# design 1

design_1/port_trees.png
(2 px per um)
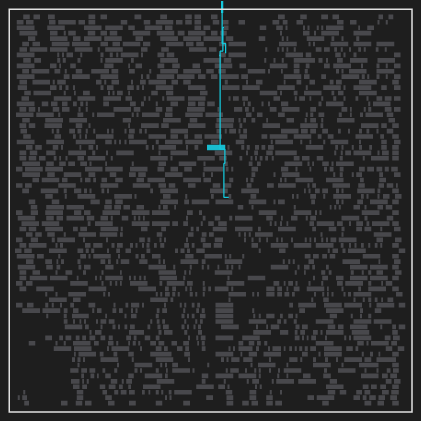
--- config.mk ---
export PLATFORM = sky130hd
export DESIGN_NAME = ahb_burst_tester
export DESIGN_NICKNAME = d
export VERILOG_FILES = /design/src/rtl/ahb_burst_tester.sv
export SDC_FILE = /design/constraint.sdc
export NUM_CORES = 1
export LEC_CHECK = 0
export ABC_AREA = 0
export CAP_MARGIN = 10
export CELL_PAD_IN_SITES_DETAIL_PLACEMENT = 1
export CELL_PAD_IN_SITES_GLOBAL_PLACEMENT = 2
export CORE_MARGIN = 2
export CORE_UTILIZATION = 33
export CTS_CLUSTER_SIZE = 30
export DETAILED_ROUTE_END_ITERATION = 16
export GPL_ROUTABILITY_DRIVEN = 0
export GPL_TIMING_DRIVEN = 0
export PLACE_DENSITY_LB_ADDON = 0.1
export SLEW_MARGIN = 20
export SYNTH_ARGS = -nofsm -noshare
export SYNTH_HDL_FRONTEND = slang
export SYNTH_SLANG_ARGS = --single-unit
--- constraint.sdc ---
create_clock -name hclk -period 12.05 [get_ports hclk]
set_input_delay 1.8075 -clock hclk [delete_from_list [all_inputs] [get_ports hclk]]
set_output_delay 1.8075 -clock hclk [all_outputs]
set_load 0.005 [all_outputs]
--- src/rtl/ahb_burst_tester.sv ---
// AHB-Lite traffic master for SRAM bring-up: writes a seed+i pattern to a word block,
// reads it back, compares each word and reports the error count and first failing address.
module ahb_burst_tester #(
  parameter int unsigned DATA_W      = 32,
  parameter int unsigned ADDR_W      = 32,
  parameter int unsigned MAX_WORDS_W = 10,
  parameter int unsigned ERR_CNT_W   = 8
) (
  input  logic                   hclk,
  input  logic                   hreset,
  input  logic                   start,
  input  logic [1:0]             mode,
  input  logic                   burst_en,
  input  logic [ADDR_W-1:0]      base_addr,
  input  logic [MAX_WORDS_W-1:0] num_words,
  input  logic [DATA_W-1:0]      seed,
  output logic                   hsel,
  output logic                   hwrite,
  output logic [1:0]             htrans,
  output logic [2:0]             hsize,
  output logic [2:0]             hburst,
  output logic [ADDR_W-1:0]      haddr,
  output logic [DATA_W-1:0]      hwdata,
  output logic                   hready,
  input  logic                   hready_resp,
  input  logic [1:0]             hresp,
  input  logic [DATA_W-1:0]      hrdata,
  output logic                   busy,
  output logic                   done,
  output logic                   pass,
  output logic [ERR_CNT_W-1:0]   err_cnt,
  output logic [ADDR_W-1:0]      first_err_addr
);

  localparam int unsigned BYTES   = DATA_W / 8;
  localparam int unsigned STEP_SH = $clog2(BYTES);
  localparam logic [ADDR_W-1:0] LOW_MASK = ADDR_W'(BYTES - 1);
  localparam logic [1:0] TR_IDLE   = 2'b00;
  localparam logic [1:0] TR_NONSEQ = 2'b10;
  localparam logic [1:0] TR_SEQ    = 2'b11;

  typedef enum logic [2:0] {
    S_IDLE, S_WR, S_WR_TAIL, S_RD, S_RD_TAIL, S_FIN
  } state_t;

  state_t state_q, state_nxt;

  logic [MAX_WORDS_W-1:0] idx_q, idx_nxt, last_q;
  logic                   rd_pass_q, burst_q;
  logic [ADDR_W-1:0]      base_q;
  logic [DATA_W-1:0]      seed_q;
  logic                   d_valid_q, d_write_q;
  logic [ADDR_W-1:0]      d_addr_q;
  logic [DATA_W-1:0]      d_pat_q;

  logic                   accept;
  logic [ADDR_W-1:0]      base_e;
  logic                   burst_e, rd_pass_e;
  logic                   addr_act_nxt, hwrite_nxt;
  logic [1:0]             htrans_nxt;
  logic [ADDR_W-1:0]      haddr_nxt;
  logic [DATA_W-1:0]      pat_cur;
  logic                   hit_err;
  logic [ERR_CNT_W-1:0]   err_nxt;

  assign hready = 1'b1;
  assign accept = (state_q == S_IDLE) && start;

  always_ff @(posedge hclk or posedge hreset) begin
    if (hreset) state_q <= S_IDLE;
    else        state_q <= state_nxt;
  end

  // idx_q is the word whose address phase is on the bus; WR_TAIL may carry read word 0
  always_comb begin
    state_nxt = state_q;
    idx_nxt   = idx_q;
    unique case (state_q)
      S_IDLE: begin
        if (start) begin
          idx_nxt = '0;
          if (num_words == '0)    state_nxt = S_FIN;
          else if (mode == 2'b10) state_nxt = S_RD;
          else                    state_nxt = S_WR;
        end
      end
      S_WR: begin
        if (hready_resp) begin
          if (idx_q == last_q) begin
            state_nxt = S_WR_TAIL;
            idx_nxt   = '0;
          end else begin
            idx_nxt = idx_q + MAX_WORDS_W'(1);
          end
        end
      end
      S_WR_TAIL: begin
        if (hready_resp) begin
          if (!rd_pass_q)          state_nxt = S_FIN;
          else if (last_q == '0)   state_nxt = S_RD_TAIL;
          else begin
            state_nxt = S_RD;
            idx_nxt   = MAX_WORDS_W'(1);
          end
        end
      end
      S_RD: begin
        if (hready_resp) begin
          if (idx_q == last_q) state_nxt = S_RD_TAIL;
          else                 idx_nxt   = idx_q + MAX_WORDS_W'(1);
        end
      end
      S_RD_TAIL: if (hready_resp) state_nxt = S_FIN;
      S_FIN:     state_nxt = S_IDLE;
      default:   state_nxt = S_IDLE;
    endcase
  end

  // Next values for the registered bus and status outputs
  always_comb begin
    base_e       = accept ? (base_addr & ~LOW_MASK) : base_q;
    burst_e      = accept ? burst_en : burst_q;
    rd_pass_e    = accept ? (mode != 2'b01) : rd_pass_q;
    addr_act_nxt = (state_nxt == S_WR) || (state_nxt == S_RD) ||
                   ((state_nxt == S_WR_TAIL) && rd_pass_e);
    hwrite_nxt   = (state_nxt == S_WR);
    haddr_nxt    = haddr;
    htrans_nxt   = TR_IDLE;
    if (addr_act_nxt) begin
      haddr_nxt = base_e + (ADDR_W'(idx_nxt) << STEP_SH);
      if (!burst_e || (idx_nxt == '0) || (haddr_nxt[9:0] == 10'd0)) htrans_nxt = TR_NONSEQ;
      else                                                        htrans_nxt = TR_SEQ;
    end
    pat_cur = seed_q + DATA_W'(idx_q);
    hit_err = d_valid_q && hready_resp &&
              ((hresp != 2'b00) || (!d_write_q && (hrdata != d_pat_q)));
    err_nxt = err_cnt;
    if (accept)                        err_nxt = '0;
    else if (hit_err && err_cnt != '1) err_nxt = err_cnt + ERR_CNT_W'(1);
  end

  always_ff @(posedge hclk or posedge hreset) begin
    if (hreset) begin
      hsel           <= 1'b0;
      hwrite         <= 1'b0;
      htrans         <= TR_IDLE;
      hsize          <= 3'b000;
      hburst         <= 3'b000;
      haddr          <= '0;
      hwdata         <= '0;
      busy           <= 1'b0;
      done           <= 1'b0;
      pass           <= 1'b0;
      err_cnt        <= '0;
      first_err_addr <= '0;
      idx_q          <= '0;
      last_q         <= '0;
      rd_pass_q      <= 1'b0;
      burst_q        <= 1'b0;
      base_q         <= '0;
      seed_q         <= '0;
      d_valid_q      <= 1'b0;
      d_write_q      <= 1'b0;
      d_addr_q       <= '0;
      d_pat_q        <= '0;
    end else begin
      hsel    <= addr_act_nxt;
      hwrite  <= hwrite_nxt;
      htrans  <= htrans_nxt;
      haddr   <= haddr_nxt;
      idx_q   <= idx_nxt;
      err_cnt <= err_nxt;
      busy    <= (state_nxt != S_IDLE) && (state_nxt != S_FIN);
      done    <= (state_nxt == S_FIN);
      if (accept) begin
        base_q    <= base_e;
        burst_q   <= burst_en;
        rd_pass_q <= rd_pass_e;
        seed_q    <= seed;
        last_q    <= num_words - MAX_WORDS_W'(1);
        hsize     <= 3'(STEP_SH);
        hburst    <= burst_en ? 3'b001 : 3'b000;
        pass      <= 1'b0;
      end
      // An accepted address phase becomes the data phase of the next cycle
      if (hready_resp) begin
        d_valid_q <= hsel;
        d_write_q <= hwrite;
        d_addr_q  <= haddr;
        d_pat_q   <= pat_cur;
        if (hsel && hwrite) hwdata <= pat_cur;
      end
      if (hit_err && (err_cnt == '0)) first_err_addr <= d_addr_q;
      if (state_nxt == S_FIN)         pass <= (err_nxt == '0);
    end
  end

endmodule

==> impl_metrics.csv <==
group,metric,value,unit
clocking,insertion_delay,0.59,ns
grt,met2_usage,33.78,%
logic_synthesis,ys_seq_share,52.37,%
drt,routed_wl,40190,um
clocking,cts_made_buffers,31,
logic_synthesis,synth-seq-cells,267,
place,placed_cells,1993,
critical_path,worst-path-buf-inv,5,
run_status,outcome,"finished, final reports clean",
drt,postRouteAntennaNets,0,
critical_path,r2r_start,"state_q[1]$_DFF_PP0_",
critical_path,cpPeakStageDelay,0.84,ns
logic_synthesis,yosysCellCount,1244,
logic_synthesis,ys_sh_mux,9.522,%
layout,nNetsFinal,1651,
sta,period_used_share,62.96,%
power,combinationalPower,1.59,mW
logic_synthesis,mappedNetlistArea,12760,um^2
layout,diodes,1,
logic_synthesis,yosys.area_share.simple,15.69,%
grt,met1_usage,26.55,%
critical_path,cp.required,12.51,ns
sta,tns,0,ns
critical_path,endpoint,"haddr[23]$_DFFE_PP0P_",
critical_path,worst_path_max_delay_cell,"o21ai_1",
layout,layout_top_cell,"dfrtp_1",
run,maxCapViolCount,0,
logic_synthesis,area_leaders,"dfrtp_1, nand2_1, mux2_2, xor2_1, xnor2_1",
sta,max_freq,131.8,MHz
logic_synthesis,ys_area,12760,um^2
logic_synthesis,ys_sh_aoi,8.581,%
logic_synthesis,yosys_warnings,0,
layout,logic_gate_count,878,
grt,grt_busiest_layer,"met2",
Notes on design_1/port_trees.png above:
hsel: drawn in cyan, direction output, edge top, end cells 1, buffers 1, wire 116 um.


# design 2

design_2/congestion_map.png
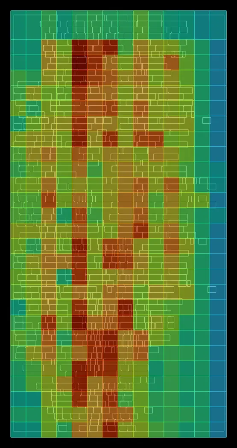
<file path="config.mk">
export PLATFORM = sky130hd
export DESIGN_NAME = cochlea_readout_scanner
export DESIGN_NICKNAME = d
export VERILOG_FILES = /design/src/rtl/cochlea_readout_scanner.sv
export SDC_FILE = /design/constraint.sdc
export NUM_CORES = 1
export LEC_CHECK = 0
export ABC_CLOCK_PERIOD_IN_PS = 3900
export CAP_MARGIN = 10
export CORE_ASPECT_RATIO = 2
export CORE_UTILIZATION = 40
export DETAILED_ROUTE_END_ITERATION = 10
export GPL_ROUTABILITY_DRIVEN = 0
export PLACE_DENSITY = 0.72
export SYNTH_ARGS = -nofsm -noshare
export SYNTH_HDL_FRONTEND = slang
export SYNTH_SLANG_ARGS = --single-unit
</file>
<file path="constraint.sdc">
create_clock -name clk_master -period 3.9 [get_ports clk_master]
set_input_delay 0.78 -clock clk_master [delete_from_list [all_inputs] [get_ports clk_master]]
set_output_delay 0.78 -clock clk_master [all_outputs]
set_load 0.05 [all_outputs]
</file>
<file path="src/rtl/cochlea_readout_scanner.sv">
// Frame-based readout scanner: snapshots all cell I/Q readouts on a phi1b_dig rising edge,
// scans enabled channels one per cycle into a first-word-fall-through FIFO, and keeps sticky error flags.
module cochlea_readout_scanner #(
  parameter int N_CH       = 16,
  parameter int CH_W       = $clog2(N_CH),
  parameter int FIFO_DEPTH = 8,
  parameter int DW         = CH_W + 5
) (
  input  logic              clk_master,
  input  logic              rstb,
  input  logic              en,
  input  logic              phi1b_dig,
  input  logic [N_CH-1:0]   ch_mask,
  input  logic [2*N_CH-1:0] read_out_I_bus,
  input  logic [2*N_CH-1:0] read_out_Q_bus,
  input  logic              clr_flags,
  output logic [DW-1:0]     out_data,
  output logic              out_valid,
  input  logic              out_ready,
  output logic              frame_done,
  output logic              busy,
  output logic              overflow,
  output logic              missed_frame,
  output logic [7:0]        drop_cnt
);

  localparam int PTR_W = $clog2(FIFO_DEPTH);
  localparam int CNT_W = PTR_W + 1;
  localparam logic [CH_W-1:0]  LAST_CH  = CH_W'(N_CH - 1);
  localparam logic [CNT_W-1:0] FULL_CNT = CNT_W'(FIFO_DEPTH);

  typedef enum logic {IDLE, SCAN} state_e;

  state_e            state_q;
  logic [CH_W-1:0]   ch_idx_q;
  logic              frame_par_q;
  logic              phi_d_q;
  logic              frame_done_q;
  logic [2*N_CH-1:0] snap_i_q;
  logic [2*N_CH-1:0] snap_q_q;

  logic [DW-1:0]     mem_q [FIFO_DEPTH];
  logic [PTR_W-1:0]  wr_ptr_q;
  logic [PTR_W-1:0]  rd_ptr_q;
  logic [CNT_W-1:0]  count_q;

  logic              overflow_q;
  logic              missed_q;
  logic [7:0]        drop_cnt_q;

  logic              start;
  logic              push;
  logic              pop;
  logic              push_ok;
  logic              drop;
  logic              miss;
  logic [CH_W:0]     bit_base;
  logic [DW-1:0]     push_word;

  assign start     = en & phi1b_dig & ~phi_d_q;
  assign miss      = start & (state_q == SCAN);
  // Dropping en mid-scan aborts immediately, so the aborting slot pushes nothing.
  assign push      = (state_q == SCAN) & en & ch_mask[ch_idx_q];
  assign bit_base  = {ch_idx_q, 1'b0};
  assign push_word = {frame_par_q, ch_idx_q, snap_i_q[bit_base +: 2], snap_q_q[bit_base +: 2]};

  assign out_valid = (count_q != '0);
  assign pop       = out_valid & out_ready;
  assign push_ok   = push & ((count_q != FULL_CNT) | pop);
  assign drop      = push & ~push_ok;

  // NOTE: sequential state uses non-blocking assignments only, so every register samples pre-edge values.
  always_ff @(posedge clk_master or negedge rstb) begin
    if (!rstb) begin
      state_q      <= IDLE;
      ch_idx_q     <= '0;
      frame_par_q  <= 1'b0;
      phi_d_q      <= 1'b0;
      frame_done_q <= 1'b0;
      snap_i_q     <= '0;
      snap_q_q     <= '0;
    end else begin
      phi_d_q      <= phi1b_dig;
      frame_done_q <= 1'b0;
      case (state_q)
        IDLE: begin
          if (start) begin
            snap_i_q    <= read_out_I_bus;
            snap_q_q    <= read_out_Q_bus;
            ch_idx_q    <= '0;
            frame_par_q <= ~frame_par_q;
            state_q     <= SCAN;
          end
        end
        SCAN: begin
          if (!en) begin
            state_q <= IDLE;
          end else if (ch_idx_q == LAST_CH) begin
            state_q      <= IDLE;
            frame_done_q <= 1'b1;
          end else begin
            ch_idx_q <= ch_idx_q + 1'b1;
          end
        end
        default: state_q <= IDLE;
      endcase
    end
  end

  // NOTE: the storage array has no reset; out_data is gated by out_valid so stale entries never leak out.
  always_ff @(posedge clk_master) begin
    if (push_ok) begin
      mem_q[wr_ptr_q] <= push_word;
    end
  end

  always_ff @(posedge clk_master or negedge rstb) begin
    if (!rstb) begin
      wr_ptr_q <= '0;
      rd_ptr_q <= '0;
      count_q  <= '0;
    end else begin
      if (push_ok) wr_ptr_q <= wr_ptr_q + 1'b1;
      if (pop)     rd_ptr_q <= rd_ptr_q + 1'b1;
      case ({push_ok, pop})
        2'b10:   count_q <= count_q + 1'b1;
        2'b01:   count_q <= count_q - 1'b1;
        default: count_q <= count_q;
      endcase
    end
  end

  // A new event in the same cycle as clr_flags wins over the clear.
  always_ff @(posedge clk_master or negedge rstb) begin
    if (!rstb) begin
      overflow_q <= 1'b0;
      missed_q   <= 1'b0;
      drop_cnt_q <= '0;
    end else begin
      if (drop)           overflow_q <= 1'b1;
      else if (clr_flags) overflow_q <= 1'b0;

      if (miss)           missed_q <= 1'b1;
      else if (clr_flags) missed_q <= 1'b0;

      if (drop && clr_flags)         drop_cnt_q <= 8'd1;
      else if (clr_flags)            drop_cnt_q <= '0;
      else if (drop && drop_cnt_q != 8'hFF) drop_cnt_q <= drop_cnt_q + 1'b1;
    end
  end

  assign out_data     = out_valid ? mem_q[rd_ptr_q] : '0;
  assign frame_done   = frame_done_q;
  assign busy         = (state_q == SCAN);
  assign overflow     = overflow_q;
  assign missed_frame = missed_q;
  assign drop_cnt     = drop_cnt_q;

endmodule

</file>
==> impl_metrics.csv <==
group,metric,value,unit
run_status,outcome,"finished, final reports clean",
hold_path,min_to,"snap_i_q[23]$_DFFE_PN0P_",
layout,post-route-util,51.77,%
power,power_switching,1.875,mW
logic_synthesis,synth-seq-cells,164,
logic_synthesis,synthFlopType,"dfrtp_1",
logic_synthesis,yosys.cell_types.count,44,
critical_path,cp.required,3.12,ns
run,warnings,26,
sta,tns,0,ns
clocking,cts.sinks,164,
power,combinationalPower,1.76,mW
critical_path,path_max_fanout,20,
power,p_clk_share,28.6,%
layout,logic_gate_count,254,
layout,most-common-layout-cells,"clkdlybuf4s50_1, dfrtp_1, edfxtp_1",
layout,largest_class,"registers",
drt,postRouteAntennaNets,0,
place,placed_cells,767,
floorplanning,io_pins,108,
sta,rsz0062_at_grt,"false",
layout,nNetsFinal,666,
grt,grt_max_degree,78,
clocking,root_buffer,"clkbuf_16",
place,portBuffers,107,
clocking,cts_tree,"done",
hold_path,holdPathStages,1,
critical_path,worst-path-buf-inv,2,
logic_synthesis,synth_cells,453,
sta,fin_crit,3.386,ns
power,pg_seq,2.37,mW
drt,avgRoutedWirePerCell,19.56,um
critical_path,r2r.worst_path.cells,13,
logic_synthesis,synthArstFlopShare,56.10,%
drt,drt_iter0_markers,337,
critical_path,end_kind,"primary output",
clocking,post_cts_resized,0,
critical_path,crit_chain,"buf_4, mux4_2, mux2i_1, nor2_1, clkdlybuf4s50_1",
sta,setup_violations,0,
critical_path,path_depth,5,
drt,drc,0,
clocking,worst_setup_hold_path_clk_slew,0.07,ns
layout,comb_share,28.59,%
hold_path,hp-start,"snap_i_q[23]$_DFFE_PN0P_",
critical_path,worst_path_max_delay_cell,"clkdlybuf4s50_1",
grt,grt_pass1_vias,4867,
power,p_leak,3.495,nW
logic_synthesis,netlist.area_leader.share,31.77,%
Notes on design_2/congestion_map.png above:
met1 global-route usage: 17.54%
gr busiest metal: met2
met3 Usage GRT: 4.274%
Total Routing Usage GR: 17.92%


# design 3

design_3/layers.png
(1 px per um)
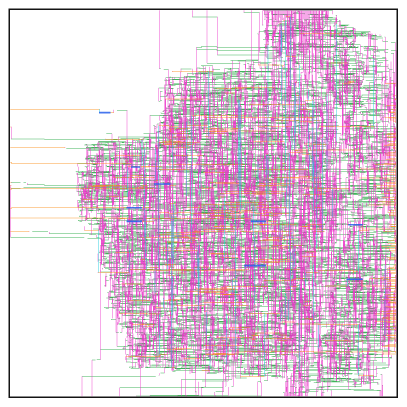
==> src/rtl/branch_jump_unit_pkg.sv <==
// Shared opcodes, BTB entry layout and saturating-counter helpers for the branch/jump unit.
package branch_jump_unit_pkg;

  localparam int XLEN_P = 32;

  localparam logic [6:0] B_TYPE    = 7'b1100011;
  localparam logic [6:0] J_TYPE    = 7'b1101111;
  localparam logic [6:0] JALR_TYPE = 7'b1100111;

  typedef logic [1:0] ctr2_t;

  // tag holds pc >> (IDX_W+2) zero-extended, so one layout serves any BTB depth
  typedef struct packed {
    logic              valid;
    logic [XLEN_P-1:0] tag;
    ctr2_t             ctr;
    logic [XLEN_P-1:0] target;
  } btb_entry_t;

  function automatic ctr2_t sat_inc(ctr2_t c);
    return (c == 2'b11) ? c : c + 2'b01;
  endfunction

  function automatic ctr2_t sat_dec(ctr2_t c);
    return (c == 2'b00) ? c : c - 2'b01;
  endfunction

endpackage

==> src/rtl/bju_btb.sv <==
// Direct-mapped BTB with 2-bit counters: LANES combinational read ports, one train port.
module bju_btb
  import branch_jump_unit_pkg::*;
#(
  parameter int XLEN      = 32,
  parameter int LANES     = 2,
  parameter int BTB_DEPTH = 16
) (
  input  logic                  clk,
  input  logic                  rst_n,
  input  logic [LANES*XLEN-1:0] rd_pc,
  output logic [LANES-1:0]      rd_taken,
  input  logic                  upd_valid,
  input  logic [XLEN-1:0]       upd_pc,
  input  logic                  upd_taken,
  input  logic [XLEN-1:0]       upd_target
);

  localparam int IDX_W = $clog2(BTB_DEPTH);

  btb_entry_t mem [BTB_DEPTH];

  function automatic logic [XLEN_P-1:0] tag_of(logic [XLEN-1:0] pc);
    return XLEN_P'(pc >> (IDX_W + 2));
  endfunction

  logic [LANES-1:0] unused_rd_target;

  for (genvar k = 0; k < LANES; k++) begin : g_rd
    logic [XLEN-1:0]  pc;
    logic [IDX_W-1:0] idx;
    btb_entry_t       e;
    assign pc  = rd_pc[k*XLEN +: XLEN];
    assign idx = pc[IDX_W+1:2];
    assign e   = mem[idx];
    assign rd_taken[k]         = e.valid && (e.tag == tag_of(pc)) && e.ctr[1];
    assign unused_rd_target[k] = ^e.target;
  end

  logic [IDX_W-1:0] u_idx;
  btb_entry_t       u_e;
  logic             u_hit;
  logic             unused_upd_target;

  assign u_idx = upd_pc[IDX_W+1:2];
  assign u_e   = mem[u_idx];
  assign u_hit = u_e.valid && (u_e.tag == tag_of(upd_pc));
  assign unused_upd_target = ^u_e.target;

  // Reads above see the array before this edge's write, so same-index lookups get old contents
  always_ff @(posedge clk or negedge rst_n) begin
    if (!rst_n) begin
      for (int i = 0; i < BTB_DEPTH; i++) mem[i] <= '0;
    end else if (upd_valid) begin
      if (u_hit) begin
        if (upd_taken) begin
          mem[u_idx].ctr    <= sat_inc(u_e.ctr);
          mem[u_idx].target <= upd_target;
        end else begin
          mem[u_idx].ctr <= sat_dec(u_e.ctr);
        end
      end else if (upd_taken) begin
        mem[u_idx] <= '{valid: 1'b1, tag: tag_of(upd_pc), ctr: 2'b10, target: upd_target};
      end
    end
  end

endmodule

==> src/rtl/branch_jump_unit.sv <==
// Per-lane branch/jump decode and target adders with BTB prediction, one registered stage.
module branch_jump_unit
  import branch_jump_unit_pkg::*;
#(
  parameter int XLEN      = 32,
  parameter int LANES     = 2,
  parameter int BTB_DEPTH = 16
) (
  input  logic                  clk,
  input  logic                  rst_n,
  input  logic                  stall_i,
  input  logic                  flush_i,
  input  logic [LANES-1:0]      in_valid_i,
  input  logic [LANES*XLEN-1:0] pc_i,
  input  logic [LANES*7-1:0]    opcode_i,
  input  logic [LANES*XLEN-1:0] imm_i,
  input  logic [LANES*XLEN-1:0] rs1_i,
  output logic [LANES-1:0]      out_valid_o,
  output logic [LANES*XLEN-1:0] target_o,
  output logic [LANES-1:0]      branch_o,
  output logic [LANES-1:0]      jump_o,
  output logic [LANES-1:0]      misalign_o,
  output logic [LANES-1:0]      pred_taken_o,
  input  logic                  upd_valid_i,
  input  logic [XLEN-1:0]       upd_pc_i,
  input  logic                  upd_taken_i,
  input  logic [XLEN-1:0]       upd_target_i
);

  logic [LANES-1:0]      btb_taken;
  logic [LANES-1:0]      n_valid, n_branch, n_jump, n_mis, n_pred;
  logic [LANES*XLEN-1:0] n_target;

  bju_btb #(
    .XLEN      (XLEN),
    .LANES     (LANES),
    .BTB_DEPTH (BTB_DEPTH)
  ) u_btb (
    .clk        (clk),
    .rst_n      (rst_n),
    .rd_pc      (pc_i),
    .rd_taken   (btb_taken),
    .upd_valid  (upd_valid_i),
    .upd_pc     (upd_pc_i),
    .upd_taken  (upd_taken_i),
    .upd_target (upd_target_i)
  );

  for (genvar k = 0; k < LANES; k++) begin : g_lane
    logic [XLEN-1:0] pc, imm, rs1, base, sum, tgt;
    logic [6:0]      op;
    logic            is_b, is_jalr, is_j, ctrl;

    assign pc      = pc_i[k*XLEN +: XLEN];
    assign imm     = imm_i[k*XLEN +: XLEN];
    assign rs1     = rs1_i[k*XLEN +: XLEN];
    assign op      = opcode_i[k*7 +: 7];
    assign is_b    = (op == B_TYPE);
    assign is_jalr = (op == JALR_TYPE);
    assign is_j    = (op == J_TYPE) || is_jalr;
    assign ctrl    = in_valid_i[k] && (is_b || is_j);

    assign base = is_jalr ? rs1 : pc;
    assign sum  = base + imm;
    assign tgt  = is_jalr ? {sum[XLEN-1:1], 1'b0} : sum;

    assign n_valid[k]                 = ctrl;
    assign n_branch[k]                = ctrl && is_b;
    assign n_jump[k]                  = ctrl && is_j;
    assign n_target[k*XLEN +: XLEN]   = ctrl ? tgt : '0;
    assign n_mis[k]                   = ctrl && tgt[1];
    // A ctrl lane that is not a jump is a branch, so the BTB result applies directly
    assign n_pred[k]                  = ctrl && (is_j || btb_taken[k]);
  end

  always_ff @(posedge clk or negedge rst_n) begin
    if (!rst_n) begin
      out_valid_o  <= '0;
      target_o     <= '0;
      branch_o     <= '0;
      jump_o       <= '0;
      misalign_o   <= '0;
      pred_taken_o <= '0;
    end else if (flush_i) begin
      out_valid_o  <= '0;
      target_o     <= '0;
      branch_o     <= '0;
      jump_o       <= '0;
      misalign_o   <= '0;
      pred_taken_o <= '0;
    end else if (!stall_i) begin
      out_valid_o  <= n_valid;
      target_o     <= n_target;
      branch_o     <= n_branch;
      jump_o       <= n_jump;
      misalign_o   <= n_mis;
      pred_taken_o <= n_pred;
    end
  end

endmodule

==> config.mk <==
export PLATFORM = sky130hd
export DESIGN_NAME = branch_jump_unit
export DESIGN_NICKNAME = d
export VERILOG_FILES = /design/src/rtl/branch_jump_unit_pkg.sv /design/src/rtl/bju_btb.sv /design/src/rtl/branch_jump_unit.sv
export SDC_FILE = /design/constraint.sdc
export NUM_CORES = 1
export LEC_CHECK = 0
export CELL_PAD_IN_SITES_DETAIL_PLACEMENT = 2
export CELL_PAD_IN_SITES_GLOBAL_PLACEMENT = 2
export CORE_MARGIN = 2
export CORE_UTILIZATION = 25
export DETAILED_ROUTE_END_ITERATION = 10
export GPL_ROUTABILITY_DRIVEN = 0
export PLACE_DENSITY = 0.64
export SLEW_MARGIN = 20
export SYNTH_ARGS = -nofsm -noshare
export SYNTH_HDL_FRONTEND = slang
export SYNTH_HIERARCHICAL = 1
export SYNTH_SLANG_ARGS = --single-unit
==> constraint.sdc <==
create_clock -name clk -period 5.7 [get_ports clk]
set_clock_uncertainty 0.15 [all_clocks]
set_input_delay 0.855 -clock clk [delete_from_list [all_inputs] [get_ports clk]]
set_output_delay 0.855 -clock clk [all_outputs]
set_load 0.05 [all_outputs]
==> impl_metrics.csv <==
group,metric,value,unit
sta,tns,0,ns
power,power_switching,4.250,mW
clocking,cts_setup_buffers,0,
drt,drc,0,
critical_path,worst_path_max_delay_cell,"clkdlybuf4s50_1",
run_status,outcome,"finished, final reports clean",
grt,grt_max_degree,142,
layout,final-nonclk-buf-share,10.62,%
critical_path,worstPathArrival,4.97,ns
power,p_leak,18.32,nW
place,dp_slack,0.4136,ns
power,ir_drop,0.1836,mV
layout,reg_top3,"u_btb/mem: 464 flops, target_o: 64 flops",
sta,max_freq,217.6,MHz
grt,overflow,0,
sta,period_used_share,80.63,%
hold_path,hold_path.class,"in2async",
logic_synthesis,mappedNetlistArea,36580,um^2
floorplanning,die_w,386.5,um
logic_synthesis,xor_share,3.208,%
sta,drv_slew,0,
clocking,post_cts_resized,0,
layout,diodes,1,
layout,comb_share,48.59,%
logic_synthesis,synthAdderAreaFrac,2.764,%
critical_path,r2r.worst_path.cells,13,
layout,logic_area,21810,um^2
critical_path,critPathKind,"in2reg",
power,combinationalPower,3.71,mW
logic_synthesis,synth_nets,3134,
Notes on design_3/layers.png above:
M4: drawn in cyan, wire length 4290 um. M3: drawn in orange, wire length 7420 um. M1: drawn in green, wire length 65.6 mm. M5: drawn in blue, wire length 121 um. M2: drawn in magenta, wire length 75.6 mm.
Routed wire per std cell: 30.45 um
Total Routing Usage GR: 20.33%


# design 4

$ cat src/rtl/arb_pkg.sv
// Shared types and constant helpers for the round-robin grant arbiter.
package arb_pkg;

   typedef enum logic {
      ARB_IDLE  = 1'b0,
      ARB_GRANT = 1'b1
   } arb_state_t;

   // Ceiling log2 usable in parameter expressions; clog2(1) == 0.
   function automatic int clog2(input int value);
      int result;
      result = 0;
      for (int v = value - 1; v > 0; v = v >> 1) begin
         result = result + 1;
      end
      return result;
   endfunction

endpackage

$ cat src/rtl/rr_pick.sv
// Combinational rotating-start picker: highest index at or below start wins,
// wrapping from 0 back to NUM_REQ-1.
module rr_pick
   import arb_pkg::*;
#(
   parameter  int NUM_REQ = 8,
   localparam int IDX_W   = clog2(NUM_REQ)
) (
   input  logic [NUM_REQ-1:0] req,
   input  logic [IDX_W-1:0]   start,
   output logic [NUM_REQ-1:0] win,
   output logic [IDX_W-1:0]   win_idx,
   output logic               found
);

   logic [NUM_REQ-1:0] rotated;
   logic [IDX_W-1:0]   src_idx [NUM_REQ];
   logic [IDX_W-1:0]   rot_idx;
   logic               rot_found;

   // Rotate so that bit 'start' lands on the top position; index math wraps mod NUM_REQ.
   for (genvar gi = 0; gi < NUM_REQ; gi++) begin : g_rot
      assign src_idx[gi] = IDX_W'(gi) + start + IDX_W'(1);
      assign rotated[gi] = req[src_idx[gi]];
   end

   always_comb begin
      rot_found = 1'b0;
      rot_idx   = '0;
      for (int i = 0; i < NUM_REQ; i++) begin
         if (rotated[i]) begin
            rot_found = 1'b1;
            rot_idx   = IDX_W'(i);
         end
      end
   end

   assign found   = rot_found;
   assign win_idx = rot_found ? (rot_idx + start + IDX_W'(1)) : '0;
   assign win     = rot_found ? (NUM_REQ'(1) << win_idx) : '0;

endmodule

$ cat src/rtl/rr_grant_arb.sv
// Registered N-way arbiter with fixed or round-robin priority, grant hold,
// and hold-limit preemption when other requesters are waiting.
module rr_grant_arb
   import arb_pkg::*;
#(
   parameter  int NUM_REQ  = 8,
   parameter  int MAX_HOLD = 16,
   localparam int IDX_W    = clog2(NUM_REQ)
) (
   input  logic               clock,
   input  logic               reset_n,
   input  logic [NUM_REQ-1:0] req,
   input  logic               en,
   input  logic               rr_mode,
   output logic [NUM_REQ-1:0] gnt,
   output logic [IDX_W-1:0]   gnt_idx,
   output logic               gnt_valid,
   output logic               req_up
);

   localparam int HOLD_W = (clog2(MAX_HOLD) < 1) ? 1 : clog2(MAX_HOLD);
   localparam logic [HOLD_W-1:0] HOLD_LAST = (MAX_HOLD == 0) ? '0 : HOLD_W'(MAX_HOLD - 1);

   arb_state_t         state_reg;
   logic [IDX_W-1:0]   ptr_reg;
   logic [HOLD_W-1:0]  hold_cnt_reg;
   logic [NUM_REQ-1:0] gnt_reg;
   logic [IDX_W-1:0]   gnt_idx_reg;

   logic [NUM_REQ-1:0] pick_req;
   logic [IDX_W-1:0]   pick_start;
   logic [NUM_REQ-1:0] pick_win;
   logic [IDX_W-1:0]   pick_idx;
   logic               pick_found;
   logic               owner_req;
   logic               hold_limit;

   // The current owner is masked out, so any pick is a different requester.
   assign pick_req   = req & ~gnt_reg;
   assign pick_start = rr_mode ? ptr_reg : IDX_W'(NUM_REQ - 1);
   assign owner_req  = |(req & gnt_reg);
   assign hold_limit = (MAX_HOLD != 0) && (hold_cnt_reg == HOLD_LAST);

   rr_pick #(
      .NUM_REQ (NUM_REQ)
   ) u_pick (
      .req     (pick_req),
      .start   (pick_start),
      .win     (pick_win),
      .win_idx (pick_idx),
      .found   (pick_found)
   );

   always_ff @(posedge clock or negedge reset_n) begin
      if (!reset_n) begin
         state_reg    <= ARB_IDLE;
         ptr_reg      <= IDX_W'(NUM_REQ - 1);
         hold_cnt_reg <= '0;
         gnt_reg      <= '0;
         gnt_idx_reg  <= '0;
      end else begin
         case (state_reg)
            ARB_IDLE: begin
               if (en && pick_found) begin
                  state_reg    <= ARB_GRANT;
                  gnt_reg      <= pick_win;
                  gnt_idx_reg  <= pick_idx;
                  hold_cnt_reg <= '0;
                  if (rr_mode) begin
                     ptr_reg <= pick_idx - IDX_W'(1);
                  end
               end
            end
            ARB_GRANT: begin
               if (!en || (!owner_req && !pick_found)) begin
                  state_reg    <= ARB_IDLE;
                  gnt_reg      <= '0;
                  gnt_idx_reg  <= '0;
                  hold_cnt_reg <= '0;
               end else if (!owner_req || (hold_limit && pick_found)) begin
                  // Hand over directly to the next winner, no idle bubble.
                  gnt_reg      <= pick_win;
                  gnt_idx_reg  <= pick_idx;
                  hold_cnt_reg <= '0;
                  if (rr_mode) begin
                     ptr_reg <= pick_idx - IDX_W'(1);
                  end
               end else if (hold_cnt_reg != HOLD_LAST) begin
                  hold_cnt_reg <= hold_cnt_reg + HOLD_W'(1);
               end
            end
            default: begin
               state_reg <= ARB_IDLE;
               gnt_reg   <= '0;
            end
         endcase
      end
   end

   assign gnt       = gnt_reg;
   assign gnt_idx   = gnt_idx_reg;
   assign gnt_valid = |gnt_reg;
   assign req_up    = |req;

endmodule
$ cat config.mk
export PLATFORM = sky130hd
export DESIGN_NAME = rr_grant_arb
export DESIGN_NICKNAME = d
export VERILOG_FILES = /design/src/rtl/arb_pkg.sv /design/src/rtl/rr_pick.sv /design/src/rtl/rr_grant_arb.sv
export SDC_FILE = /design/constraint.sdc
export NUM_CORES = 1
export LEC_CHECK = 0
export CAP_MARGIN = 20
export CORE_MARGIN = 3
export CORE_UTILIZATION = 35
export CTS_BUF_LIST = sky130_fd_sc_hd__clkbuf_4 sky130_fd_sc_hd__clkbuf_8
export CTS_CLUSTER_SIZE = 14
export DETAILED_ROUTE_END_ITERATION = 16
export SLEW_MARGIN = 10
export SYNTH_ARGS = -nofsm -noshare
export SYNTH_HDL_FRONTEND = slang
export SYNTH_SLANG_ARGS = --single-unit
$ cat constraint.sdc
create_clock -name clock -period 3.24 [get_ports clock]
set_input_delay 0.486 -clock clock [delete_from_list [all_inputs] [get_ports clock]]
set_output_delay 0.486 -clock clock [all_outputs]
set_load 0.03 [all_outputs]
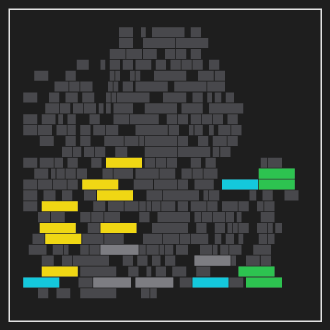
design_4/ff_map.png
(4 px per um) Other sequential cells in the stronger grey, the rest of the logic in the fainter grey.
gnt: drawn in yellow, placed flops 8. gnt_idx: drawn in cyan, placed flops 3. hold_cnt_reg: drawn in green, placed flops 4.

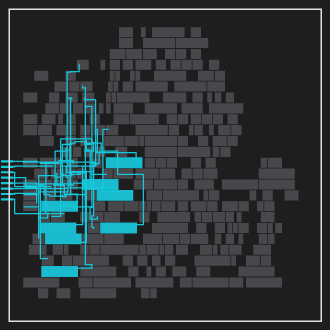
design_4/port_trees.png
(4 px per um)
gnt: drawn in cyan, direction output, edge left, end cells 8, buffers 16, wire 691 um.

==> impl_metrics.csv <==
group,metric,value,unit
layout,area_growth,55.68,%
layout,stdcell_area,2795,um^2
floorplanning,dieArea,6026,um^2
power,pg_seq,366,uW
sta,whs,0.4840,ns
floorplanning,tap_cells,67,
drt,m1WireLength,2237,um
clocking,cts_setup_buffers,6,
run_status,outcome,"finished with violations",
clocking,worst_setup_hold_path_clk_slew,0.08,ns
critical_path,r2r_slack,-0.21,ns
clocking,cts_htree_levels,1,
critical_path,r2r-end,"gnt[6]$_DFFE_PN0P_",
layout,flops,19,
place,dpl_cell_area,2556,um^2
logic_synthesis,netlist.area_leader.share,22.30,%
drt,routed_wl,5388,um
power,ir_drop,0.7815,mV
grt,grt_busiest_layer,"met2",
logic_synthesis,synth_cells,173,
grt,overflow,0,
logic_synthesis,synth_nets,194,
run,warnings,33,
power,combinationalPower,2.19,mW
sta,tightest_slew,0.8662,ns
critical_path,crit_chain,"nand2b_4, inv_8, ha_4, xnor3_1, mux4_2, o211ai_1, a311oi_2, fa_2, xnor2_2, or3_4, a21oi_4, a22o_1",
logic_synthesis,ys_area,1795,um^2
floorplanning,num_rows,25,
critical_path,critPathTopFamily,"AND-OR/OR-AND gates",
layout,post-route-util,57.65,%
run,maxCapViolCount,0,
clocking,post_cts_resized,18,
logic_synthesis,ys_top_logic_family,"multiplexers",
grt,grt_util_all_layers,18.05,%
clocking,root_buffer,"clkbuf_8",
clocking,insertion_delay,0.26,ns
critical_path,worst_path_max_delay_cell,"dfstp_2",
logic_synthesis,avgSynthCellArea,10.38,um^2
layout,final-nonclk-buf-share,26.32,%
run_status,violations,"negative setup slack",
layout,inverters,7,
layout,clk_share,1.656,%
critical_path,worstSetupStartpointType,"register",
critical_path,r2r_start,"ptr_reg[0]$_DFFE_PN1P_",
drt,top_layer_used,"met4",
sta,fin_crit,3.450,ns
layout,drive_above_1_share,49.04,%
sta,layout_setup_ws,-0.2098,ns
drt,postRouteAntennaNets,0,
layout,logic_gate_count,142,
sta,setup_violations,11,
critical_path,end_kind,"register",

# design 5

File: config.mk
export PLATFORM = sky130hd
export DESIGN_NAME = align_pipe_flat
export DESIGN_NICKNAME = d
export VERILOG_FILES = /design/src/rtl/align_if.sv /design/src/rtl/align_pipe.sv /design/src/flat_wrapper.sv
export SDC_FILE = /design/constraint.sdc
export NUM_CORES = 1
export LEC_CHECK = 0
export CORE_ASPECT_RATIO = 0.9
export CORE_MARGIN = 3
export CORE_UTILIZATION = 55
export DETAILED_ROUTE_END_ITERATION = 16
export GPL_ROUTABILITY_DRIVEN = 0
export HOLD_SLACK_MARGIN = 0.05
export PLACE_DENSITY = 0.79
export SETUP_SLACK_MARGIN = 0.15
export SKIP_CTS_REPAIR_TIMING = 1
export SLEW_MARGIN = 0
export SYNTH_ARGS = -nofsm -noshare
export SYNTH_HDL_FRONTEND = slang
export SYNTH_SLANG_ARGS = --single-unit
File: constraint.sdc
create_clock -name clk -period 8.5 [get_ports clk]
set_input_delay 1.7 -clock clk [delete_from_list [all_inputs] [get_ports clk]]
set_output_delay 1.7 -clock clk [all_outputs]
set_load 0.01 [all_outputs]
File: src/rtl/align_if.sv
// Operand/result handshake bundle for the FP-adder alignment stage.
// The master side is the operand source and the result sink; the slave side is the aligner.
interface align_if #(
  parameter int unsigned EXP_W = 8,
  parameter int unsigned MAN_W = 28
);
  logic             in_valid;
  logic             in_ready;
  logic [EXP_W-1:0] exp_a;
  logic [EXP_W-1:0] exp_b;
  logic [MAN_W-1:0] mantis_a;
  logic [MAN_W-1:0] mantis_b;
  logic [2:0]       type_a;
  logic [2:0]       type_b;

  logic             out_valid;
  logic             out_ready;
  logic [EXP_W-1:0] exp;
  logic [MAN_W-1:0] mantis_great;
  logic [MAN_W-1:0] mantis_small;
  logic             sticky;
  logic             a_is_great;
  logic             is_inf;
  logic             is_nan;

  modport master (
    output in_valid, exp_a, exp_b, mantis_a, mantis_b, type_a, type_b, out_ready,
    input  in_ready, out_valid, exp, mantis_great, mantis_small, sticky, a_is_great,
           is_inf, is_nan
  );

  modport slave (
    input  in_valid, exp_a, exp_b, mantis_a, mantis_b, type_a, type_b, out_ready,
    output in_ready, out_valid, exp, mantis_great, mantis_small, sticky, a_is_great,
           is_inf, is_nan
  );
endinterface

File: src/rtl/align_pipe.sv
// Three-stage operand alignment for the FP adder: extend/compare, shift with sticky, order.
// All stages share one advance enable, so a stalled output freezes the whole pipe.
module align_pipe #(
  parameter int unsigned EXP_W = 8,
  parameter int unsigned MAN_W = 28
) (
  input  logic    clk,
  input  logic    rst,
  align_if.slave  bus
);

  localparam logic [2:0] TZero = 3'b000;
  localparam logic [2:0] TNorm = 3'b001;
  localparam logic [2:0] TSub  = 3'b010;
  localparam logic [2:0] TInf  = 3'b011;
  localparam logic [MAN_W-1:0] HiddenBit = {2'b01, {(MAN_W-2){1'b0}}};

  typedef struct packed {
    logic [MAN_W-1:0] man;
    logic [EXP_W-1:0] eexp;
    logic             inf;
    logic             nan;
  } ext_t;

  // Codes outside the defined set fall into the nan branch.
  function automatic ext_t extend(input logic [2:0] typ, input logic [EXP_W-1:0] e,
                                  input logic [MAN_W-1:0] m);
    ext_t r;
    r.man  = '0;
    r.eexp = e;
    r.inf  = 1'b0;
    r.nan  = 1'b0;
    case (typ)
      TZero: r.eexp = '0;
      TNorm: r.man  = m | HiddenBit;
      TSub: begin
        r.man  = m;
        r.eexp = EXP_W'(1);
      end
      TInf:    r.inf = 1'b1;
      default: r.nan = 1'b1;
    endcase
    return r;
  endfunction

  logic w_en;

  // Stage 1 registers
  logic             r_v1, r_shift_a1, r_inf1, r_nan1;
  logic [MAN_W-1:0] r_keep1, r_shift1;
  logic [EXP_W-1:0] r_diff1, r_exp1;
  // Stage 2 registers
  logic             r_v2, r_shift_a2, r_sticky2, r_inf2, r_nan2;
  logic [MAN_W-1:0] r_keep2, r_shifted2;
  logic [EXP_W-1:0] r_exp2;
  // Stage 3 registers (outputs)
  logic             r_v3, r_sticky3, r_a_great3, r_inf3, r_nan3;
  logic [MAN_W-1:0] r_great3, r_small3;
  logic [EXP_W-1:0] r_exp3;

  assign w_en         = ~r_v3 | bus.out_ready;
  assign bus.in_ready = w_en;

  // Stage 1: extend and pick which operand gets shifted.
  ext_t             w_ext_a, w_ext_b;
  logic             w_a_ge;
  logic [MAN_W-1:0] w_keep, w_shift;
  logic [EXP_W-1:0] w_diff, w_big_exp;

  always_comb begin
    w_ext_a   = extend(bus.type_a, bus.exp_a, bus.mantis_a);
    w_ext_b   = extend(bus.type_b, bus.exp_b, bus.mantis_b);
    w_a_ge    = w_ext_a.eexp >= w_ext_b.eexp;
    w_keep    = w_a_ge ? w_ext_a.man : w_ext_b.man;
    w_shift   = w_a_ge ? w_ext_b.man : w_ext_a.man;
    w_diff    = w_a_ge ? (w_ext_a.eexp - w_ext_b.eexp) : (w_ext_b.eexp - w_ext_a.eexp);
    w_big_exp = w_a_ge ? w_ext_a.eexp : w_ext_b.eexp;
  end

  always_ff @(posedge clk or posedge rst) begin
    if (rst) begin
      r_v1       <= 1'b0;
      r_shift_a1 <= 1'b0;
      r_inf1     <= 1'b0;
      r_nan1     <= 1'b0;
      r_keep1    <= '0;
      r_shift1   <= '0;
      r_diff1    <= '0;
      r_exp1     <= '0;
    end else if (w_en) begin
      r_v1       <= bus.in_valid;
      r_shift_a1 <= ~w_a_ge;
      r_inf1     <= w_ext_a.inf | w_ext_b.inf;
      r_nan1     <= w_ext_a.nan | w_ext_b.nan;
      r_keep1    <= w_keep;
      r_shift1   <= w_shift;
      r_diff1    <= w_diff;
      r_exp1     <= w_big_exp;
    end
  end

  // Stage 2: right shift; a full-width diff saturates instead of wrapping.
  logic             w_sat, w_sticky;
  logic [MAN_W-1:0] w_shifted, w_lost_mask;

  always_comb begin
    w_sat       = 32'(r_diff1) >= MAN_W;
    w_lost_mask = ~({MAN_W{1'b1}} << r_diff1);
    w_shifted   = w_sat ? '0 : (r_shift1 >> r_diff1);
    w_sticky    = w_sat ? (|r_shift1) : (|(r_shift1 & w_lost_mask));
  end

  always_ff @(posedge clk or posedge rst) begin
    if (rst) begin
      r_v2       <= 1'b0;
      r_shift_a2 <= 1'b0;
      r_sticky2  <= 1'b0;
      r_inf2     <= 1'b0;
      r_nan2     <= 1'b0;
      r_keep2    <= '0;
      r_shifted2 <= '0;
      r_exp2     <= '0;
    end else if (w_en) begin
      r_v2       <= r_v1;
      r_shift_a2 <= r_shift_a1;
      r_sticky2  <= w_sticky;
      r_inf2     <= r_inf1;
      r_nan2     <= r_nan1;
      r_keep2    <= r_keep1;
      r_shifted2 <= w_shifted;
      r_exp2     <= r_exp1;
    end
  end

  // Stage 3: order; a tie keeps the unshifted operand on top.
  logic w_keep_ge;
  assign w_keep_ge = r_keep2 >= r_shifted2;

  always_ff @(posedge clk or posedge rst) begin
    if (rst) begin
      r_v3       <= 1'b0;
      r_sticky3  <= 1'b0;
      r_a_great3 <= 1'b0;
      r_inf3     <= 1'b0;
      r_nan3     <= 1'b0;
      r_great3   <= '0;
      r_small3   <= '0;
      r_exp3     <= '0;
    end else if (w_en) begin
      r_v3       <= r_v2;
      r_sticky3  <= r_sticky2;
      r_a_great3 <= w_keep_ge ? ~r_shift_a2 : r_shift_a2;
      r_inf3     <= r_inf2;
      r_nan3     <= r_nan2;
      r_great3   <= w_keep_ge ? r_keep2 : r_shifted2;
      r_small3   <= w_keep_ge ? r_shifted2 : r_keep2;
      r_exp3     <= r_exp2;
    end
  end

  assign bus.out_valid    = r_v3;
  assign bus.exp          = r_exp3;
  assign bus.mantis_great = r_great3;
  assign bus.mantis_small = r_small3;
  assign bus.sticky       = r_sticky3;
  assign bus.a_is_great   = r_a_great3;
  assign bus.is_inf       = r_inf3;
  assign bus.is_nan       = r_nan3;

endmodule

File: src/flat_wrapper.sv
// flat-port wrapper written by rule: the top's interface ports become plain ports
module align_pipe_flat 
#(
  parameter int unsigned EXP_W = 8,
  parameter int unsigned MAN_W = 28
)
  (clk, rst, bus_in_valid, bus_exp_a, bus_exp_b, bus_mantis_a, bus_mantis_b, bus_type_a, bus_type_b, bus_out_ready, bus_in_ready, bus_out_valid, bus_exp, bus_mantis_great, bus_mantis_small, bus_sticky, bus_a_is_great, bus_is_inf, bus_is_nan);
  align_if #(.EXP_W(EXP_W), .MAN_W(MAN_W)) bus_i ();
  input  logic clk;
  input  logic rst;
  input wire logic [$bits(bus_i.in_valid)-1:0] bus_in_valid;
  input wire logic [$bits(bus_i.exp_a)-1:0] bus_exp_a;
  input wire logic [$bits(bus_i.exp_b)-1:0] bus_exp_b;
  input wire logic [$bits(bus_i.mantis_a)-1:0] bus_mantis_a;
  input wire logic [$bits(bus_i.mantis_b)-1:0] bus_mantis_b;
  input wire logic [$bits(bus_i.type_a)-1:0] bus_type_a;
  input wire logic [$bits(bus_i.type_b)-1:0] bus_type_b;
  input wire logic [$bits(bus_i.out_ready)-1:0] bus_out_ready;
  output wire logic [$bits(bus_i.in_ready)-1:0] bus_in_ready;
  output wire logic [$bits(bus_i.out_valid)-1:0] bus_out_valid;
  output wire logic [$bits(bus_i.exp)-1:0] bus_exp;
  output wire logic [$bits(bus_i.mantis_great)-1:0] bus_mantis_great;
  output wire logic [$bits(bus_i.mantis_small)-1:0] bus_mantis_small;
  output wire logic [$bits(bus_i.sticky)-1:0] bus_sticky;
  output wire logic [$bits(bus_i.a_is_great)-1:0] bus_a_is_great;
  output wire logic [$bits(bus_i.is_inf)-1:0] bus_is_inf;
  output wire logic [$bits(bus_i.is_nan)-1:0] bus_is_nan;
  assign bus_i.in_valid = bus_in_valid;
  assign bus_i.exp_a = bus_exp_a;
  assign bus_i.exp_b = bus_exp_b;
  assign bus_i.mantis_a = bus_mantis_a;
  assign bus_i.mantis_b = bus_mantis_b;
  assign bus_i.type_a = bus_type_a;
  assign bus_i.type_b = bus_type_b;
  assign bus_i.out_ready = bus_out_ready;
  assign bus_in_ready = bus_i.in_ready;
  assign bus_out_valid = bus_i.out_valid;
  assign bus_exp = bus_i.exp;
  assign bus_mantis_great = bus_i.mantis_great;
  assign bus_mantis_small = bus_i.mantis_small;
  assign bus_sticky = bus_i.sticky;
  assign bus_a_is_great = bus_i.a_is_great;
  assign bus_is_inf = bus_i.is_inf;
  assign bus_is_nan = bus_i.is_nan;
  align_pipe #(.EXP_W(EXP_W), .MAN_W(MAN_W)) u_core (.clk(clk), .rst(rst), .bus(bus_i));
endmodule
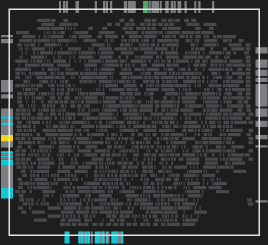
design_5/pinout.png
(1.5 px per um) Pins as bars across the die edge, other pins in grey.
bus_type_b: drawn in yellow, pins 3, direction input, edge left. bus_out_ready: drawn in green, pins 1, direction input, edge top. bus_mantis_a: drawn in cyan, pins 28, direction input, edge 16 bottom, 12 left.
All pins by edge: 53 left, 36 top, 34 right, 29 bottom.
Die Height: 149.7 um
I/O Buffers: 151
Die X: 165.6 um

==> impl_metrics.csv <==
group,metric,value,unit
run,maxCapViolCount,0,
hold_path,hp-start,"u_core.r_v2$_DFFE_PP0P_",
layout,clk_share,5.462,%
floorplanning,core_area,22080,um^2
floorplanning,num_rows,51,
layout,logic_gate_count,1106,
power,comb_power_share,45.0,%
clocking,insertion_delay,0.50,ns
sta,fin_crit,5.687,ns
drt,drc,0,
logic_synthesis,ys_sh_mux,4.920,%
grt,grt_pass1_vias,11030,
drt,firstDrtPassIters,5,
logic_synthesis,yosysCellCount,1491,
critical_path,worstSetupStartpointType,"primary input",
grt,met2_usage,45.37,%
layout,area_growth,18.59,%
power,p_clk_share,20.9,%
power,power_switching,2.065,mW
logic_synthesis,netlist_top_cells_count,"nand2_1, dfrtp_1, nor2_1",
power,powerClk,1.08,mW
power,powerDensity,344.7,nW/um^2
power,p_total,5.156,mW
run_status,outcome,"finished, final reports clean",
critical_path,crit_start,"bus_out_ready",
logic_synthesis,ys_area,12610,um^2
critical_path,critPathTopFamily,"buffers and inverters",
floorplanning,tap_cells,291,
logic_synthesis,edf_count,0,
power,switching_share,40.05,%
logic_synthesis,ys_sh_aoi,19.33,%
sta,tightest_slew,1.272,ns

# design 6

design_6/port_trees.png
(6 px per um)
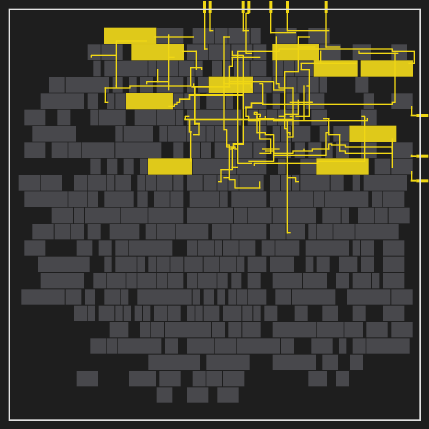
design_6/layers.png
(6 px per um)
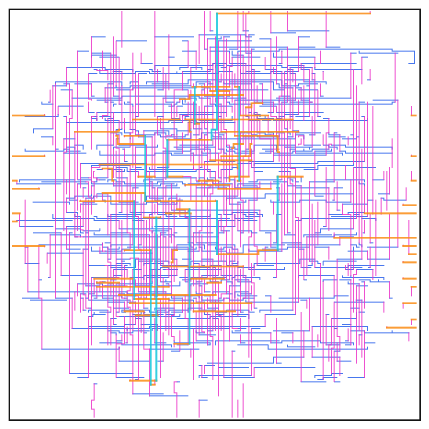
**src/rtl/vga_timing.sv**
```systemverilog
`default_nettype none
// ============================================================================
// Module      : vga_timing
// Description : Raster timing generator for the VGA controller. Produces
//               pixel/line position counters, sync/blank decode, line and
//               frame strobes and a free-running frame counter. Everything
//               is registered and advances only on pixel clock-enable.
// Revision    : 1.0 - initial release
// ============================================================================
module vga_timing #(
    parameter int H_VIEW     = 640,
    parameter int H_FRONT    = 16,
    parameter int H_SYNC     = 96,
    parameter int H_BACK     = 48,
    parameter int V_VIEW     = 480,
    parameter int V_FRONT    = 10,
    parameter int V_SYNC     = 2,
    parameter int V_BACK     = 33,
    parameter int H_SYNC_POL = 0,
    parameter int V_SYNC_POL = 0,
    parameter int HW         = 10,
    parameter int VW         = 10,
    parameter int FW         = 8
) (
    input  logic          clk,
    input  logic          rst_n,
    input  logic          ce,
    output logic [HW-1:0] hpos,
    output logic [VW-1:0] vpos,
    output logic          hsync,
    output logic          vsync,
    output logic          hblank,
    output logic          vblank,
    output logic          visible,
    output logic          line_start,
    output logic          frame_start,
    output logic [FW-1:0] frame_count
);

    // ------------------------------------------------------------------
    // Derived geometry
    // ------------------------------------------------------------------
    localparam int c_h_total = H_VIEW + H_FRONT + H_SYNC + H_BACK;
    localparam int c_v_total = V_VIEW + V_FRONT + V_SYNC + V_BACK;

    localparam logic [HW-1:0] c_h_last     = HW'(c_h_total - 1);
    localparam logic [HW-1:0] c_h_view     = HW'(H_VIEW);
    localparam logic [HW-1:0] c_hs_start   = HW'(H_VIEW + H_FRONT);
    localparam logic [HW-1:0] c_hs_end     = HW'(H_VIEW + H_FRONT + H_SYNC);

    localparam logic [VW-1:0] c_v_last     = VW'(c_v_total - 1);
    localparam logic [VW-1:0] c_v_view     = VW'(V_VIEW);
    localparam logic [VW-1:0] c_vs_start   = VW'(V_VIEW + V_FRONT);
    localparam logic [VW-1:0] c_vs_end     = VW'(V_VIEW + V_FRONT + V_SYNC);

    // Active levels of the sync outputs
    localparam logic c_hs_on = (H_SYNC_POL != 0);
    localparam logic c_vs_on = (V_SYNC_POL != 0);

    // Every porch/sync field must be non-empty and the totals must fit the
    // counter widths. A non-zero back porch also guarantees that the sync
    // end positions are representable at HW/VW width.
    localparam bit c_params_ok =
        (H_VIEW > 0) && (H_FRONT > 0) && (H_SYNC > 0) && (H_BACK > 0) &&
        (V_VIEW > 0) && (V_FRONT > 0) && (V_SYNC > 0) && (V_BACK > 0) &&
        (HW > 0) && (VW > 0) && (FW > 0) &&
        (c_h_total <= (1 << HW)) && (c_v_total <= (1 << VW));

    generate
        if (!c_params_ok) begin : g_bad_params
            $error("vga_timing: illegal timing parameter set");
        end
    endgenerate

    // ------------------------------------------------------------------
    // State
    // ------------------------------------------------------------------
    logic [HW-1:0] r_hpos;
    logic [VW-1:0] r_vpos;
    logic [FW-1:0] r_frame_count;
    logic          r_first_wrap;   // set until the first wrap out of reset
    logic          r_hsync;
    logic          r_vsync;
    logic          r_hblank;
    logic          r_vblank;
    logic          r_visible;
    logic          r_line_start;
    logic          r_frame_start;

    // ------------------------------------------------------------------
    // Next-state values
    // ------------------------------------------------------------------
    logic          w_h_wrap;
    logic          w_v_wrap;
    logic [HW-1:0] w_hpos_nxt;
    logic [VW-1:0] w_vpos_nxt;
    logic [FW-1:0] w_frame_count_nxt;
    logic          w_hs_act;
    logic          w_vs_act;
    logic          w_hblank_nxt;
    logic          w_vblank_nxt;
    logic          w_line_start_nxt;
    logic          w_frame_start_nxt;

    // Next raster position and its decode; decoding the next position lets
    // the registered outputs line up with the registered counters.
    always_comb begin
        w_h_wrap   = (r_hpos == c_h_last);
        w_v_wrap   = (r_vpos == c_v_last);

        w_hpos_nxt = w_h_wrap ? '0 : r_hpos + 1'b1;

        w_vpos_nxt = r_vpos;
        if (w_h_wrap) begin
            w_vpos_nxt = w_v_wrap ? '0 : r_vpos + 1'b1;
        end

        // The wrap leaving reset lands on (0,0) but is not a completed frame
        w_frame_count_nxt = r_frame_count;
        if (w_h_wrap && w_v_wrap && !r_first_wrap) begin
            w_frame_count_nxt = r_frame_count + 1'b1;
        end

        w_hs_act          = (w_hpos_nxt >= c_hs_start) && (w_hpos_nxt < c_hs_end);
        w_vs_act          = (w_vpos_nxt >= c_vs_start) && (w_vpos_nxt < c_vs_end);
        w_hblank_nxt      = (w_hpos_nxt >= c_h_view);
        w_vblank_nxt      = (w_vpos_nxt >= c_v_view);
        w_line_start_nxt  = (w_hpos_nxt == '0);
        w_frame_start_nxt = (w_hpos_nxt == '0) && (w_vpos_nxt == '0);
    end

    // Counter and output registers; reset parks on the last pixel of a frame
    always_ff @(posedge clk) begin
        if (!rst_n) begin
            r_hpos        <= c_h_last;
            r_vpos        <= c_v_last;
            r_frame_count <= '0;
            r_first_wrap  <= 1'b1;
            r_hsync       <= ~c_hs_on;
            r_vsync       <= ~c_vs_on;
            r_hblank      <= 1'b1;
            r_vblank      <= 1'b1;
            r_visible     <= 1'b0;
            r_line_start  <= 1'b0;
            r_frame_start <= 1'b0;
        end else if (ce) begin
            r_hpos        <= w_hpos_nxt;
            r_vpos        <= w_vpos_nxt;
            r_frame_count <= w_frame_count_nxt;
            r_first_wrap  <= 1'b0;
            r_hsync       <= w_hs_act ? c_hs_on : ~c_hs_on;
            r_vsync       <= w_vs_act ? c_vs_on : ~c_vs_on;
            r_hblank      <= w_hblank_nxt;
            r_vblank      <= w_vblank_nxt;
            r_visible     <= ~w_hblank_nxt & ~w_vblank_nxt;
            r_line_start  <= w_line_start_nxt;
            r_frame_start <= w_frame_start_nxt;
        end
    end

    assign hpos        = r_hpos;
    assign vpos        = r_vpos;
    assign hsync       = r_hsync;
    assign vsync       = r_vsync;
    assign hblank      = r_hblank;
    assign vblank      = r_vblank;
    assign visible     = r_visible;
    assign line_start  = r_line_start;
    assign frame_start = r_frame_start;
    assign frame_count = r_frame_count;

endmodule
`default_nettype wire

```
**config.mk**
```make
export PLATFORM = sky130hd
export DESIGN_NAME = vga_timing
export DESIGN_NICKNAME = d
export VERILOG_FILES = /design/src/rtl/vga_timing.sv
export SDC_FILE = /design/constraint.sdc
export NUM_CORES = 1
export LEC_CHECK = 0
export CORE_UTILIZATION = 49
export CTS_BUF_LIST = sky130_fd_sc_hd__clkbuf_2 sky130_fd_sc_hd__clkbuf_4 sky130_fd_sc_hd__clkbuf_8
export DETAILED_ROUTE_END_ITERATION = 6
export GPL_TIMING_DRIVEN = 0
export PLACE_DENSITY = 0.9
export SYNTH_ARGS = -nofsm -noshare
export SYNTH_HDL_FRONTEND = slang
export SYNTH_SLANG_ARGS = --single-unit
```
**constraint.sdc**
```tcl
create_clock -name clk -period 2.31 [get_ports clk]
set_input_delay 0.462 -clock clk [delete_from_list [all_inputs] [get_ports clk]]
set_output_delay 0.462 -clock clk [all_outputs]
set_load 0.005 [all_outputs]
```
==> impl_metrics.csv <==
group,metric,value,unit
run_status,outcome,"finished with violations",
run_status,violations,"negative setup slack",
place,portBuffers,36,
drt,m1WireLength,2614,um
clocking,clockBufferDepth,2,
grt,grt_max_degree,12,
hold_path,hp-start,"frame_count[7]$_SDFFE_PN0P_",
logic_synthesis,synth-seq-cells,36,
layout,seq_area,748.2,um^2
place,place.detailed.hpwl,3832,um
power,p_total,1.840,mW
place,dpl_cell_area,2601,um^2
layout,seq_share,25.47,%
layout,stdcell_area,2938,um^2
layout,flops,36,
logic_synthesis,yosys.area_share.simple,30.56,%
floorplanning,num_rows,23,
sta,setup_violations,2,
place,dp_slack,-0.4422,ns
logic_synthesis,synthFlopType,"dfxtp_1",
critical_path,path_max_fanout,4,
critical_path,end_kind,"register",
drt,num_vias,2272,
logic_synthesis,ys_seq_share,33.53,%
clocking,holdBufCountCts,0,
grt,grt_util_all_layers,27.37,%
layout,comb_share,48.64,%
clocking,cts_setup_buffers,7,
drt,wl_met2,3008,um
sta,relSlewSlack,63.46,%
floorplanning,fp.dieH,68.24,um
floorplanning,initCoreUtil,52.23,%
layout,post-route-util,71.39,%
sta,layout_setup_ws,-0.007636,ns
critical_path,cp.required,2.50,ns
layout,logic_gate_count,202,
grt,grt_pass1_wl,9453,um
About design_6/port_trees.png:
hpos: drawn in yellow, direction output, edge 7 top, 3 right, end cells 10, buffers 12, wire 616 um.

About design_6/layers.png:
M1: drawn in blue, wire length 2610 um. M2: drawn in magenta, wire length 3010 um. M3: drawn in orange, wire length 436 um. M4: drawn in cyan, wire length 170 um.


# design 7

design_7/congestion_map.png
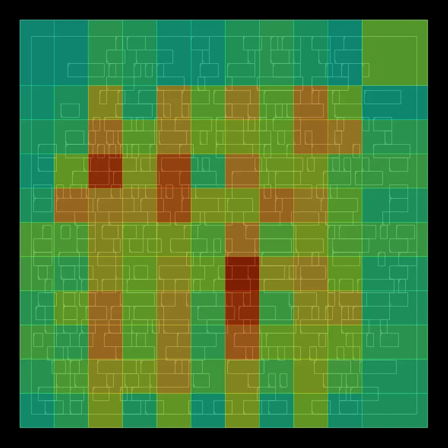
design_7/pinout.png
(3 px per um) Pins as bars across the die edge, other pins in grey.
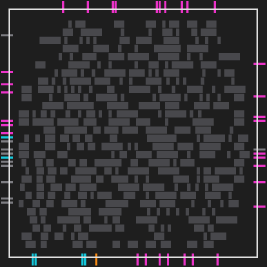
## src/rtl/piradip_word_to_symbol.sv

```systemverilog
// Word-to-symbol serializer: loads WIDTH-bit words from an AXI-stream input and
// shifts them out as WIDTH/SYM_WIDTH symbols, carrying word tlast onto the final symbol.
module piradip_word_to_symbol #(
  parameter int WIDTH     = 32,
  parameter int SYM_WIDTH = 1,
  parameter int MSB_FIRST = 1,
  localparam int NSYM     = WIDTH / SYM_WIDTH,
  localparam int LW       = $clog2(NSYM + 1)
) (
  input  logic                 clk,
  input  logic                 rst,
  input  logic                 align,
  input  logic [WIDTH-1:0]     words_tdata,
  input  logic                 words_tlast,
  input  logic                 words_tvalid,
  output logic                 words_tready,
  output logic [SYM_WIDTH-1:0] sym_tdata,
  output logic                 sym_tlast,
  output logic                 sym_tvalid,
  input  logic                 sym_tready,
  output logic [LW-1:0]        level,
  output logic                 empty
);

  if (WIDTH % SYM_WIDTH != 0) begin : g_bad_width
    $error("piradip_word_to_symbol: WIDTH must be a multiple of SYM_WIDTH");
  end

  logic [WIDTH-1:0] sr;
  logic [WIDTH-1:0] sr_next;
  logic [LW-1:0]    cnt;
  logic             last;
  logic             cnt_one;
  logic             sym_xfer;
  logic             word_xfer;

  assign cnt_one      = (cnt == LW'(1));
  assign sym_tvalid   = (cnt != '0) & ~align;
  assign sym_tlast    = last & cnt_one;
  assign words_tready = ~align & ((cnt == '0) | (cnt_one & sym_tready));
  assign level        = cnt;
  assign empty        = (cnt == '0);
  assign sym_xfer     = sym_tvalid & sym_tready;
  assign word_xfer    = words_tvalid & words_tready;

  // Zero fill keeps sym_tdata at 0 once a word has fully drained.
  if (MSB_FIRST != 0) begin : g_msb
    assign sym_tdata = sr[WIDTH-1 -: SYM_WIDTH];
    assign sr_next   = sr << SYM_WIDTH;
  end else begin : g_lsb
    assign sym_tdata = sr[SYM_WIDTH-1:0];
    assign sr_next   = sr >> SYM_WIDTH;
  end

  always_ff @(posedge clk) begin
    if (rst) begin
      cnt  <= '0;
      sr   <= '0;
      last <= 1'b0;
    end else if (align) begin
      cnt  <= '0;
      last <= 1'b0;
    end else begin
      if (sym_xfer) begin
        cnt <= cnt - LW'(1);
        sr  <= sr_next;
      end
      // A reload on the final symbol's beat wins, giving gap-free back-to-back words.
      if (word_xfer) begin
        sr   <= words_tdata;
        cnt  <= LW'(NSYM);
        last <= words_tlast;
      end
    end
  end

endmodule
```

## config.mk

```make
export PLATFORM = sky130hd
export DESIGN_NAME = piradip_word_to_symbol
export DESIGN_NICKNAME = d
export VERILOG_FILES = /design/src/rtl/piradip_word_to_symbol.sv
export SDC_FILE = /design/constraint.sdc
export NUM_CORES = 1
export LEC_CHECK = 0
export ABC_CLOCK_PERIOD_IN_PS = 1750
export CELL_PAD_IN_SITES_DETAIL_PLACEMENT = 1
export CELL_PAD_IN_SITES_GLOBAL_PLACEMENT = 1
export CORE_MARGIN = 2
export CORE_UTILIZATION = 33
export CTS_CLUSTER_SIZE = 30
export DETAILED_ROUTE_END_ITERATION = 10
export HOLD_SLACK_MARGIN = 0.1
export PLACE_DENSITY_LB_ADDON = 0.1
export SYNTH_ARGS = -nofsm -noshare
export SYNTH_HDL_FRONTEND = slang
export SYNTH_SLANG_ARGS = --single-unit
```

## constraint.sdc

```tcl
create_clock -name clk -period 1.75 [get_ports clk]
set_input_delay 0.35 -clock clk [delete_from_list [all_inputs] [get_ports clk]]
set_output_delay 0.35 -clock clk [all_outputs]
set_load 0.005 [all_outputs]
```

==> impl_metrics.csv <==
group,metric,value,unit
sta,relSlewSlack,78.70,%
layout,inverters,3,
logic_synthesis,xor_share,0.8679,%
run_status,violations,"negative setup slack",
place,place.detailed.hpwl,3804,um
power,seq_power_share,48.7,%
place,dp_slack,-0.2538,ns
grt,grt_pass1_vias,1928,
critical_path,end_kind,"primary output",
power,maxPowerGroup,"registers",
layout,stdcell_count,375,
grt,met1_usage,23.00,%
grt,grt_max_degree,24,
clocking,holdBufCountCts,0,
run_status,outcome,"finished with violations",
logic_synthesis,yosys.area_share.simple,24.05,%
drt,num_vias,1886,
grt,overflow,0,
clocking,cts.sinks,39,
layout,clock_buffer_count,6,
layout,most-common-layout-cells,"nand2_1, clkdlybuf4s50_1, nor2_1",
critical_path,worstSetupStartpointType,"register",
clocking,insertion_delay,0.29,ns
drt,m1WireLength,2648,um
sta,drv_slew,0,
layout,logic_area,1192,um^2
clocking,cts_made_buffers,5,
sta,tightest_slew,0.3160,ns
logic_synthesis,avgSynthCellArea,8.970,um^2
critical_path,endpoint,"sym_tlast",
power,switching_share,26.87,%
sta,rsz0062_at_grt,"true",
logic_synthesis,area_leaders,"dfxtp_1, a311oi_2, nand2_1, nor2_1, ha_1",
floorplanning,dieArea,6758,um^2
power,comb_power_share,21.1,%
logic_synthesis,yosys.cell_types.count,35,
power,p_clk_share,30.2,%
place,dpl_cell_area,2801,um^2
sta,whs,0.3786,ns
sta,setup_violations,23,
critical_path,cpPeakStageDelay,0.34,ns
critical_path,r2r-end,"sr[29]$_SDFFE_PP0P_",
sta,layout_setup_ws,-0.04474,ns
hold_path,hp-start,"rst",
layout,drive_above_1_share,34.67,%
critical_path,r2r.worst_path.cells,8,
power,p_total,2.007,mW
layout,comb_share,39.20,%
run,maxCapViolCount,0,
power,power_switching,539.2,uW
layout,flops,39,
About design_7/congestion_map.png:
met2 usage: 28.55%
Routed wire per std cell: 14.97 um
gr busiest metal: met2
met3 Usage GRT: 4.239%

About design_7/pinout.png:
level: drawn in cyan, pins 6, direction output, edge 4 bottom, 2 left. words_tdata: drawn in magenta, pins 32, direction input, edge 10 top, 9 right, 7 bottom, 6 left. words_tvalid: drawn in orange, pins 1, direction input, edge bottom.
Die X: 82.21 um
I/O Buffers: 48
Die Height: 82.21 um


# design 8

design_8/pinout.png
(3 px per um) Pins as bars across the die edge, other pins in grey.
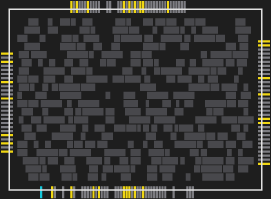
design_8/congestion_map.png
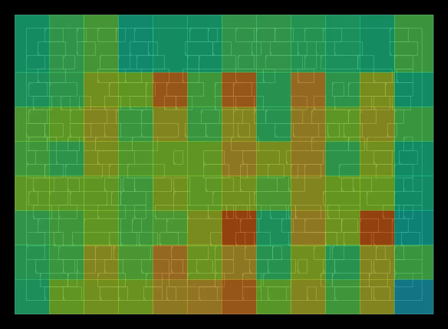
design_8/layers.png
(4 px per um)
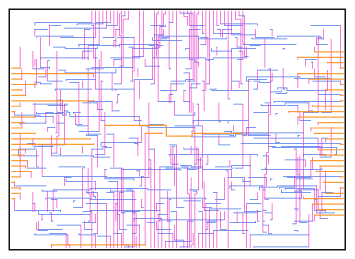
===== src/rtl/mux2to1_pkg.sv =====
// Shared constants for the 2:1 operand/result multiplexer.
// The default data width tracks the ALU datapath width.
package mux2to1_pkg;

   localparam int unsigned ALU_DATA_WIDTH = 32;
   localparam int unsigned MAX_DATA_WIDTH = 64;

endpackage : mux2to1_pkg


===== src/rtl/mux2to1_comb.sv =====
// Pure combinational 2:1 selector: mux_out = s ? i1 : i0, bit-exact.
// The ternary form keeps an unknown select visible in simulation instead of defaulting to i0.
module mux2to1_comb
   import mux2to1_pkg::*;
#(
   parameter int unsigned DATA_WIDTH = ALU_DATA_WIDTH
) (
   input  logic                  s,
   input  logic [DATA_WIDTH-1:0] i0,
   input  logic [DATA_WIDTH-1:0] i1,
   output logic [DATA_WIDTH-1:0] mux_out
);

   assign mux_out = s ? i1 : i0;

endmodule : mux2to1_comb


===== src/rtl/mux2to1.sv =====
// 2:1 data multiplexer with a combinational output, a one-cycle registered copy,
// a registered select and a select-change flag. Single clock, synchronous active-high reset.
module mux2to1
   import mux2to1_pkg::*;
#(
   parameter int unsigned          DATA_WIDTH  = ALU_DATA_WIDTH,
   parameter logic [DATA_WIDTH-1:0] RESET_VALUE = {DATA_WIDTH{1'b0}}
) (
   input  logic                  clk,
   input  logic                  rst,
   input  logic                  s,
   input  logic [DATA_WIDTH-1:0] i0,
   input  logic [DATA_WIDTH-1:0] i1,
   output logic [DATA_WIDTH-1:0] mux_out,
   output logic [DATA_WIDTH-1:0] mux_out_q,
   output logic                  sel_q,
   output logic                  sel_changed
);

   logic [DATA_WIDTH-1:0] w_mux_out;
   logic [DATA_WIDTH-1:0] r_mux_out_q;
   logic                  r_sel_q;
   logic                  r_sel_changed;

   mux2to1_comb #(
      .DATA_WIDTH (DATA_WIDTH)
   ) u_comb (
      .s       (s),
      .i0      (i0),
      .i1      (i1),
      .mux_out (w_mux_out)
   );

   // Capture selection, select and select-change; reset wins over any input activity.
   always_ff @(posedge clk) begin
      if (rst) begin
         r_mux_out_q   <= RESET_VALUE;
         r_sel_q       <= 1'b0;
         r_sel_changed <= 1'b0;
      end else begin
         r_mux_out_q   <= w_mux_out;
         r_sel_q       <= s;
         r_sel_changed <= (s != r_sel_q);
      end
   end

   assign mux_out     = w_mux_out;
   assign mux_out_q   = r_mux_out_q;
   assign sel_q       = r_sel_q;
   assign sel_changed = r_sel_changed;

endmodule : mux2to1


===== config.mk =====
export PLATFORM = sky130hd
export DESIGN_NAME = mux2to1
export DESIGN_NICKNAME = d
export VERILOG_FILES = /design/src/rtl/mux2to1_pkg.sv /design/src/rtl/mux2to1_comb.sv /design/src/rtl/mux2to1.sv
export SDC_FILE = /design/constraint.sdc
export NUM_CORES = 1
export LEC_CHECK = 0
export CAP_MARGIN = 5
export CORE_ASPECT_RATIO = 0.7
export CORE_MARGIN = 2
export CORE_UTILIZATION = 32
export DETAILED_ROUTE_END_ITERATION = 10
export GPL_TIMING_DRIVEN = 0
export HOLD_SLACK_MARGIN = 0.06
export PLACE_DENSITY_LB_ADDON = 0.12
export SETUP_SLACK_MARGIN = 0.4
export SLEW_MARGIN = 20
export SYNTH_ARGS = -nofsm -noshare
export SYNTH_HDL_FRONTEND = slang
export SYNTH_SLANG_ARGS = --single-unit

===== constraint.sdc =====
create_clock -name clk -period 1.65 [get_ports clk]
set_input_delay 0.165 -clock clk [delete_from_list [all_inputs] [get_ports clk]]
set_output_delay 0.165 -clock clk [all_outputs]
set_load 0.02 [all_outputs]

==> impl_metrics.csv <==
group,metric,value,unit
drt,drc,0,
grt,grt_pass1_vias,1259,
critical_path,endpoint,"mux_out[9]",
layout,largest_class,"buffers",
logic_synthesis,synth-seq-cells,34,
drt,postRouteAntennaNets,0,
power,p_clk_share,28.5,%
logic_synthesis,yosys.cell_types.count,8,
place,gp_congestion,0.6454,
drt,num_vias,1256,
critical_path,cp.required,1.48,ns
layout,seq_share,25.29,%
critical_path,worstSetupStartpointType,"primary input",
clocking,cts_made_buffers,5,
clocking,insertion_delay,0.27,ns
grt,met1_usage,17.45,%
floorplanning,initCoreUtil,33.02,%
layout,stdcell_count,302,
drt,top_layer_used,"met3",
power,pg_seq,886,uW
layout,logic_area,684.4,um^2
place,placed_cells,294,
sta,drv_slew,0,
power,powerDensity,792.4,nW/um^2
clocking,root_buffer,"clkbuf_8",
layout,logic_gate_count,67,
layout,clock_buffer_count,7,
clocking,cts_tree,"done",
layout,largest_reg_flops,32,
critical_path,worst_path_max_delay_cell,"clkdlybuf4s50_1",
critical_path,path_max_fanout,2,
layout,layout_top_cell,"clkdlybuf4s50_1",
floorplanning,core_area,4304,um^2
sta,tightest_slew,0.4566,ns
logic_synthesis,yosys_warnings,0,
logic_synthesis,synth_cells,108,
critical_path,path_depth,3,
critical_path,r2r_slack,1.04,ns
logic_synthesis,ys_area,1421,um^2
sta,fin_crit,1.179,ns
sta,rsz0062_at_grt,"false",
sta,relSlewSlack,69.56,%
logic_synthesis,yosys.area_share.simple,14.79,%
layout,drive_above_1_share,30.77,%
logic_synthesis,netlist.area_leader.share,47.89,%
place,portBuffers,131,
layout,flops,34,
drt,firstDrtPassIters,4,
power,intPower,1.562,mW
logic_synthesis,ys_seq_share,47.89,%
clocking,cts.sinks,34,
run,maxCapViolCount,0,
critical_path,critPathKind,"in2out",
power,seq_power_share,41.6,%
sta,period_used_share,71.45,%
place,dp_slack,0.07936,ns
logic_synthesis,synthArstFlopShare,0,%
power,p_total,2.132,mW
clocking,post_cts_resized,157,
power,p_leak,1.294,nW
run_status,outcome,"finished, final reports clean",
critical_path,cpPeakStageDelay,0.41,ns
hold_path,hp-start,"s",
logic_synthesis,avgSynthCellArea,13.16,um^2
sta,finalHoldViolations,0,
sta,max_freq,848.2,MHz
hold_path,holdPathStages,3,
grt,grt_busiest_layer,"met2",
logic_synthesis,area_leaders,"dfxtp_1, mux2_4, nor2b_1, buf_6, mux2_2",
## Picture notes: design_8/pinout.png
i0: drawn in yellow, pins 32, direction input, edge 9 bottom, 9 top, 7 left, 7 right. clk: drawn in cyan, pins 1, direction input, edge bottom.

## Picture notes: design_8/congestion_map.png
Routed wire per std cell: 12.98 um
met3 Usage GRT: 6.630%
met2 usage: 27.31%
Core Util, Final: 62.53%

## Picture notes: design_8/layers.png
M1: drawn in blue, wire length 1630 um. M2: drawn in magenta, wire length 1900 um. M3: drawn in orange, wire length 391 um.


# design 9

### config.mk
export PLATFORM = sky130hd
export DESIGN_NAME = pll_lock_sequencer
export DESIGN_NICKNAME = d
export VERILOG_FILES = /design/src/rtl/pll_seq_pkg.sv /design/src/rtl/bit_sync.sv /design/src/rtl/pll_lock_sequencer.sv
export SDC_FILE = /design/constraint.sdc
export NUM_CORES = 1
export LEC_CHECK = 0
export ABC_AREA = 1
export CAP_MARGIN = 30
export CORE_ASPECT_RATIO = 1.75
export CORE_UTILIZATION = 40
export CTS_CLUSTER_DIAMETER = 100
export CTS_CLUSTER_SIZE = 28
export DETAILED_ROUTE_END_ITERATION = 6
export PLACE_DENSITY = 0.66
export SLEW_MARGIN = 20
export SYNTH_ARGS = -nofsm -noshare
export SYNTH_HDL_FRONTEND = slang
export SYNTH_SLANG_ARGS = --single-unit
### constraint.sdc
create_clock -name clock -period 2.7 [get_ports clock]
set_input_delay 0.27 -clock clock [delete_from_list [all_inputs] [get_ports clock]]
set_output_delay 0.27 -clock clock [all_outputs]
set_load 0.005 [all_outputs]
### src/rtl/pll_seq_pkg.sv
// pll_seq_pkg: shared state encoding, widths and default timing for the PLL lock sequencer.
package pll_seq_pkg;
  typedef enum logic [1:0] {
    WAIT_LOCK = 2'd0,
    STABLE    = 2'd1,
    HOLD      = 2'd2,
    RUN       = 2'd3
  } state_e;
  localparam int RLK_W             = 8;
  localparam int SYNC_STAGES_DEF   = 2;
  localparam int STABLE_CYCLES_DEF = 16;
  localparam int HOLD_CYCLES_DEF   = 8;
  localparam int DROP_CYCLES_DEF   = 3;
  function automatic int max3(input int a, input int b, input int c);
    int m;
    m = a > b ? a : b;
    return m > c ? m : c;
  endfunction
endpackage

### src/rtl/bit_sync.sv
// bit_sync: N-stage single-bit synchronizer, asynchronously cleared to 0.
module bit_sync #(
  parameter int N = 2
) (
  input  logic clock,
  input  logic reset_n,
  input  logic d_i,
  output logic q_o
);
  logic [N-1:0] s_q;
  always_ff @(posedge clock or negedge reset_n)
    if (!reset_n) s_q <= '0;
    else          s_q <= {s_q[N-2:0], d_i};
  assign q_o = s_q[N-1];
endmodule

### src/rtl/pll_lock_sequencer.sv
// pll_lock_sequencer: filters the async PLL lock flag into a synchronously released core reset,
// a ready flag, and lock-loss supervision while the core runs.
module pll_lock_sequencer
  import pll_seq_pkg::*;
#(
  parameter int SYNC_STAGES   = SYNC_STAGES_DEF,
  parameter int STABLE_CYCLES = STABLE_CYCLES_DEF,
  parameter int HOLD_CYCLES   = HOLD_CYCLES_DEF,
  parameter int DROP_CYCLES   = DROP_CYCLES_DEF
) (
  input  logic             clock,
  input  logic             reset_n,
  input  logic             pll_locked,
  input  logic             clear_fault,
  output logic             core_reset_n,
  output logic             ready,
  output logic             lock_lost,
  output logic [RLK_W-1:0] relock_count
);
  localparam int CNT_W = $clog2(max3(STABLE_CYCLES, HOLD_CYCLES, DROP_CYCLES) + 1);
  localparam logic [CNT_W-1:0] STABLE_N = CNT_W'(STABLE_CYCLES);
  localparam logic [CNT_W-1:0] HOLD_N   = CNT_W'(HOLD_CYCLES);
  localparam logic [CNT_W-1:0] DROP_M1  = CNT_W'(DROP_CYCLES - 1);
  localparam logic [CNT_W-1:0] ONE      = CNT_W'(1);

  logic             locked_s;
  state_e           state_q;
  logic [CNT_W-1:0] cnt_q;

  bit_sync #(.N(SYNC_STAGES)) u_sync (
    .clock  (clock),
    .reset_n(reset_n),
    .d_i    (pll_locked),
    .q_o    (locked_s)
  );

  // cnt_q times STABLE/HOLD and, in RUN, the current run of unlocked cycles.
  always_ff @(posedge clock or negedge reset_n)
    if (!reset_n) begin
      state_q      <= WAIT_LOCK;
      cnt_q        <= '0;
      core_reset_n <= 1'b0;
      ready        <= 1'b0;
      lock_lost    <= 1'b0;
      relock_count <= '0;
    end else begin
      if (clear_fault) lock_lost <= 1'b0;
      case (state_q)
        WAIT_LOCK: begin
          core_reset_n <= 1'b0;
          ready        <= 1'b0;
          cnt_q        <= locked_s ? ONE : '0;
          state_q      <= locked_s ? STABLE : WAIT_LOCK;
        end
        STABLE:
          if (!locked_s) begin
            state_q <= WAIT_LOCK;
            cnt_q   <= '0;
          end else if (cnt_q == STABLE_N) begin
            state_q <= HOLD;
            cnt_q   <= ONE;
          end else cnt_q <= cnt_q + ONE;
        HOLD:
          if (!locked_s) begin
            state_q <= WAIT_LOCK;
            cnt_q   <= '0;
          end else if (cnt_q == HOLD_N) begin
            state_q      <= RUN;
            cnt_q        <= '0;
            core_reset_n <= 1'b1;
            ready        <= 1'b1;
          end else cnt_q <= cnt_q + ONE;
        RUN:
          if (locked_s) cnt_q <= '0;
          else if (cnt_q == DROP_M1) begin
            state_q      <= WAIT_LOCK;
            cnt_q        <= '0;
            core_reset_n <= 1'b0;
            ready        <= 1'b0;
            lock_lost    <= 1'b1;
            relock_count <= &relock_count ? relock_count : relock_count + 8'd1;
          end else cnt_q <= cnt_q + ONE;
        default: begin
          state_q      <= WAIT_LOCK;
          cnt_q        <= '0;
          core_reset_n <= 1'b0;
          ready        <= 1'b0;
        end
      endcase
    end
endmodule

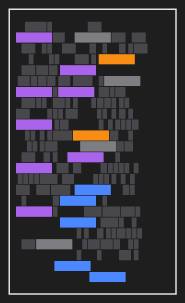
design_9/ff_map.png
(4 px per um) Other sequential cells in the stronger grey, the rest of the logic in the fainter grey.
state_q: drawn in orange, placed flops 2. cnt_q: drawn in blue, placed flops 5, where bottom centre. relock_count: drawn in purple, placed flops 8.
Another 4 sequential cells are not coloured.
Seq. cell area: 475.5 um^2
seq pwr: 363 uW
Core Util, Final: 51.44%

==> impl_metrics.csv <==
group,metric,value,unit
critical_path,path_max_fanout,12,
floorplanning,num_rows,24,
logic_synthesis,synthAdderAreaFrac,4.624,%
grt,grt_pass1_vias,905,
place,place.detailed.hpwl,1667,um
logic_synthesis,ys_top_logic_family,"simple AND/OR/NAND/NOR gates",
layout,n_all_buffers,15,
layout,n_fill_cell,254,
layout,largest_reg_flops,8,
clocking,cts_made_buffers,3,
clocking,worst_setup_hold_path_clk_slew,0.07,ns
drt,firstDrtPassIters,4,
layout,seq_share,36.64,%
drt,drt_iter0_markers,34,
power,powerDensity,616.5,nW/um^2
drt,postRouteAntennaNets,0,
critical_path,cp_common_cell,"nand2_1",
place,dpl_cell_area,1236,um^2
clocking,cts_tree,"done",
power,ir_drop,0.4002,mV
sta,drv_slew,0,
place,placed_cells,177,
sta,whs,0.2641,ns
critical_path,crit_chain,"ha_1, nand2_1, clkinv_1, nand2_2, o21ai_2, inv_1, nand2_1, nand2_1",
layout,top_register,"relock_count",
layout,inverters,22,
power,power_switching,272.9,uW
logic_synthesis,xor_share,7.283,%
grt,grt_util_all_layers,18.19,%
clocking,clockBufferDepth,2,
layout,drive_above_1_share,12.18,%
power,p_clk_share,24.1,%
logic_synthesis,area_leaders,"dfrtp_1, nand2_1, inv_1, nor2_1, xor2_1",
sta,clock-skew-final,0.008515,ns
clocking,cts_setup_buffers,0,
logic_synthesis,ys_sh_mux,0,%
power,intPower,527.0,uW
critical_path,cp.required,2.85,ns
logic_synthesis,mappedNetlistArea,1082,um^2
floorplanning,core_area,2522,um^2
sta,period_used_share,64.21,%
floorplanning,die_w,41.32,um
layout,logic_area,505.5,um^2
power,switching_share,34.12,%
grt,overflow,0,
sta,finalHoldViolations,0,
logic_synthesis,netlist_top_cells_count,"nand2_1, dfrtp_1, inv_1",
critical_path,r2r_slack,0.97,ns
critical_path,worstPathArrival,1.88,ns
critical_path,crit_start,"relock_count[0]$_DFFE_PN0P_",
drt,routed_wl,2122,um
power,p_total,800.0,uW
logic_synthesis,netlist.area_leader.share,43.93,%
logic_synthesis,synth-seq-cells,19,
clocking,holdBufCountCts,0,
layout,clk_share,3.568,%
drt,num_vias,870,
layout,logic_gate_count,96,
critical_path,worst-path-buf-inv,2,
floorplanning,fp.dieH,70.81,um
run_status,outcome,"finished, final reports clean",
drt,top_layer_used,"met4",
logic_synthesis,synth_nets,147,
critical_path,r2r_start,"relock_count[0]$_DFFE_PN0P_",
sta,setup_violations,0,
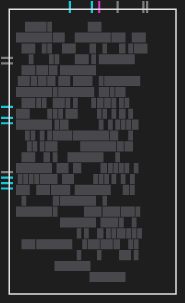
design_9/pinout.png
(4 px per um) Pins as bars across the die edge, other pins in grey.
clear_fault: drawn in magenta, pins 1, direction input, edge top. relock_count: drawn in cyan, pins 8, direction output, edge 6 left, 2 top.
All pins by edge: 9 left, 6 top.


# design 10

design_10/layers.png
(2 px per um)
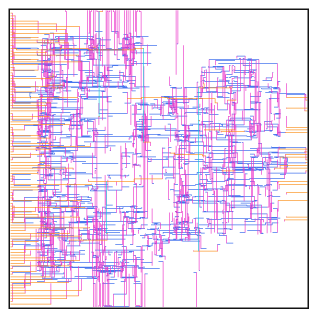
design_10/pinout.png
(2 px per um) Pins as bars across the die edge, other pins in grey.
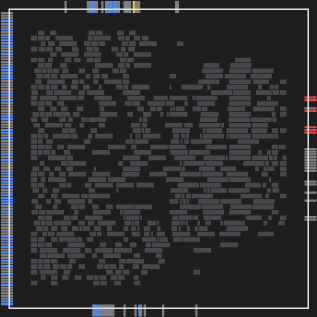
--- config.mk ---
export PLATFORM = sky130hd
export DESIGN_NAME = lzd_share_ctrl
export DESIGN_NICKNAME = d
export VERILOG_FILES = /design/src/rtl/lzd_share_ctrl.sv
export SDC_FILE = /design/constraint.sdc
export NUM_CORES = 1
export LEC_CHECK = 0
export CAP_MARGIN = 30
export CORE_MARGIN = 10
export CORE_UTILIZATION = 35
export CTS_CLUSTER_DIAMETER = 30
export CTS_CLUSTER_SIZE = 10
export DETAILED_ROUTE_END_ITERATION = 10
export PLACE_DENSITY = 0.65
export SLEW_MARGIN = 20
export SYNTH_ARGS = -nofsm -noshare
export SYNTH_HDL_FRONTEND = slang
export SYNTH_SLANG_ARGS = --single-unit
--- constraint.sdc ---
create_clock -name clk -period 5.07 [get_ports clk]
set_input_delay 1.2675 -clock clk [delete_from_list [all_inputs] [get_ports clk]]
set_output_delay 1.2675 -clock clk [all_outputs]
set_load 0.02 [all_outputs]
--- src/rtl/lzd_share_ctrl.sv ---
// Two-requester sequencer/arbiter sharing one pipelined 48-bit leading-zero detector.
// Optional stall counters: define LZD_PERF_CNT_EN to add stall_cnt_0/stall_cnt_1.
module lzd_share_ctrl #(
  parameter int unsigned LZD_LAT    = 5,
  parameter int unsigned FIFO_DEPTH = 4,
  parameter int unsigned CNT_W      = 16
) (
  input  logic        clk,
  input  logic        rst,
  input  logic        req_valid_0,
  output logic        req_ready_0,
  input  logic [47:0] req_data_0,
  input  logic        req_valid_1,
  output logic        req_ready_1,
  input  logic [47:0] req_data_1,
  output logic [47:0] lzd_a,
  input  logic [5:0]  lzd_p,
  input  logic        lzd_v,
  output logic        rsp_valid_0,
  input  logic        rsp_ready_0,
  output logic [5:0]  rsp_lz_0,
  output logic        rsp_zero_0,
  output logic        rsp_valid_1,
  input  logic        rsp_ready_1,
  output logic [5:0]  rsp_lz_1,
  output logic        rsp_zero_1
`ifdef LZD_PERF_CNT_EN
  ,
  output logic [CNT_W-1:0] stall_cnt_0,
  output logic [CNT_W-1:0] stall_cnt_1
`endif
);

  localparam int unsigned PW      = (FIFO_DEPTH > 1) ? $clog2(FIFO_DEPTH) : 1;
  localparam int unsigned CW      = PW + 1;
  localparam logic [CW:0] DEPTH_C = (CW+1)'(FIFO_DEPTH);
  localparam logic [5:0]  LZ_ZERO = 6'd48;

  typedef enum logic {
    RR_REQ0 = 1'b0,
    RR_REQ1 = 1'b1
  } rr_e;

  rr_e              rr_q, rr_d;
  logic [47:0]      lzd_a_q, lzd_a_d;
  logic [LZD_LAT:0] tag_v_q, tag_o_q;

  logic [1:0]       req_valid, rsp_ready, eligible, cand, gnt, rsp_valid;
  logic [1:0][6:0]  head;
  logic             ret_v, ret_o;
  logic [6:0]       ret_ent;

  assign req_valid = {req_valid_1, req_valid_0};
  assign rsp_ready = {rsp_ready_1, rsp_ready_0};

  // Eligibility comes from registered credit state only; rst gates grants while held.
  always_comb begin
    cand = req_valid & eligible & {2{~rst}};
    gnt  = cand;
    if (cand == 2'b11) begin
      gnt = (rr_q == RR_REQ0) ? 2'b01 : 2'b10;
    end
    rr_d = rr_q;
    if (gnt[0]) begin
      rr_d = RR_REQ1;
    end else if (gnt[1]) begin
      rr_d = RR_REQ0;
    end
    lzd_a_d = lzd_a_q;
    if (gnt[0]) begin
      lzd_a_d = req_data_0;
    end else if (gnt[1]) begin
      lzd_a_d = req_data_1;
    end
  end

  assign req_ready_0 = gnt[0];
  assign req_ready_1 = gnt[1];
  assign lzd_a       = lzd_a_q;

  // Last tag stage lines up with the detector output of the same operand.
  assign ret_v   = tag_v_q[LZD_LAT];
  assign ret_o   = tag_o_q[LZD_LAT];
  assign ret_ent = lzd_v ? {1'b0, lzd_p} : {1'b1, LZ_ZERO};

  always_ff @(posedge clk or posedge rst) begin
    if (rst) begin
      rr_q    <= RR_REQ0;
      lzd_a_q <= '0;
      tag_v_q <= '0;
      tag_o_q <= '0;
    end else begin
      rr_q    <= rr_d;
      lzd_a_q <= lzd_a_d;
      tag_v_q <= {tag_v_q[LZD_LAT-1:0], |gnt};
      tag_o_q <= {tag_o_q[LZD_LAT-1:0], gnt[1]};
    end
  end

  for (genvar n = 0; n < 2; n++) begin : g_req
    logic [CW-1:0] fcnt_q, fcnt_d, infl_q, infl_d;
    logic [PW-1:0] wptr_q, wptr_d, rptr_q, rptr_d;
    logic [6:0]    mem_q [FIFO_DEPTH];
    logic          wr, pop;

    assign wr           = ret_v & ((n == 0) ? ~ret_o : ret_o);
    assign rsp_valid[n] = (fcnt_q != '0);
    assign pop          = rsp_valid[n] & rsp_ready[n];
    assign eligible[n]  = ({1'b0, fcnt_q} + {1'b0, infl_q}) < DEPTH_C;
    assign head[n]      = rsp_valid[n] ? mem_q[rptr_q] : '0;

    // Simultaneous inc/dec cancel, so issue+return or write+pop leave counts unchanged.
    always_comb begin
      fcnt_d = fcnt_q + CW'(wr) - CW'(pop);
      infl_d = infl_q + CW'(gnt[n]) - CW'(wr);
      wptr_d = wptr_q + PW'(wr);
      rptr_d = rptr_q + PW'(pop);
    end

    always_ff @(posedge clk or posedge rst) begin
      if (rst) begin
        fcnt_q <= '0;
        infl_q <= '0;
        wptr_q <= '0;
        rptr_q <= '0;
      end else begin
        fcnt_q <= fcnt_d;
        infl_q <= infl_d;
        wptr_q <= wptr_d;
        rptr_q <= rptr_d;
      end
    end

    always_ff @(posedge clk) begin
      if (wr) begin
        mem_q[wptr_q] <= ret_ent;
      end
    end
  end

  assign rsp_valid_0 = rsp_valid[0];
  assign rsp_lz_0    = head[0][5:0];
  assign rsp_zero_0  = head[0][6];
  assign rsp_valid_1 = rsp_valid[1];
  assign rsp_lz_1    = head[1][5:0];
  assign rsp_zero_1  = head[1][6];

`ifdef LZD_PERF_CNT_EN
  logic [1:0][CNT_W-1:0] stall_q, stall_d;

  always_comb begin
    stall_d = stall_q;
    for (int unsigned n = 0; n < 2; n++) begin
      if (req_valid[n] && !gnt[n] && (stall_q[n] != '1)) begin
        stall_d[n] = stall_q[n] + CNT_W'(1);
      end
    end
  end

  always_ff @(posedge clk or posedge rst) begin
    if (rst) begin
      stall_q <= '0;
    end else begin
      stall_q <= stall_d;
    end
  end

  assign stall_cnt_0 = stall_q[0];
  assign stall_cnt_1 = stall_q[1];
`endif

endmodule
==> impl_metrics.csv <==
group,metric,value,unit
critical_path,worst-path-buf-inv,2,
grt,grt_busiest_layer,"met2",
layout,diodes,0,
grt,grt_pass1_vias,4455,
critical_path,endpoint,"req_ready_1",
layout,largest_class,"registers",
floorplanning,core_area,16410,um^2
drt,viasPerCell,4.935,
sta,setup_violations,0,
sta,period_used_share,91.95,%
critical_path,worst_path_max_delay_cell,"clkdlybuf4s50_1",
sta,max_freq,214.5,MHz
layout,largest_reg_flops,56,
place,gp_congestion,0.8047,
critical_path,critPathTopFamily,"buffers and inverters",
layout,top_register,"g_req.mem_q",
clocking,cts_made_buffers,17,
critical_path,cpPeakStageDelay,0.63,ns
logic_synthesis,synthArstFlopShare,59.12,%
drt,m1WireLength,5957,um
critical_path,worstSetupStartpointType,"primary input",
power,switching_share,33.73,%
power,p_clk_share,24.2,%
logic_synthesis,top_area_cell,"dfrtp_1",
power,maxPowerGroup,"combinational logic",
logic_synthesis,area_leaders,"dfrtp_1, edfxtp_1, a221o_1, nor3b_1, mux4_2",
drt,wl_met2,7262,um
logic_synthesis,synthAdderAreaFrac,4.832,%
place,placed_cells,752,
floorplanning,fp.dieH,148.7,um
logic_synthesis,yosysCellCount,371,
run_status,outcome,"finished, final reports clean",
logic_synthesis,ys_area,5801,um^2
## Picture notes: design_10/layers.png
M1: drawn in blue, wire length 5960 um. M2: drawn in magenta, wire length 7260 um. M4: drawn in cyan, wire length 207 um. M3: drawn in orange, wire length 2020 um.
Total Routing Usage GR: 14.41%
final wirelength: 15440 um
Routed wire per std cell: 19.67 um

## Picture notes: design_10/pinout.png
req_data_0: drawn in blue, pins 48, direction input, edge 38 left, 6 top, 4 bottom. rsp_lz_1: drawn in red, pins 6, direction output, edge right. req_valid_1: drawn in yellow, pins 1, direction input, edge top.
All pins by edge: 108 left, 26 top, 22 right, 19 bottom.


# design 11

`src/rtl/pipe_ctrl_if.sv`:
```
// Pipeline control bus between the stage chain and pipe_ctrl.
//   Hazard/branch/memory-response signals flow toward pipe_ctrl; per-stage
//   stall/clear vectors and fault/busy status flow back to the stages.
//   master : stage chain side (drives i_*, observes o_*)
//   slave  : pipe_ctrl side (observes i_*, drives o_*)
//   Memory response codes: OK = 0, WAIT = 1, ERR = 2 (3 is treated as ERR).
`ifndef PIPE_CTRL_MEM_CODES
`define PIPE_CTRL_MEM_CODES
`define MEM_CODE_W    2
`define MEM_CODE_OK   2'd0
`define MEM_CODE_WAIT 2'd1
`define MEM_CODE_ERR  2'd2
`endif

interface pipe_ctrl_if #(
  parameter int unsigned NUM_STAGES = 5
);
  logic                   i_mem_hazard;
  logic                   i_branch;
  logic                   i_mem_req_en;
  logic [`MEM_CODE_W-1:0] i_mem_res_code;
  logic [NUM_STAGES-1:0]  o_stall;
  logic [NUM_STAGES-1:0]  o_clr;
  logic                   o_fault;
  logic [1:0]             o_fault_code;
  logic                   o_busy;

  modport master (
    output i_mem_hazard, i_branch, i_mem_req_en, i_mem_res_code,
    input  o_stall, o_clr, o_fault, o_fault_code, o_busy
  );

  modport slave (
    input  i_mem_hazard, i_branch, i_mem_req_en, i_mem_res_code,
    output o_stall, o_clr, o_fault, o_fault_code, o_busy
  );
endinterface

```
`src/rtl/pipe_ctrl.sv`:
```
// Central stall/flush controller for the N-stage core.
//   Drives per-stage stall and clear vectors from load-use hazards, taken
//   branches and variable-latency memory responses; sequences the pipeline
//   out of reset and latches memory faults. Bit 0 is FE, bit NUM_STAGES-1 WB.
// Ports:
//   clk  : clock
//   clr  : synchronous reset, active-high
//   bus  : pipe_ctrl_if.slave (hazard/branch/mem inputs, stall/clr/fault/busy outputs)
`ifndef PIPE_CTRL_MEM_CODES
`define PIPE_CTRL_MEM_CODES
`define MEM_CODE_W    2
`define MEM_CODE_OK   2'd0
`define MEM_CODE_WAIT 2'd1
`define MEM_CODE_ERR  2'd2
`endif

module pipe_ctrl #(
  parameter int unsigned NUM_STAGES   = 5,
  parameter int unsigned ID_STAGE     = 1,
  parameter int unsigned BR_STAGE     = 2,
  parameter int unsigned MEM_STAGE    = 3,
  parameter int unsigned RESET_CYCLES = 4,
  parameter int unsigned MEM_TIMEOUT  = 255
) (
  input logic       clk,
  input logic       clr,
  pipe_ctrl_if.slave bus
);

  // Bits [n-1:0] set.
  function automatic logic [NUM_STAGES-1:0] low_mask(input int unsigned n);
    logic [NUM_STAGES-1:0] m;
    m = '0;
    for (int unsigned i = 0; i < NUM_STAGES; i++) begin
      if (i < n) m[i] = 1'b1;
    end
    return m;
  endfunction

  localparam logic [NUM_STAGES-1:0] ID_STALL  = low_mask(ID_STAGE + 1);
  localparam logic [NUM_STAGES-1:0] ID_BUB    = NUM_STAGES'(1) << (ID_STAGE + 1);
  localparam logic [NUM_STAGES-1:0] BR_FLUSH  = low_mask(BR_STAGE);
  localparam logic [NUM_STAGES-1:0] MEM_STALL = low_mask(MEM_STAGE + 1);
  localparam logic [NUM_STAGES-1:0] MEM_BUB   = NUM_STAGES'(1) << (MEM_STAGE + 1);

  localparam int unsigned RST_W = (RESET_CYCLES > 1) ? $clog2(RESET_CYCLES) : 1;
  localparam int unsigned WAIT_W = $clog2(MEM_TIMEOUT + 1);
  localparam logic [RST_W-1:0]  RST_LAST  = RST_W'(RESET_CYCLES - 1);
  localparam logic [WAIT_W-1:0] WAIT_LAST = WAIT_W'(MEM_TIMEOUT - 1);
  localparam logic [WAIT_W-1:0] WAIT_MAX  = '1;

  localparam logic [1:0] FC_MEM_ERR = 2'd1;
  localparam logic [1:0] FC_TIMEOUT = 2'd2;

  typedef enum logic [1:0] {
    S_RESET_SEQ,
    S_RUN,
    S_MEM_WAIT,
    S_FAULT
  } state_t;

  state_t            state_q, state_d;
  logic [RST_W-1:0]  rst_cnt_q, rst_cnt_d;
  logic [WAIT_W-1:0] wait_q, wait_d;
  logic              fault_q, fault_d;
  logic [1:0]        fcode_q, fcode_d;

  logic code_ok, code_wait, code_err;
  assign code_ok   = (bus.i_mem_res_code == `MEM_CODE_OK);
  assign code_wait = (bus.i_mem_res_code == `MEM_CODE_WAIT);
  assign code_err  = !code_ok && !code_wait;  // any unknown code is an error

  // State register
  always_ff @(posedge clk) begin
    if (clr) begin
      state_q   <= S_RESET_SEQ;
      rst_cnt_q <= '0;
      wait_q    <= '0;
      fault_q   <= 1'b0;
      fcode_q   <= '0;
    end else begin
      state_q   <= state_d;
      rst_cnt_q <= rst_cnt_d;
      wait_q    <= wait_d;
      fault_q   <= fault_d;
      fcode_q   <= fcode_d;
    end
  end

  // Next-state logic
  always_comb begin
    state_d   = state_q;
    rst_cnt_d = rst_cnt_q;
    wait_d    = wait_q;
    fault_d   = fault_q;
    fcode_d   = fcode_q;
    unique case (state_q)
      S_RESET_SEQ: begin
        if (rst_cnt_q == RST_LAST) begin
          state_d   = S_RUN;
          rst_cnt_d = '0;
        end else begin
          rst_cnt_d = rst_cnt_q + 1'b1;
        end
      end
      S_RUN: begin
        if (bus.i_mem_req_en && code_wait) begin
          state_d = S_MEM_WAIT;
          wait_d  = '0;
        end else if (bus.i_mem_req_en && code_err) begin
          state_d = S_FAULT;
          fault_d = 1'b1;
          fcode_d = FC_MEM_ERR;
        end
      end
      S_MEM_WAIT: begin
        if (code_ok) begin
          state_d = S_RUN;
        end else if (code_wait) begin
          // wait_q counts MEM_WAIT cycles already spent; this is the next one.
          if (wait_q >= WAIT_LAST) begin
            state_d = S_FAULT;
            fault_d = 1'b1;
            fcode_d = FC_TIMEOUT;
          end else if (wait_q != WAIT_MAX) begin
            wait_d = wait_q + 1'b1;
          end
        end else begin
          state_d = S_FAULT;
          fault_d = 1'b1;
          fcode_d = FC_MEM_ERR;
        end
      end
      S_FAULT: begin
        state_d = S_FAULT;
      end
      default: begin
        state_d = S_RESET_SEQ;
      end
    endcase
  end

  // Output logic: stall/clear act in the same cycle as the inputs
  logic [NUM_STAGES-1:0] stall_v, clr_v;
  logic                  busy_v;

  always_comb begin
    stall_v = '0;
    clr_v   = '0;
    busy_v  = 1'b0;
    if (clr) begin
      clr_v  = '1;
      busy_v = 1'b1;
    end else begin
      unique case (state_q)
        S_RESET_SEQ: begin
          clr_v  = '1;
          busy_v = 1'b1;
        end
        S_RUN: begin
          if (bus.i_mem_req_en && code_wait) begin
            stall_v = MEM_STALL;
            clr_v   = MEM_BUB;
          end else if (bus.i_mem_req_en && code_err) begin
            stall_v = '1;
          end else if (bus.i_branch) begin
            // The hazarding instruction is squashed, so no stall is needed.
            clr_v = BR_FLUSH;
          end else if (bus.i_mem_hazard) begin
            stall_v = ID_STALL;
            clr_v   = ID_BUB;
          end
        end
        S_MEM_WAIT: begin
          busy_v = 1'b1;
          // An OK response releases the stall so MEM_STAGE captures the data.
          if (!code_ok) begin
            stall_v = MEM_STALL;
            clr_v   = MEM_BUB;
          end
        end
        S_FAULT: begin
          stall_v = '1;
        end
        default: begin
          clr_v = '1;
        end
      endcase
    end
  end

  assign bus.o_stall      = stall_v;
  assign bus.o_clr        = clr_v;
  assign bus.o_busy       = busy_v;
  assign bus.o_fault      = fault_q;
  assign bus.o_fault_code = fcode_q;

endmodule

```
`src/flat_wrapper.sv`:
```
// flat-port wrapper written by rule: the top's interface ports become plain ports
module pipe_ctrl_flat 
#(
  parameter int unsigned NUM_STAGES   = 5,
  parameter int unsigned ID_STAGE     = 1,
  parameter int unsigned BR_STAGE     = 2,
  parameter int unsigned MEM_STAGE    = 3,
  parameter int unsigned RESET_CYCLES = 4,
  parameter int unsigned MEM_TIMEOUT  = 255
)
  (clk, clr, bus_i_mem_hazard, bus_i_branch, bus_i_mem_req_en, bus_i_mem_res_code, bus_o_stall, bus_o_clr, bus_o_fault, bus_o_fault_code, bus_o_busy);
  pipe_ctrl_if #(.NUM_STAGES(NUM_STAGES)) bus_i ();
  input logic clk;
  input logic clr;
  input wire logic [$bits(bus_i.i_mem_hazard)-1:0] bus_i_mem_hazard;
  input wire logic [$bits(bus_i.i_branch)-1:0] bus_i_branch;
  input wire logic [$bits(bus_i.i_mem_req_en)-1:0] bus_i_mem_req_en;
  input wire logic [$bits(bus_i.i_mem_res_code)-1:0] bus_i_mem_res_code;
  output wire logic [$bits(bus_i.o_stall)-1:0] bus_o_stall;
  output wire logic [$bits(bus_i.o_clr)-1:0] bus_o_clr;
  output wire logic [$bits(bus_i.o_fault)-1:0] bus_o_fault;
  output wire logic [$bits(bus_i.o_fault_code)-1:0] bus_o_fault_code;
  output wire logic [$bits(bus_i.o_busy)-1:0] bus_o_busy;
  assign bus_i.i_mem_hazard = bus_i_mem_hazard;
  assign bus_i.i_branch = bus_i_branch;
  assign bus_i.i_mem_req_en = bus_i_mem_req_en;
  assign bus_i.i_mem_res_code = bus_i_mem_res_code;
  assign bus_o_stall = bus_i.o_stall;
  assign bus_o_clr = bus_i.o_clr;
  assign bus_o_fault = bus_i.o_fault;
  assign bus_o_fault_code = bus_i.o_fault_code;
  assign bus_o_busy = bus_i.o_busy;
  pipe_ctrl #(.NUM_STAGES(NUM_STAGES), .ID_STAGE(ID_STAGE), .BR_STAGE(BR_STAGE), .MEM_STAGE(MEM_STAGE), .RESET_CYCLES(RESET_CYCLES), .MEM_TIMEOUT(MEM_TIMEOUT)) u_core (.clk(clk), .clr(clr), .bus(bus_i));
endmodule
```
`config.mk`:
```
export PLATFORM = sky130hd
export DESIGN_NAME = pipe_ctrl_flat
export DESIGN_NICKNAME = d
export VERILOG_FILES = /design/src/rtl/pipe_ctrl_if.sv /design/src/rtl/pipe_ctrl.sv /design/src/flat_wrapper.sv
export SDC_FILE = /design/constraint.sdc
export NUM_CORES = 1
export LEC_CHECK = 0
export CORE_AREA = 2 2 51 53
export DETAILED_ROUTE_END_ITERATION = 7
export DIE_AREA = 0 0 53 55
export PLACE_DENSITY = 0.81
export SLEW_MARGIN = 20
export SYNTH_ARGS = -nofsm -noshare
export SYNTH_HDL_FRONTEND = slang
export SYNTH_SLANG_ARGS = --single-unit
```
`constraint.sdc`:
```
create_clock -name clk -period 2.25 [get_ports clk]
set_input_delay 0.45 -clock clk [delete_from_list [all_inputs] [get_ports clk]]
set_output_delay 0.45 -clock clk [all_outputs]
set_load 0.005 [all_outputs]
```
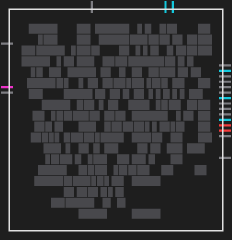
design_11/pinout.png
(4 px per um) Pins as bars across the die edge, other pins in grey.
bus_i_mem_res_code: drawn in red, pins 2, direction input, edge right. bus_o_clr: drawn in cyan, pins 5, direction output, edge 3 right, 2 top. bus_o_fault: drawn in magenta, pins 1, direction output, edge left.
All pins by edge: 15 right, 3 top, 3 left.
Die Height: 55 um
Die X: 53 um
I/O Buffers: 20

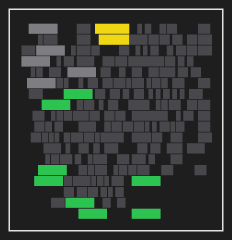
design_11/ff_map.png
(4 px per um) Other sequential cells in the stronger grey, the rest of the logic in the fainter grey.
u_core.wait_q: drawn in green, placed flops 8. u_core.state_q: drawn in yellow, placed flops 2.

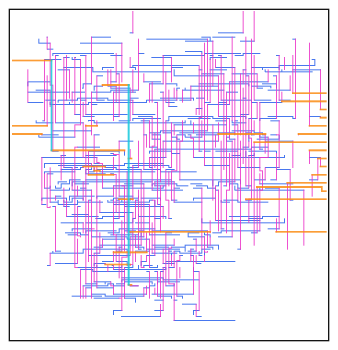
design_11/layers.png
(6 px per um)
M1: drawn in blue, wire length 1350 um. M3: drawn in orange, wire length 158 um. M4: drawn in cyan, wire length 48.3 um. M2: drawn in magenta, wire length 1440 um.
Routed wire per std cell: 14.45 um
Total Routing Usage GR: 21.87%
final wirelength: 2991 um

==> impl_metrics.csv <==
group,metric,value,unit
floorplanning,core_area,2365,um^2
clocking,worst_setup_hold_path_clk_slew,0.09,ns
layout,layout_top_cell,"buf_4",
layout,seq_area,305.3,um^2
logic_synthesis,synthFlopType,"dfxtp_1",
place,dpl_cell_area,1439,um^2
floorplanning,tap_cells,30,
layout,stdcell_area,1524,um^2
place,dp_slack,-0.4095,ns
logic_synthesis,edf_count,0,
layout,diodes,0,
clocking,cts_htree_levels,1,
run_status,outcome,"finished, final reports clean",
power,power_switching,441.5,uW
sta,relSlewSlack,62.19,%
sta,setup_violations,0,
grt,antenna_found_initial,0,
logic_synthesis,synth_cells,138,

# design 12

<file path="src/rtl/cp0_pkg.sv">
// Shared coprocessor-0 definitions: FSM state encoding and interrupt-controller register map.
package cp0_pkg;

  typedef enum logic [1:0] {
    ST_IDLE    = 2'd0,
    ST_REQ     = 2'd1,
    ST_SERVICE = 2'd2
  } state_t;

  localparam logic [1:0] REG_ENABLE  = 2'd0;
  localparam logic [1:0] REG_PENDING = 2'd1;
  localparam logic [1:0] REG_STATUS  = 2'd2;

endpackage

</file>
<file path="src/rtl/prio_enc_lsb.sv">
// Combinational priority encoder: reports the index of the lowest set bit.
module prio_enc_lsb #(
  parameter int N    = 8,
  parameter int ID_W = 3
) (
  input  logic [N-1:0]    vec,
  output logic            valid,
  output logic [ID_W-1:0] id
);

  // Scan from the top down so the lowest set bit is the last assignment.
  always_comb begin
    valid = |vec;
    id    = '0;
    for (int unsigned i = N; i > 0; i--) begin
      if (vec[i-1]) id = ID_W'(i - 1);
    end
  end

endmodule

</file>
<file path="src/rtl/irq_ctrl.sv">
// Interrupt controller: edge-latched pending bits, enable mask, fixed-priority
// request to coprocessor 0 held until taken, then blocked until eret.
module irq_ctrl
  import cp0_pkg::*;
#(
  parameter int N_IRQ = 8,
  parameter int ID_W  = 3
) (
  input  logic             i_clk,
  input  logic             i_rst,
  input  logic [N_IRQ-1:0] i_irq,
  input  logic             i_we,
  input  logic [31:0]      i_addr,
  input  logic [31:0]      i_data,
  output logic [31:0]      o_data,
  input  logic             i_cp0_ack,
  input  logic             i_eret,
  output logic             o_interrupt,
  output logic [ID_W-1:0]  o_irq_id,
  output logic             o_busy
);

  state_t           state, state_nxt;
  logic [N_IRQ-1:0] enable, pending, pending_nxt, irq_q, events, masked;
  logic [ID_W-1:0]  cur_id, sel_id;
  logic             sel_valid;
  logic             unused_bits;

  assign unused_bits = ^{i_addr[31:2], i_data};

  assign events = i_irq & ~irq_q;
  assign masked = pending & enable;

  prio_enc_lsb #(.N(N_IRQ), .ID_W(ID_W)) u_prio (
    .vec  (masked),
    .valid(sel_valid),
    .id   (sel_id)
  );

  always_comb begin
    state_nxt = state;
    case (state)
      ST_IDLE:    if (sel_valid) state_nxt = ST_REQ;
      ST_REQ: begin
        if (i_cp0_ack)            state_nxt = ST_SERVICE;
        else if (!enable[cur_id]) state_nxt = ST_IDLE;
      end
      ST_SERVICE: if (i_eret) state_nxt = ST_IDLE;
      default:    state_nxt = ST_IDLE;
    endcase
  end

  always_ff @(posedge i_clk or posedge i_rst) begin
    if (i_rst) state <= ST_IDLE;
    else       state <= state_nxt;
  end

  // New events are applied last so they override both W1C and ack clears.
  always_comb begin
    pending_nxt = pending;
    if (i_we && i_addr[1:0] == REG_PENDING) pending_nxt = pending_nxt & ~i_data[N_IRQ-1:0];
    if (state == ST_REQ && i_cp0_ack) pending_nxt[cur_id] = 1'b0;
    pending_nxt = pending_nxt | events;
  end

  always_ff @(posedge i_clk or posedge i_rst) begin
    if (i_rst) begin
      irq_q   <= '0;
      pending <= '0;
      enable  <= '0;
      cur_id  <= '0;
    end else begin
      irq_q   <= i_irq;
      pending <= pending_nxt;
      if (i_we && i_addr[1:0] == REG_ENABLE) enable <= i_data[N_IRQ-1:0];
      if (state == ST_IDLE && sel_valid) cur_id <= sel_id;
    end
  end

  assign o_interrupt = (state == ST_REQ);
  assign o_busy      = (state != ST_IDLE);
  assign o_irq_id    = cur_id;

  always_comb begin
    o_data = '0;
    case (i_addr[1:0])
      REG_ENABLE:  o_data[N_IRQ-1:0] = enable;
      REG_PENDING: o_data[N_IRQ-1:0] = pending;
      REG_STATUS: begin
        o_data[31]       = o_busy;
        o_data[30]       = o_interrupt;
        o_data[ID_W-1:0] = cur_id;
      end
      default:     o_data = '0;
    endcase
  end

endmodule

</file>
<file path="config.mk">
export PLATFORM = sky130hd
export DESIGN_NAME = irq_ctrl
export DESIGN_NICKNAME = d
export VERILOG_FILES = /design/src/rtl/cp0_pkg.sv /design/src/rtl/prio_enc_lsb.sv /design/src/rtl/irq_ctrl.sv
export SDC_FILE = /design/constraint.sdc
export NUM_CORES = 1
export LEC_CHECK = 0
export CAP_MARGIN = 15
export CELL_PAD_IN_SITES_DETAIL_PLACEMENT = 1
export CELL_PAD_IN_SITES_GLOBAL_PLACEMENT = 1
export CORE_MARGIN = 3
export CORE_UTILIZATION = 23
export CTS_BUF_LIST = sky130_fd_sc_hd__clkbuf_4
export DETAILED_ROUTE_END_ITERATION = 10
export PLACE_DENSITY = 0.76
export SYNTH_ARGS = -nofsm -noshare
export SYNTH_HDL_FRONTEND = slang
export SYNTH_SLANG_ARGS = --single-unit
</file>
<file path="constraint.sdc">
create_clock -name i_clk -period 1.25 [get_ports i_clk]
set_input_delay 0.25 -clock i_clk [delete_from_list [all_inputs] [get_ports i_clk]]
set_output_delay 0.25 -clock i_clk [all_outputs]
set_load 0.01 [all_outputs]
</file>
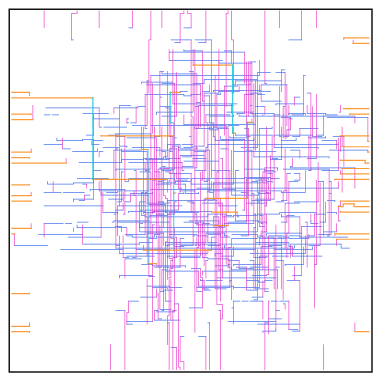
design_12/layers.png
(4 px per um)
M4: drawn in cyan, wire length 125 um. M3: drawn in orange, wire length 291 um. M1: drawn in blue, wire length 2380 um. M2: drawn in magenta, wire length 3000 um.

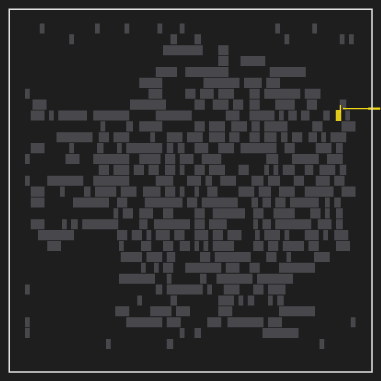
design_12/port_trees.png
(4 px per um)
o_busy: drawn in yellow, direction output, edge right, end cells 1, buffers 1, wire 8.30 um.
I/O Buffers: 37
IO Count: 114

==> impl_metrics.csv <==
group,metric,value,unit
layout,final-nonclk-buf-share,30.96,%
power,comb_power_share,58.6,%
sta,layout_setup_ws,-0.2076,ns
clocking,clockBufferDepth,2,
logic_synthesis,yosys_warnings,0,
layout,stdcell_area,2756,um^2
layout,most-common-layout-cells,"buf_4, dfrtp_1, buf_6",
layout,clock_buffer_count,6,
critical_path,crit_start,"o_irq_id[2]$_DFFE_PP0P_",
drt,routed_wl,5793,um
hold_path,hold_path.class,"in2async",
run_status,violations,"negative setup slack",
floorplanning,die_w,90.29,um
sta,finalHoldViolations,0,
grt,grt_pass1_wl,9004,um
power,powerDensity,1853,nW/um^2
drt,avgRoutedWirePerCell,16.23,um
layout,area_growth,68.68,%
power,pg_seq,1.33,mW
grt,antenna_found_initial,0,
place,placed_cells,329,
run_status,outcome,"finished with violations",
layout,n_fill_cell,786,
layout,diodes,0,
sta,setup_violations,27,
critical_path,endpoint,"o_data[2]",
sta,rsz0062_at_grt,"true",
logic_synthesis,edf_count,0,
grt,grt_pass1_vias,1665,
logic_synthesis,yosysCellCount,165,
power,seq_power_share,26.0,%
grt,grt_max_degree,30,
logic_synthesis,ys_area,1634,um^2
sta,clock-skew-final,0.002159,ns
floorplanning,initCoreUtil,23.92,%

# design 13

design_13/layers.png
(6 px per um)
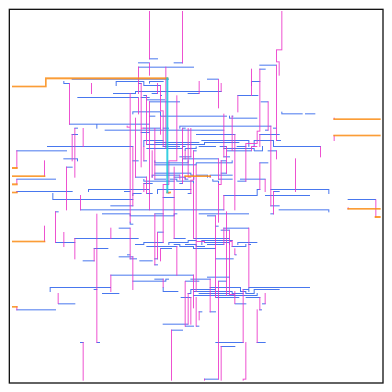
design_13/ff_map.png
(4 px per um) Other sequential cells in the stronger grey, the rest of the logic in the fainter grey.
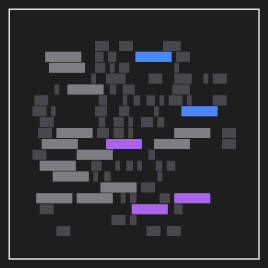
design_13/pinout.png
(4 px per um) Pins as bars across the die edge, other pins in grey.
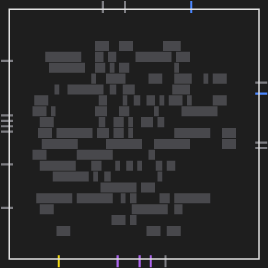
File: config.mk
export PLATFORM = sky130hd
export DESIGN_NAME = intr_ctrl
export DESIGN_NICKNAME = d
export VERILOG_FILES = /design/src/rtl/intr_pkg.sv /design/src/rtl/intr_ctrl_sync_edge.sv /design/src/rtl/intr_ctrl.sv
export SDC_FILE = /design/constraint.sdc
export NUM_CORES = 1
export LEC_CHECK = 0
export CELL_PAD_IN_SITES_DETAIL_PLACEMENT = 1
export CELL_PAD_IN_SITES_GLOBAL_PLACEMENT = 1
export CORE_MARGIN = 5
export CORE_UTILIZATION = 28
export DETAILED_ROUTE_END_ITERATION = 16
export PLACE_DENSITY = 0.58
export SETUP_SLACK_MARGIN = 0.05
export SYNTH_ARGS = -nofsm -noshare
export SYNTH_HDL_FRONTEND = slang
export SYNTH_SLANG_ARGS = --single-unit
File: constraint.sdc
create_clock -name clk_i -period 4.3 [get_ports clk_i]
set_clock_uncertainty 0.15 [all_clocks]
set_input_delay 0.43 -clock clk_i [delete_from_list [all_inputs] [get_ports clk_i]]
set_output_delay 0.43 -clock clk_i [all_outputs]
set_load 0.02 [all_outputs]
File: src/rtl/intr_pkg.sv
// Shared types and helpers for the interrupt sequencer: FSM states, cause codes,
// pending-bit layout and the fixed-priority pick.
package intr_pkg;

    typedef enum logic [1:0] {
        StIdle    = 2'd0,
        StEnter   = 2'd1,
        StService = 2'd2
    } state_e;

    typedef enum logic [1:0] {
        CauseNone = 2'b00,
        CauseExt1 = 2'b01,
        CauseExt2 = 2'b10,
        CauseTmr  = 2'b11
    } cause_e;

    localparam int unsigned PendW    = 3;
    localparam int unsigned PendExt1 = 0;
    localparam int unsigned PendExt2 = 1;
    localparam int unsigned PendTmr  = 2;

    localparam logic [1:0] LevelMax = 2'd2;

    // Fixed priority: ext1 > ext2 > timer.
    function automatic cause_e prio_pick(input logic [PendW-1:0] req);
        cause_e c;
        c = CauseNone;
        if (req[PendExt1]) begin
            c = CauseExt1;
        end else if (req[PendExt2]) begin
            c = CauseExt2;
        end else if (req[PendTmr]) begin
            c = CauseTmr;
        end
        return c;
    endfunction

    function automatic logic [PendW-1:0] cause_mask(input cause_e c);
        logic [PendW-1:0] m;
        m = '0;
        case (c)
            CauseExt1: m[PendExt1] = 1'b1;
            CauseExt2: m[PendExt2] = 1'b1;
            CauseTmr:  m[PendTmr]  = 1'b1;
            default:   m = '0;
        endcase
        return m;
    endfunction

endpackage

File: src/rtl/intr_ctrl_sync_edge.sv
// Two-flop synchroniser for an asynchronous level input followed by a
// rising-edge detector; rise_o is a one-cycle pulse in the clk_i domain.
module intr_ctrl_sync_edge (
    input  logic clk_i,
    input  logic rst_ni,
    input  logic async_i,
    output logic rise_o
);

    logic meta_q;
    logic sync_q;
    logic prev_q;

    always_ff @(posedge clk_i or negedge rst_ni) begin
        if (!rst_ni) begin
            meta_q <= 1'b0;
            sync_q <= 1'b0;
            prev_q <= 1'b0;
        end else begin
            meta_q <= async_i;
            sync_q <= meta_q;
            prev_q <= sync_q;
        end
    end

    assign rise_o = sync_q & ~prev_q;

endmodule

File: src/rtl/intr_ctrl.sv
// Interrupt sequencer: latches ext1/ext2/timer requests, arbitrates by fixed
// priority, issues a one-cycle entry strobe and tracks handler nesting depth.
module intr_ctrl
    import intr_pkg::*;
#(
    parameter bit NEST_EN = 1'b0
) (
    input  logic       clk_i,
    input  logic       rst_ni,
    input  logic       irq_ext1_i,
    input  logic       irq_ext2_i,
    input  logic       timer_tick_i,
    input  logic       ien_set_i,
    input  logic       ien_clr_i,
    input  logic       iret_i,
    output logic       take_intr_o,
    output logic       vec_sel_o,
    output logic [1:0] cause_o,
    output logic       in_service_o,
    output logic [1:0] level_o,
    output logic [2:0] pending_o,
    output logic       ien_o
);

    logic             rise_ext1;
    logic             rise_ext2;
    logic [PendW-1:0] set_vec;
    logic [PendW-1:0] clr_vec;
    logic [PendW-1:0] elig;
    logic [PendW-1:0] pend_q, pend_d;
    logic             ien_q, ien_d;
    logic [1:0]       level_q, level_d;
    state_e           state_q, state_d;
    cause_e           cause_q, cause_d;
    cause_e           shadow_q, shadow_d;
    cause_e           win;

    intr_ctrl_sync_edge u_sync_ext1 (
        .clk_i   (clk_i),
        .rst_ni  (rst_ni),
        .async_i (irq_ext1_i),
        .rise_o  (rise_ext1)
    );

    intr_ctrl_sync_edge u_sync_ext2 (
        .clk_i   (clk_i),
        .rst_ni  (rst_ni),
        .async_i (irq_ext2_i),
        .rise_o  (rise_ext2)
    );

    assign set_vec = {timer_tick_i, rise_ext2, rise_ext1};

    // Only ext1 may preempt, and only a single non-ext1 handler.
    always_comb begin
        elig = '0;
        unique case (state_q)
            StIdle: elig = pend_q & {PendW{ien_q}};
            StService: begin
                if (NEST_EN && (level_q == 2'd1) && (cause_q != CauseExt1)) begin
                    elig[PendExt1] = pend_q[PendExt1];
                end
            end
            default: elig = '0;
        endcase
    end

    assign win = prio_pick(elig);

    always_comb begin
        state_d  = state_q;
        cause_d  = cause_q;
        shadow_d = shadow_q;
        level_d  = level_q;
        clr_vec  = '0;
        unique case (state_q)
            StIdle: begin
                if (win != CauseNone) begin
                    state_d = StEnter;
                    cause_d = win;
                    clr_vec = cause_mask(win);
                    level_d = (level_q == LevelMax) ? LevelMax : level_q + 2'd1;
                end
            end
            StEnter: state_d = StService;
            StService: begin
                // A return beats a simultaneous nesting request.
                if (iret_i) begin
                    if (level_q == LevelMax) begin
                        level_d = 2'd1;
                        cause_d = shadow_q;
                    end else begin
                        level_d = 2'd0;
                        state_d = StIdle;
                    end
                end else if (win != CauseNone) begin
                    state_d  = StEnter;
                    shadow_d = cause_q;
                    cause_d  = win;
                    clr_vec  = cause_mask(win);
                    level_d  = (level_q == LevelMax) ? LevelMax : level_q + 2'd1;
                end
            end
            default: state_d = StIdle;
        endcase
    end

    assign pend_d = (pend_q & ~clr_vec) | set_vec;

    always_comb begin
        ien_d = ien_q;
        if (ien_clr_i) begin
            ien_d = 1'b0;
        end else if (ien_set_i) begin
            ien_d = 1'b1;
        end
    end

    always_ff @(posedge clk_i or negedge rst_ni) begin
        if (!rst_ni) begin
            state_q  <= StIdle;
            cause_q  <= CauseNone;
            shadow_q <= CauseNone;
            level_q  <= 2'd0;
            pend_q   <= '0;
            ien_q    <= 1'b0;
        end else begin
            state_q  <= state_d;
            cause_q  <= cause_d;
            shadow_q <= shadow_d;
            level_q  <= level_d;
            pend_q   <= pend_d;
            ien_q    <= ien_d;
        end
    end

    assign take_intr_o  = (state_q == StEnter);
    assign vec_sel_o    = (cause_q == CauseExt2) || (cause_q == CauseTmr);
    assign cause_o      = cause_q;
    assign in_service_o = (level_q != 2'd0);
    assign level_o      = level_q;
    assign pending_o    = pend_q;
    assign ien_o        = ien_q;

endmodule
==> impl_metrics.csv <==
group,metric,value,unit
grt,met1_usage,13.51,%
floorplanning,dieArea,3849,um^2
sta,drv_slew,0,
critical_path,worst_path_max_delay_cell,"clkdlybuf4s50_1",
power,powerClk,106,uW
floorplanning,die_w,62.04,um
sta,tightest_slew,0.8148,ns
critical_path,worst-path-buf-inv,1,
clocking,cts_tree,"done",
logic_synthesis,yosysCellCount,69,
run_status,outcome,"finished, final reports clean",
clocking,cts.sinks,18,
sta,fin_crit,2.202,ns
power,switching_share,36.58,%
layout,largest_class,"registers",
critical_path,r2r_start,"state_q[0]$_DFFE_PN0P_",
power,powerDensity,596.1,nW/um^2
power,p_leak,0.4317,nW
sta,setup_violations,0,
sta,period_used_share,51.22,%
sta,whs,0.2087,ns
critical_path,cp.required,3.72,ns
place,place.detailed.hpwl,1142,um
clocking,root_buffer,"clkbuf_4",
## Picture notes: design_13/layers.png
M4: drawn in cyan, wire length 19.0 um. M3: drawn in orange, wire length 66.0 um. M1: drawn in blue, wire length 760 um. M2: drawn in magenta, wire length 679 um.

## Picture notes: design_13/ff_map.png
pending_o: drawn in purple, placed flops 3. level_o: drawn in blue, placed flops 2.

## Picture notes: design_13/pinout.png
level_o: drawn in blue, pins 2, direction output, edge 1 right, 1 top. pending_o: drawn in purple, pins 3, direction output, edge bottom. rst_ni: drawn in yellow, pins 1, direction input, edge bottom.
All pins by edge: 7 left, 5 bottom, 4 right, 3 top.
I/O Buffers: 18
Die Height: 62.04 um



==> notes/layouts.md <==
Pictures saved along the way, in no particular order.

Port wiring.
picture 1
(4 px per um)
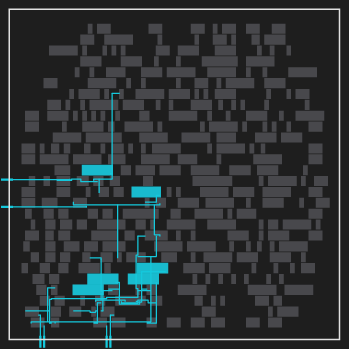
picture 2
(2 px per um)
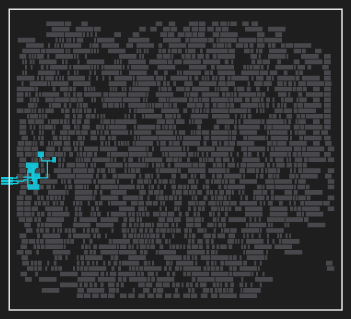
picture 3
(6 px per um)
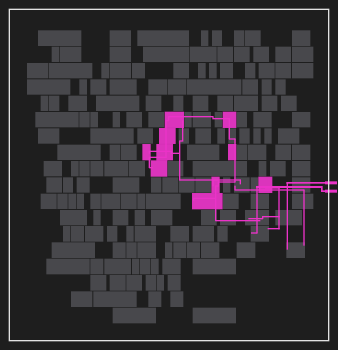
picture 4
(4 px per um)
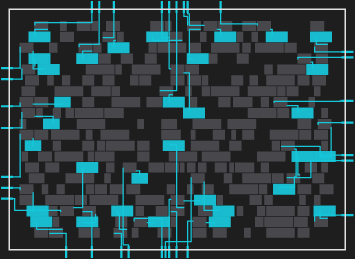
picture 5
(6 px per um)
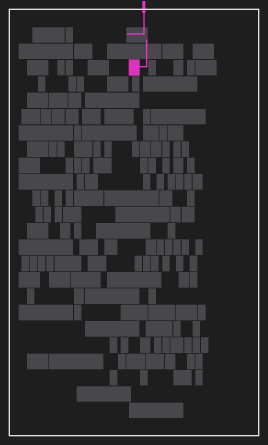
picture 6
(2 px per um)
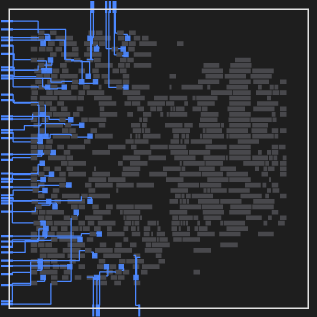
- design 9 = picture 5
- design 5 = picture 2
- design 10 = picture 6
- design 8 = picture 4
- design 11 = picture 3
- design 7 = picture 1
Of these, most cells: picture 2

Key to picture 2:
bus_type_b: drawn in cyan, direction input, edge left, end cells 10, buffers 3, wire 82.3 um.


==> gallery <==
Register map, names as in the netlist.
Plate I
(2 px per um) Other sequential cells in the stronger grey, the rest of the logic in the fainter grey.
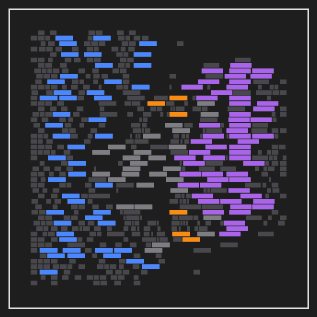
Plate II
(1 px per um) Other sequential cells in the stronger grey, the rest of the logic in the fainter grey.
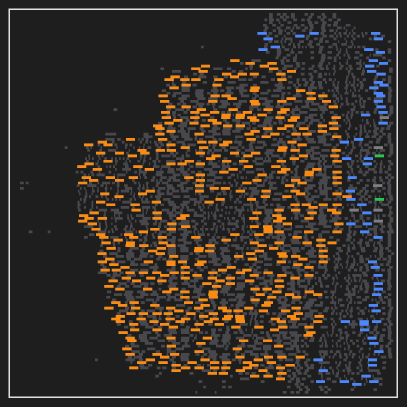
Plate III
(2 px per um) Other sequential cells in the stronger grey, the rest of the logic in the fainter grey.
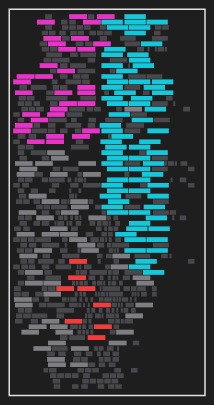
Plate IV
(3 px per um) Other sequential cells in the stronger grey, the rest of the logic in the fainter grey.
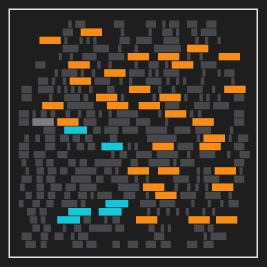
Plate V
(3 px per um) Other sequential cells in the stronger grey, the rest of the logic in the fainter grey.
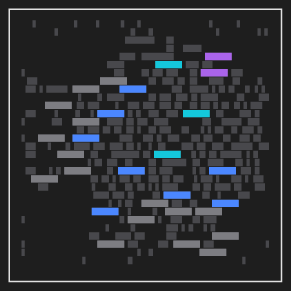
Plate VI
(4 px per um) Other sequential cells in the stronger grey, the rest of the logic in the fainter grey.
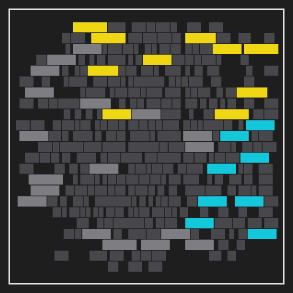
design 3: Plate II
design 12: Plate V
design 2: Plate III
design 7: Plate IV
design 10: Plate I
design 6: Plate VI
- smallest die: Plate VI

Power and IR drop assume default switching activity.
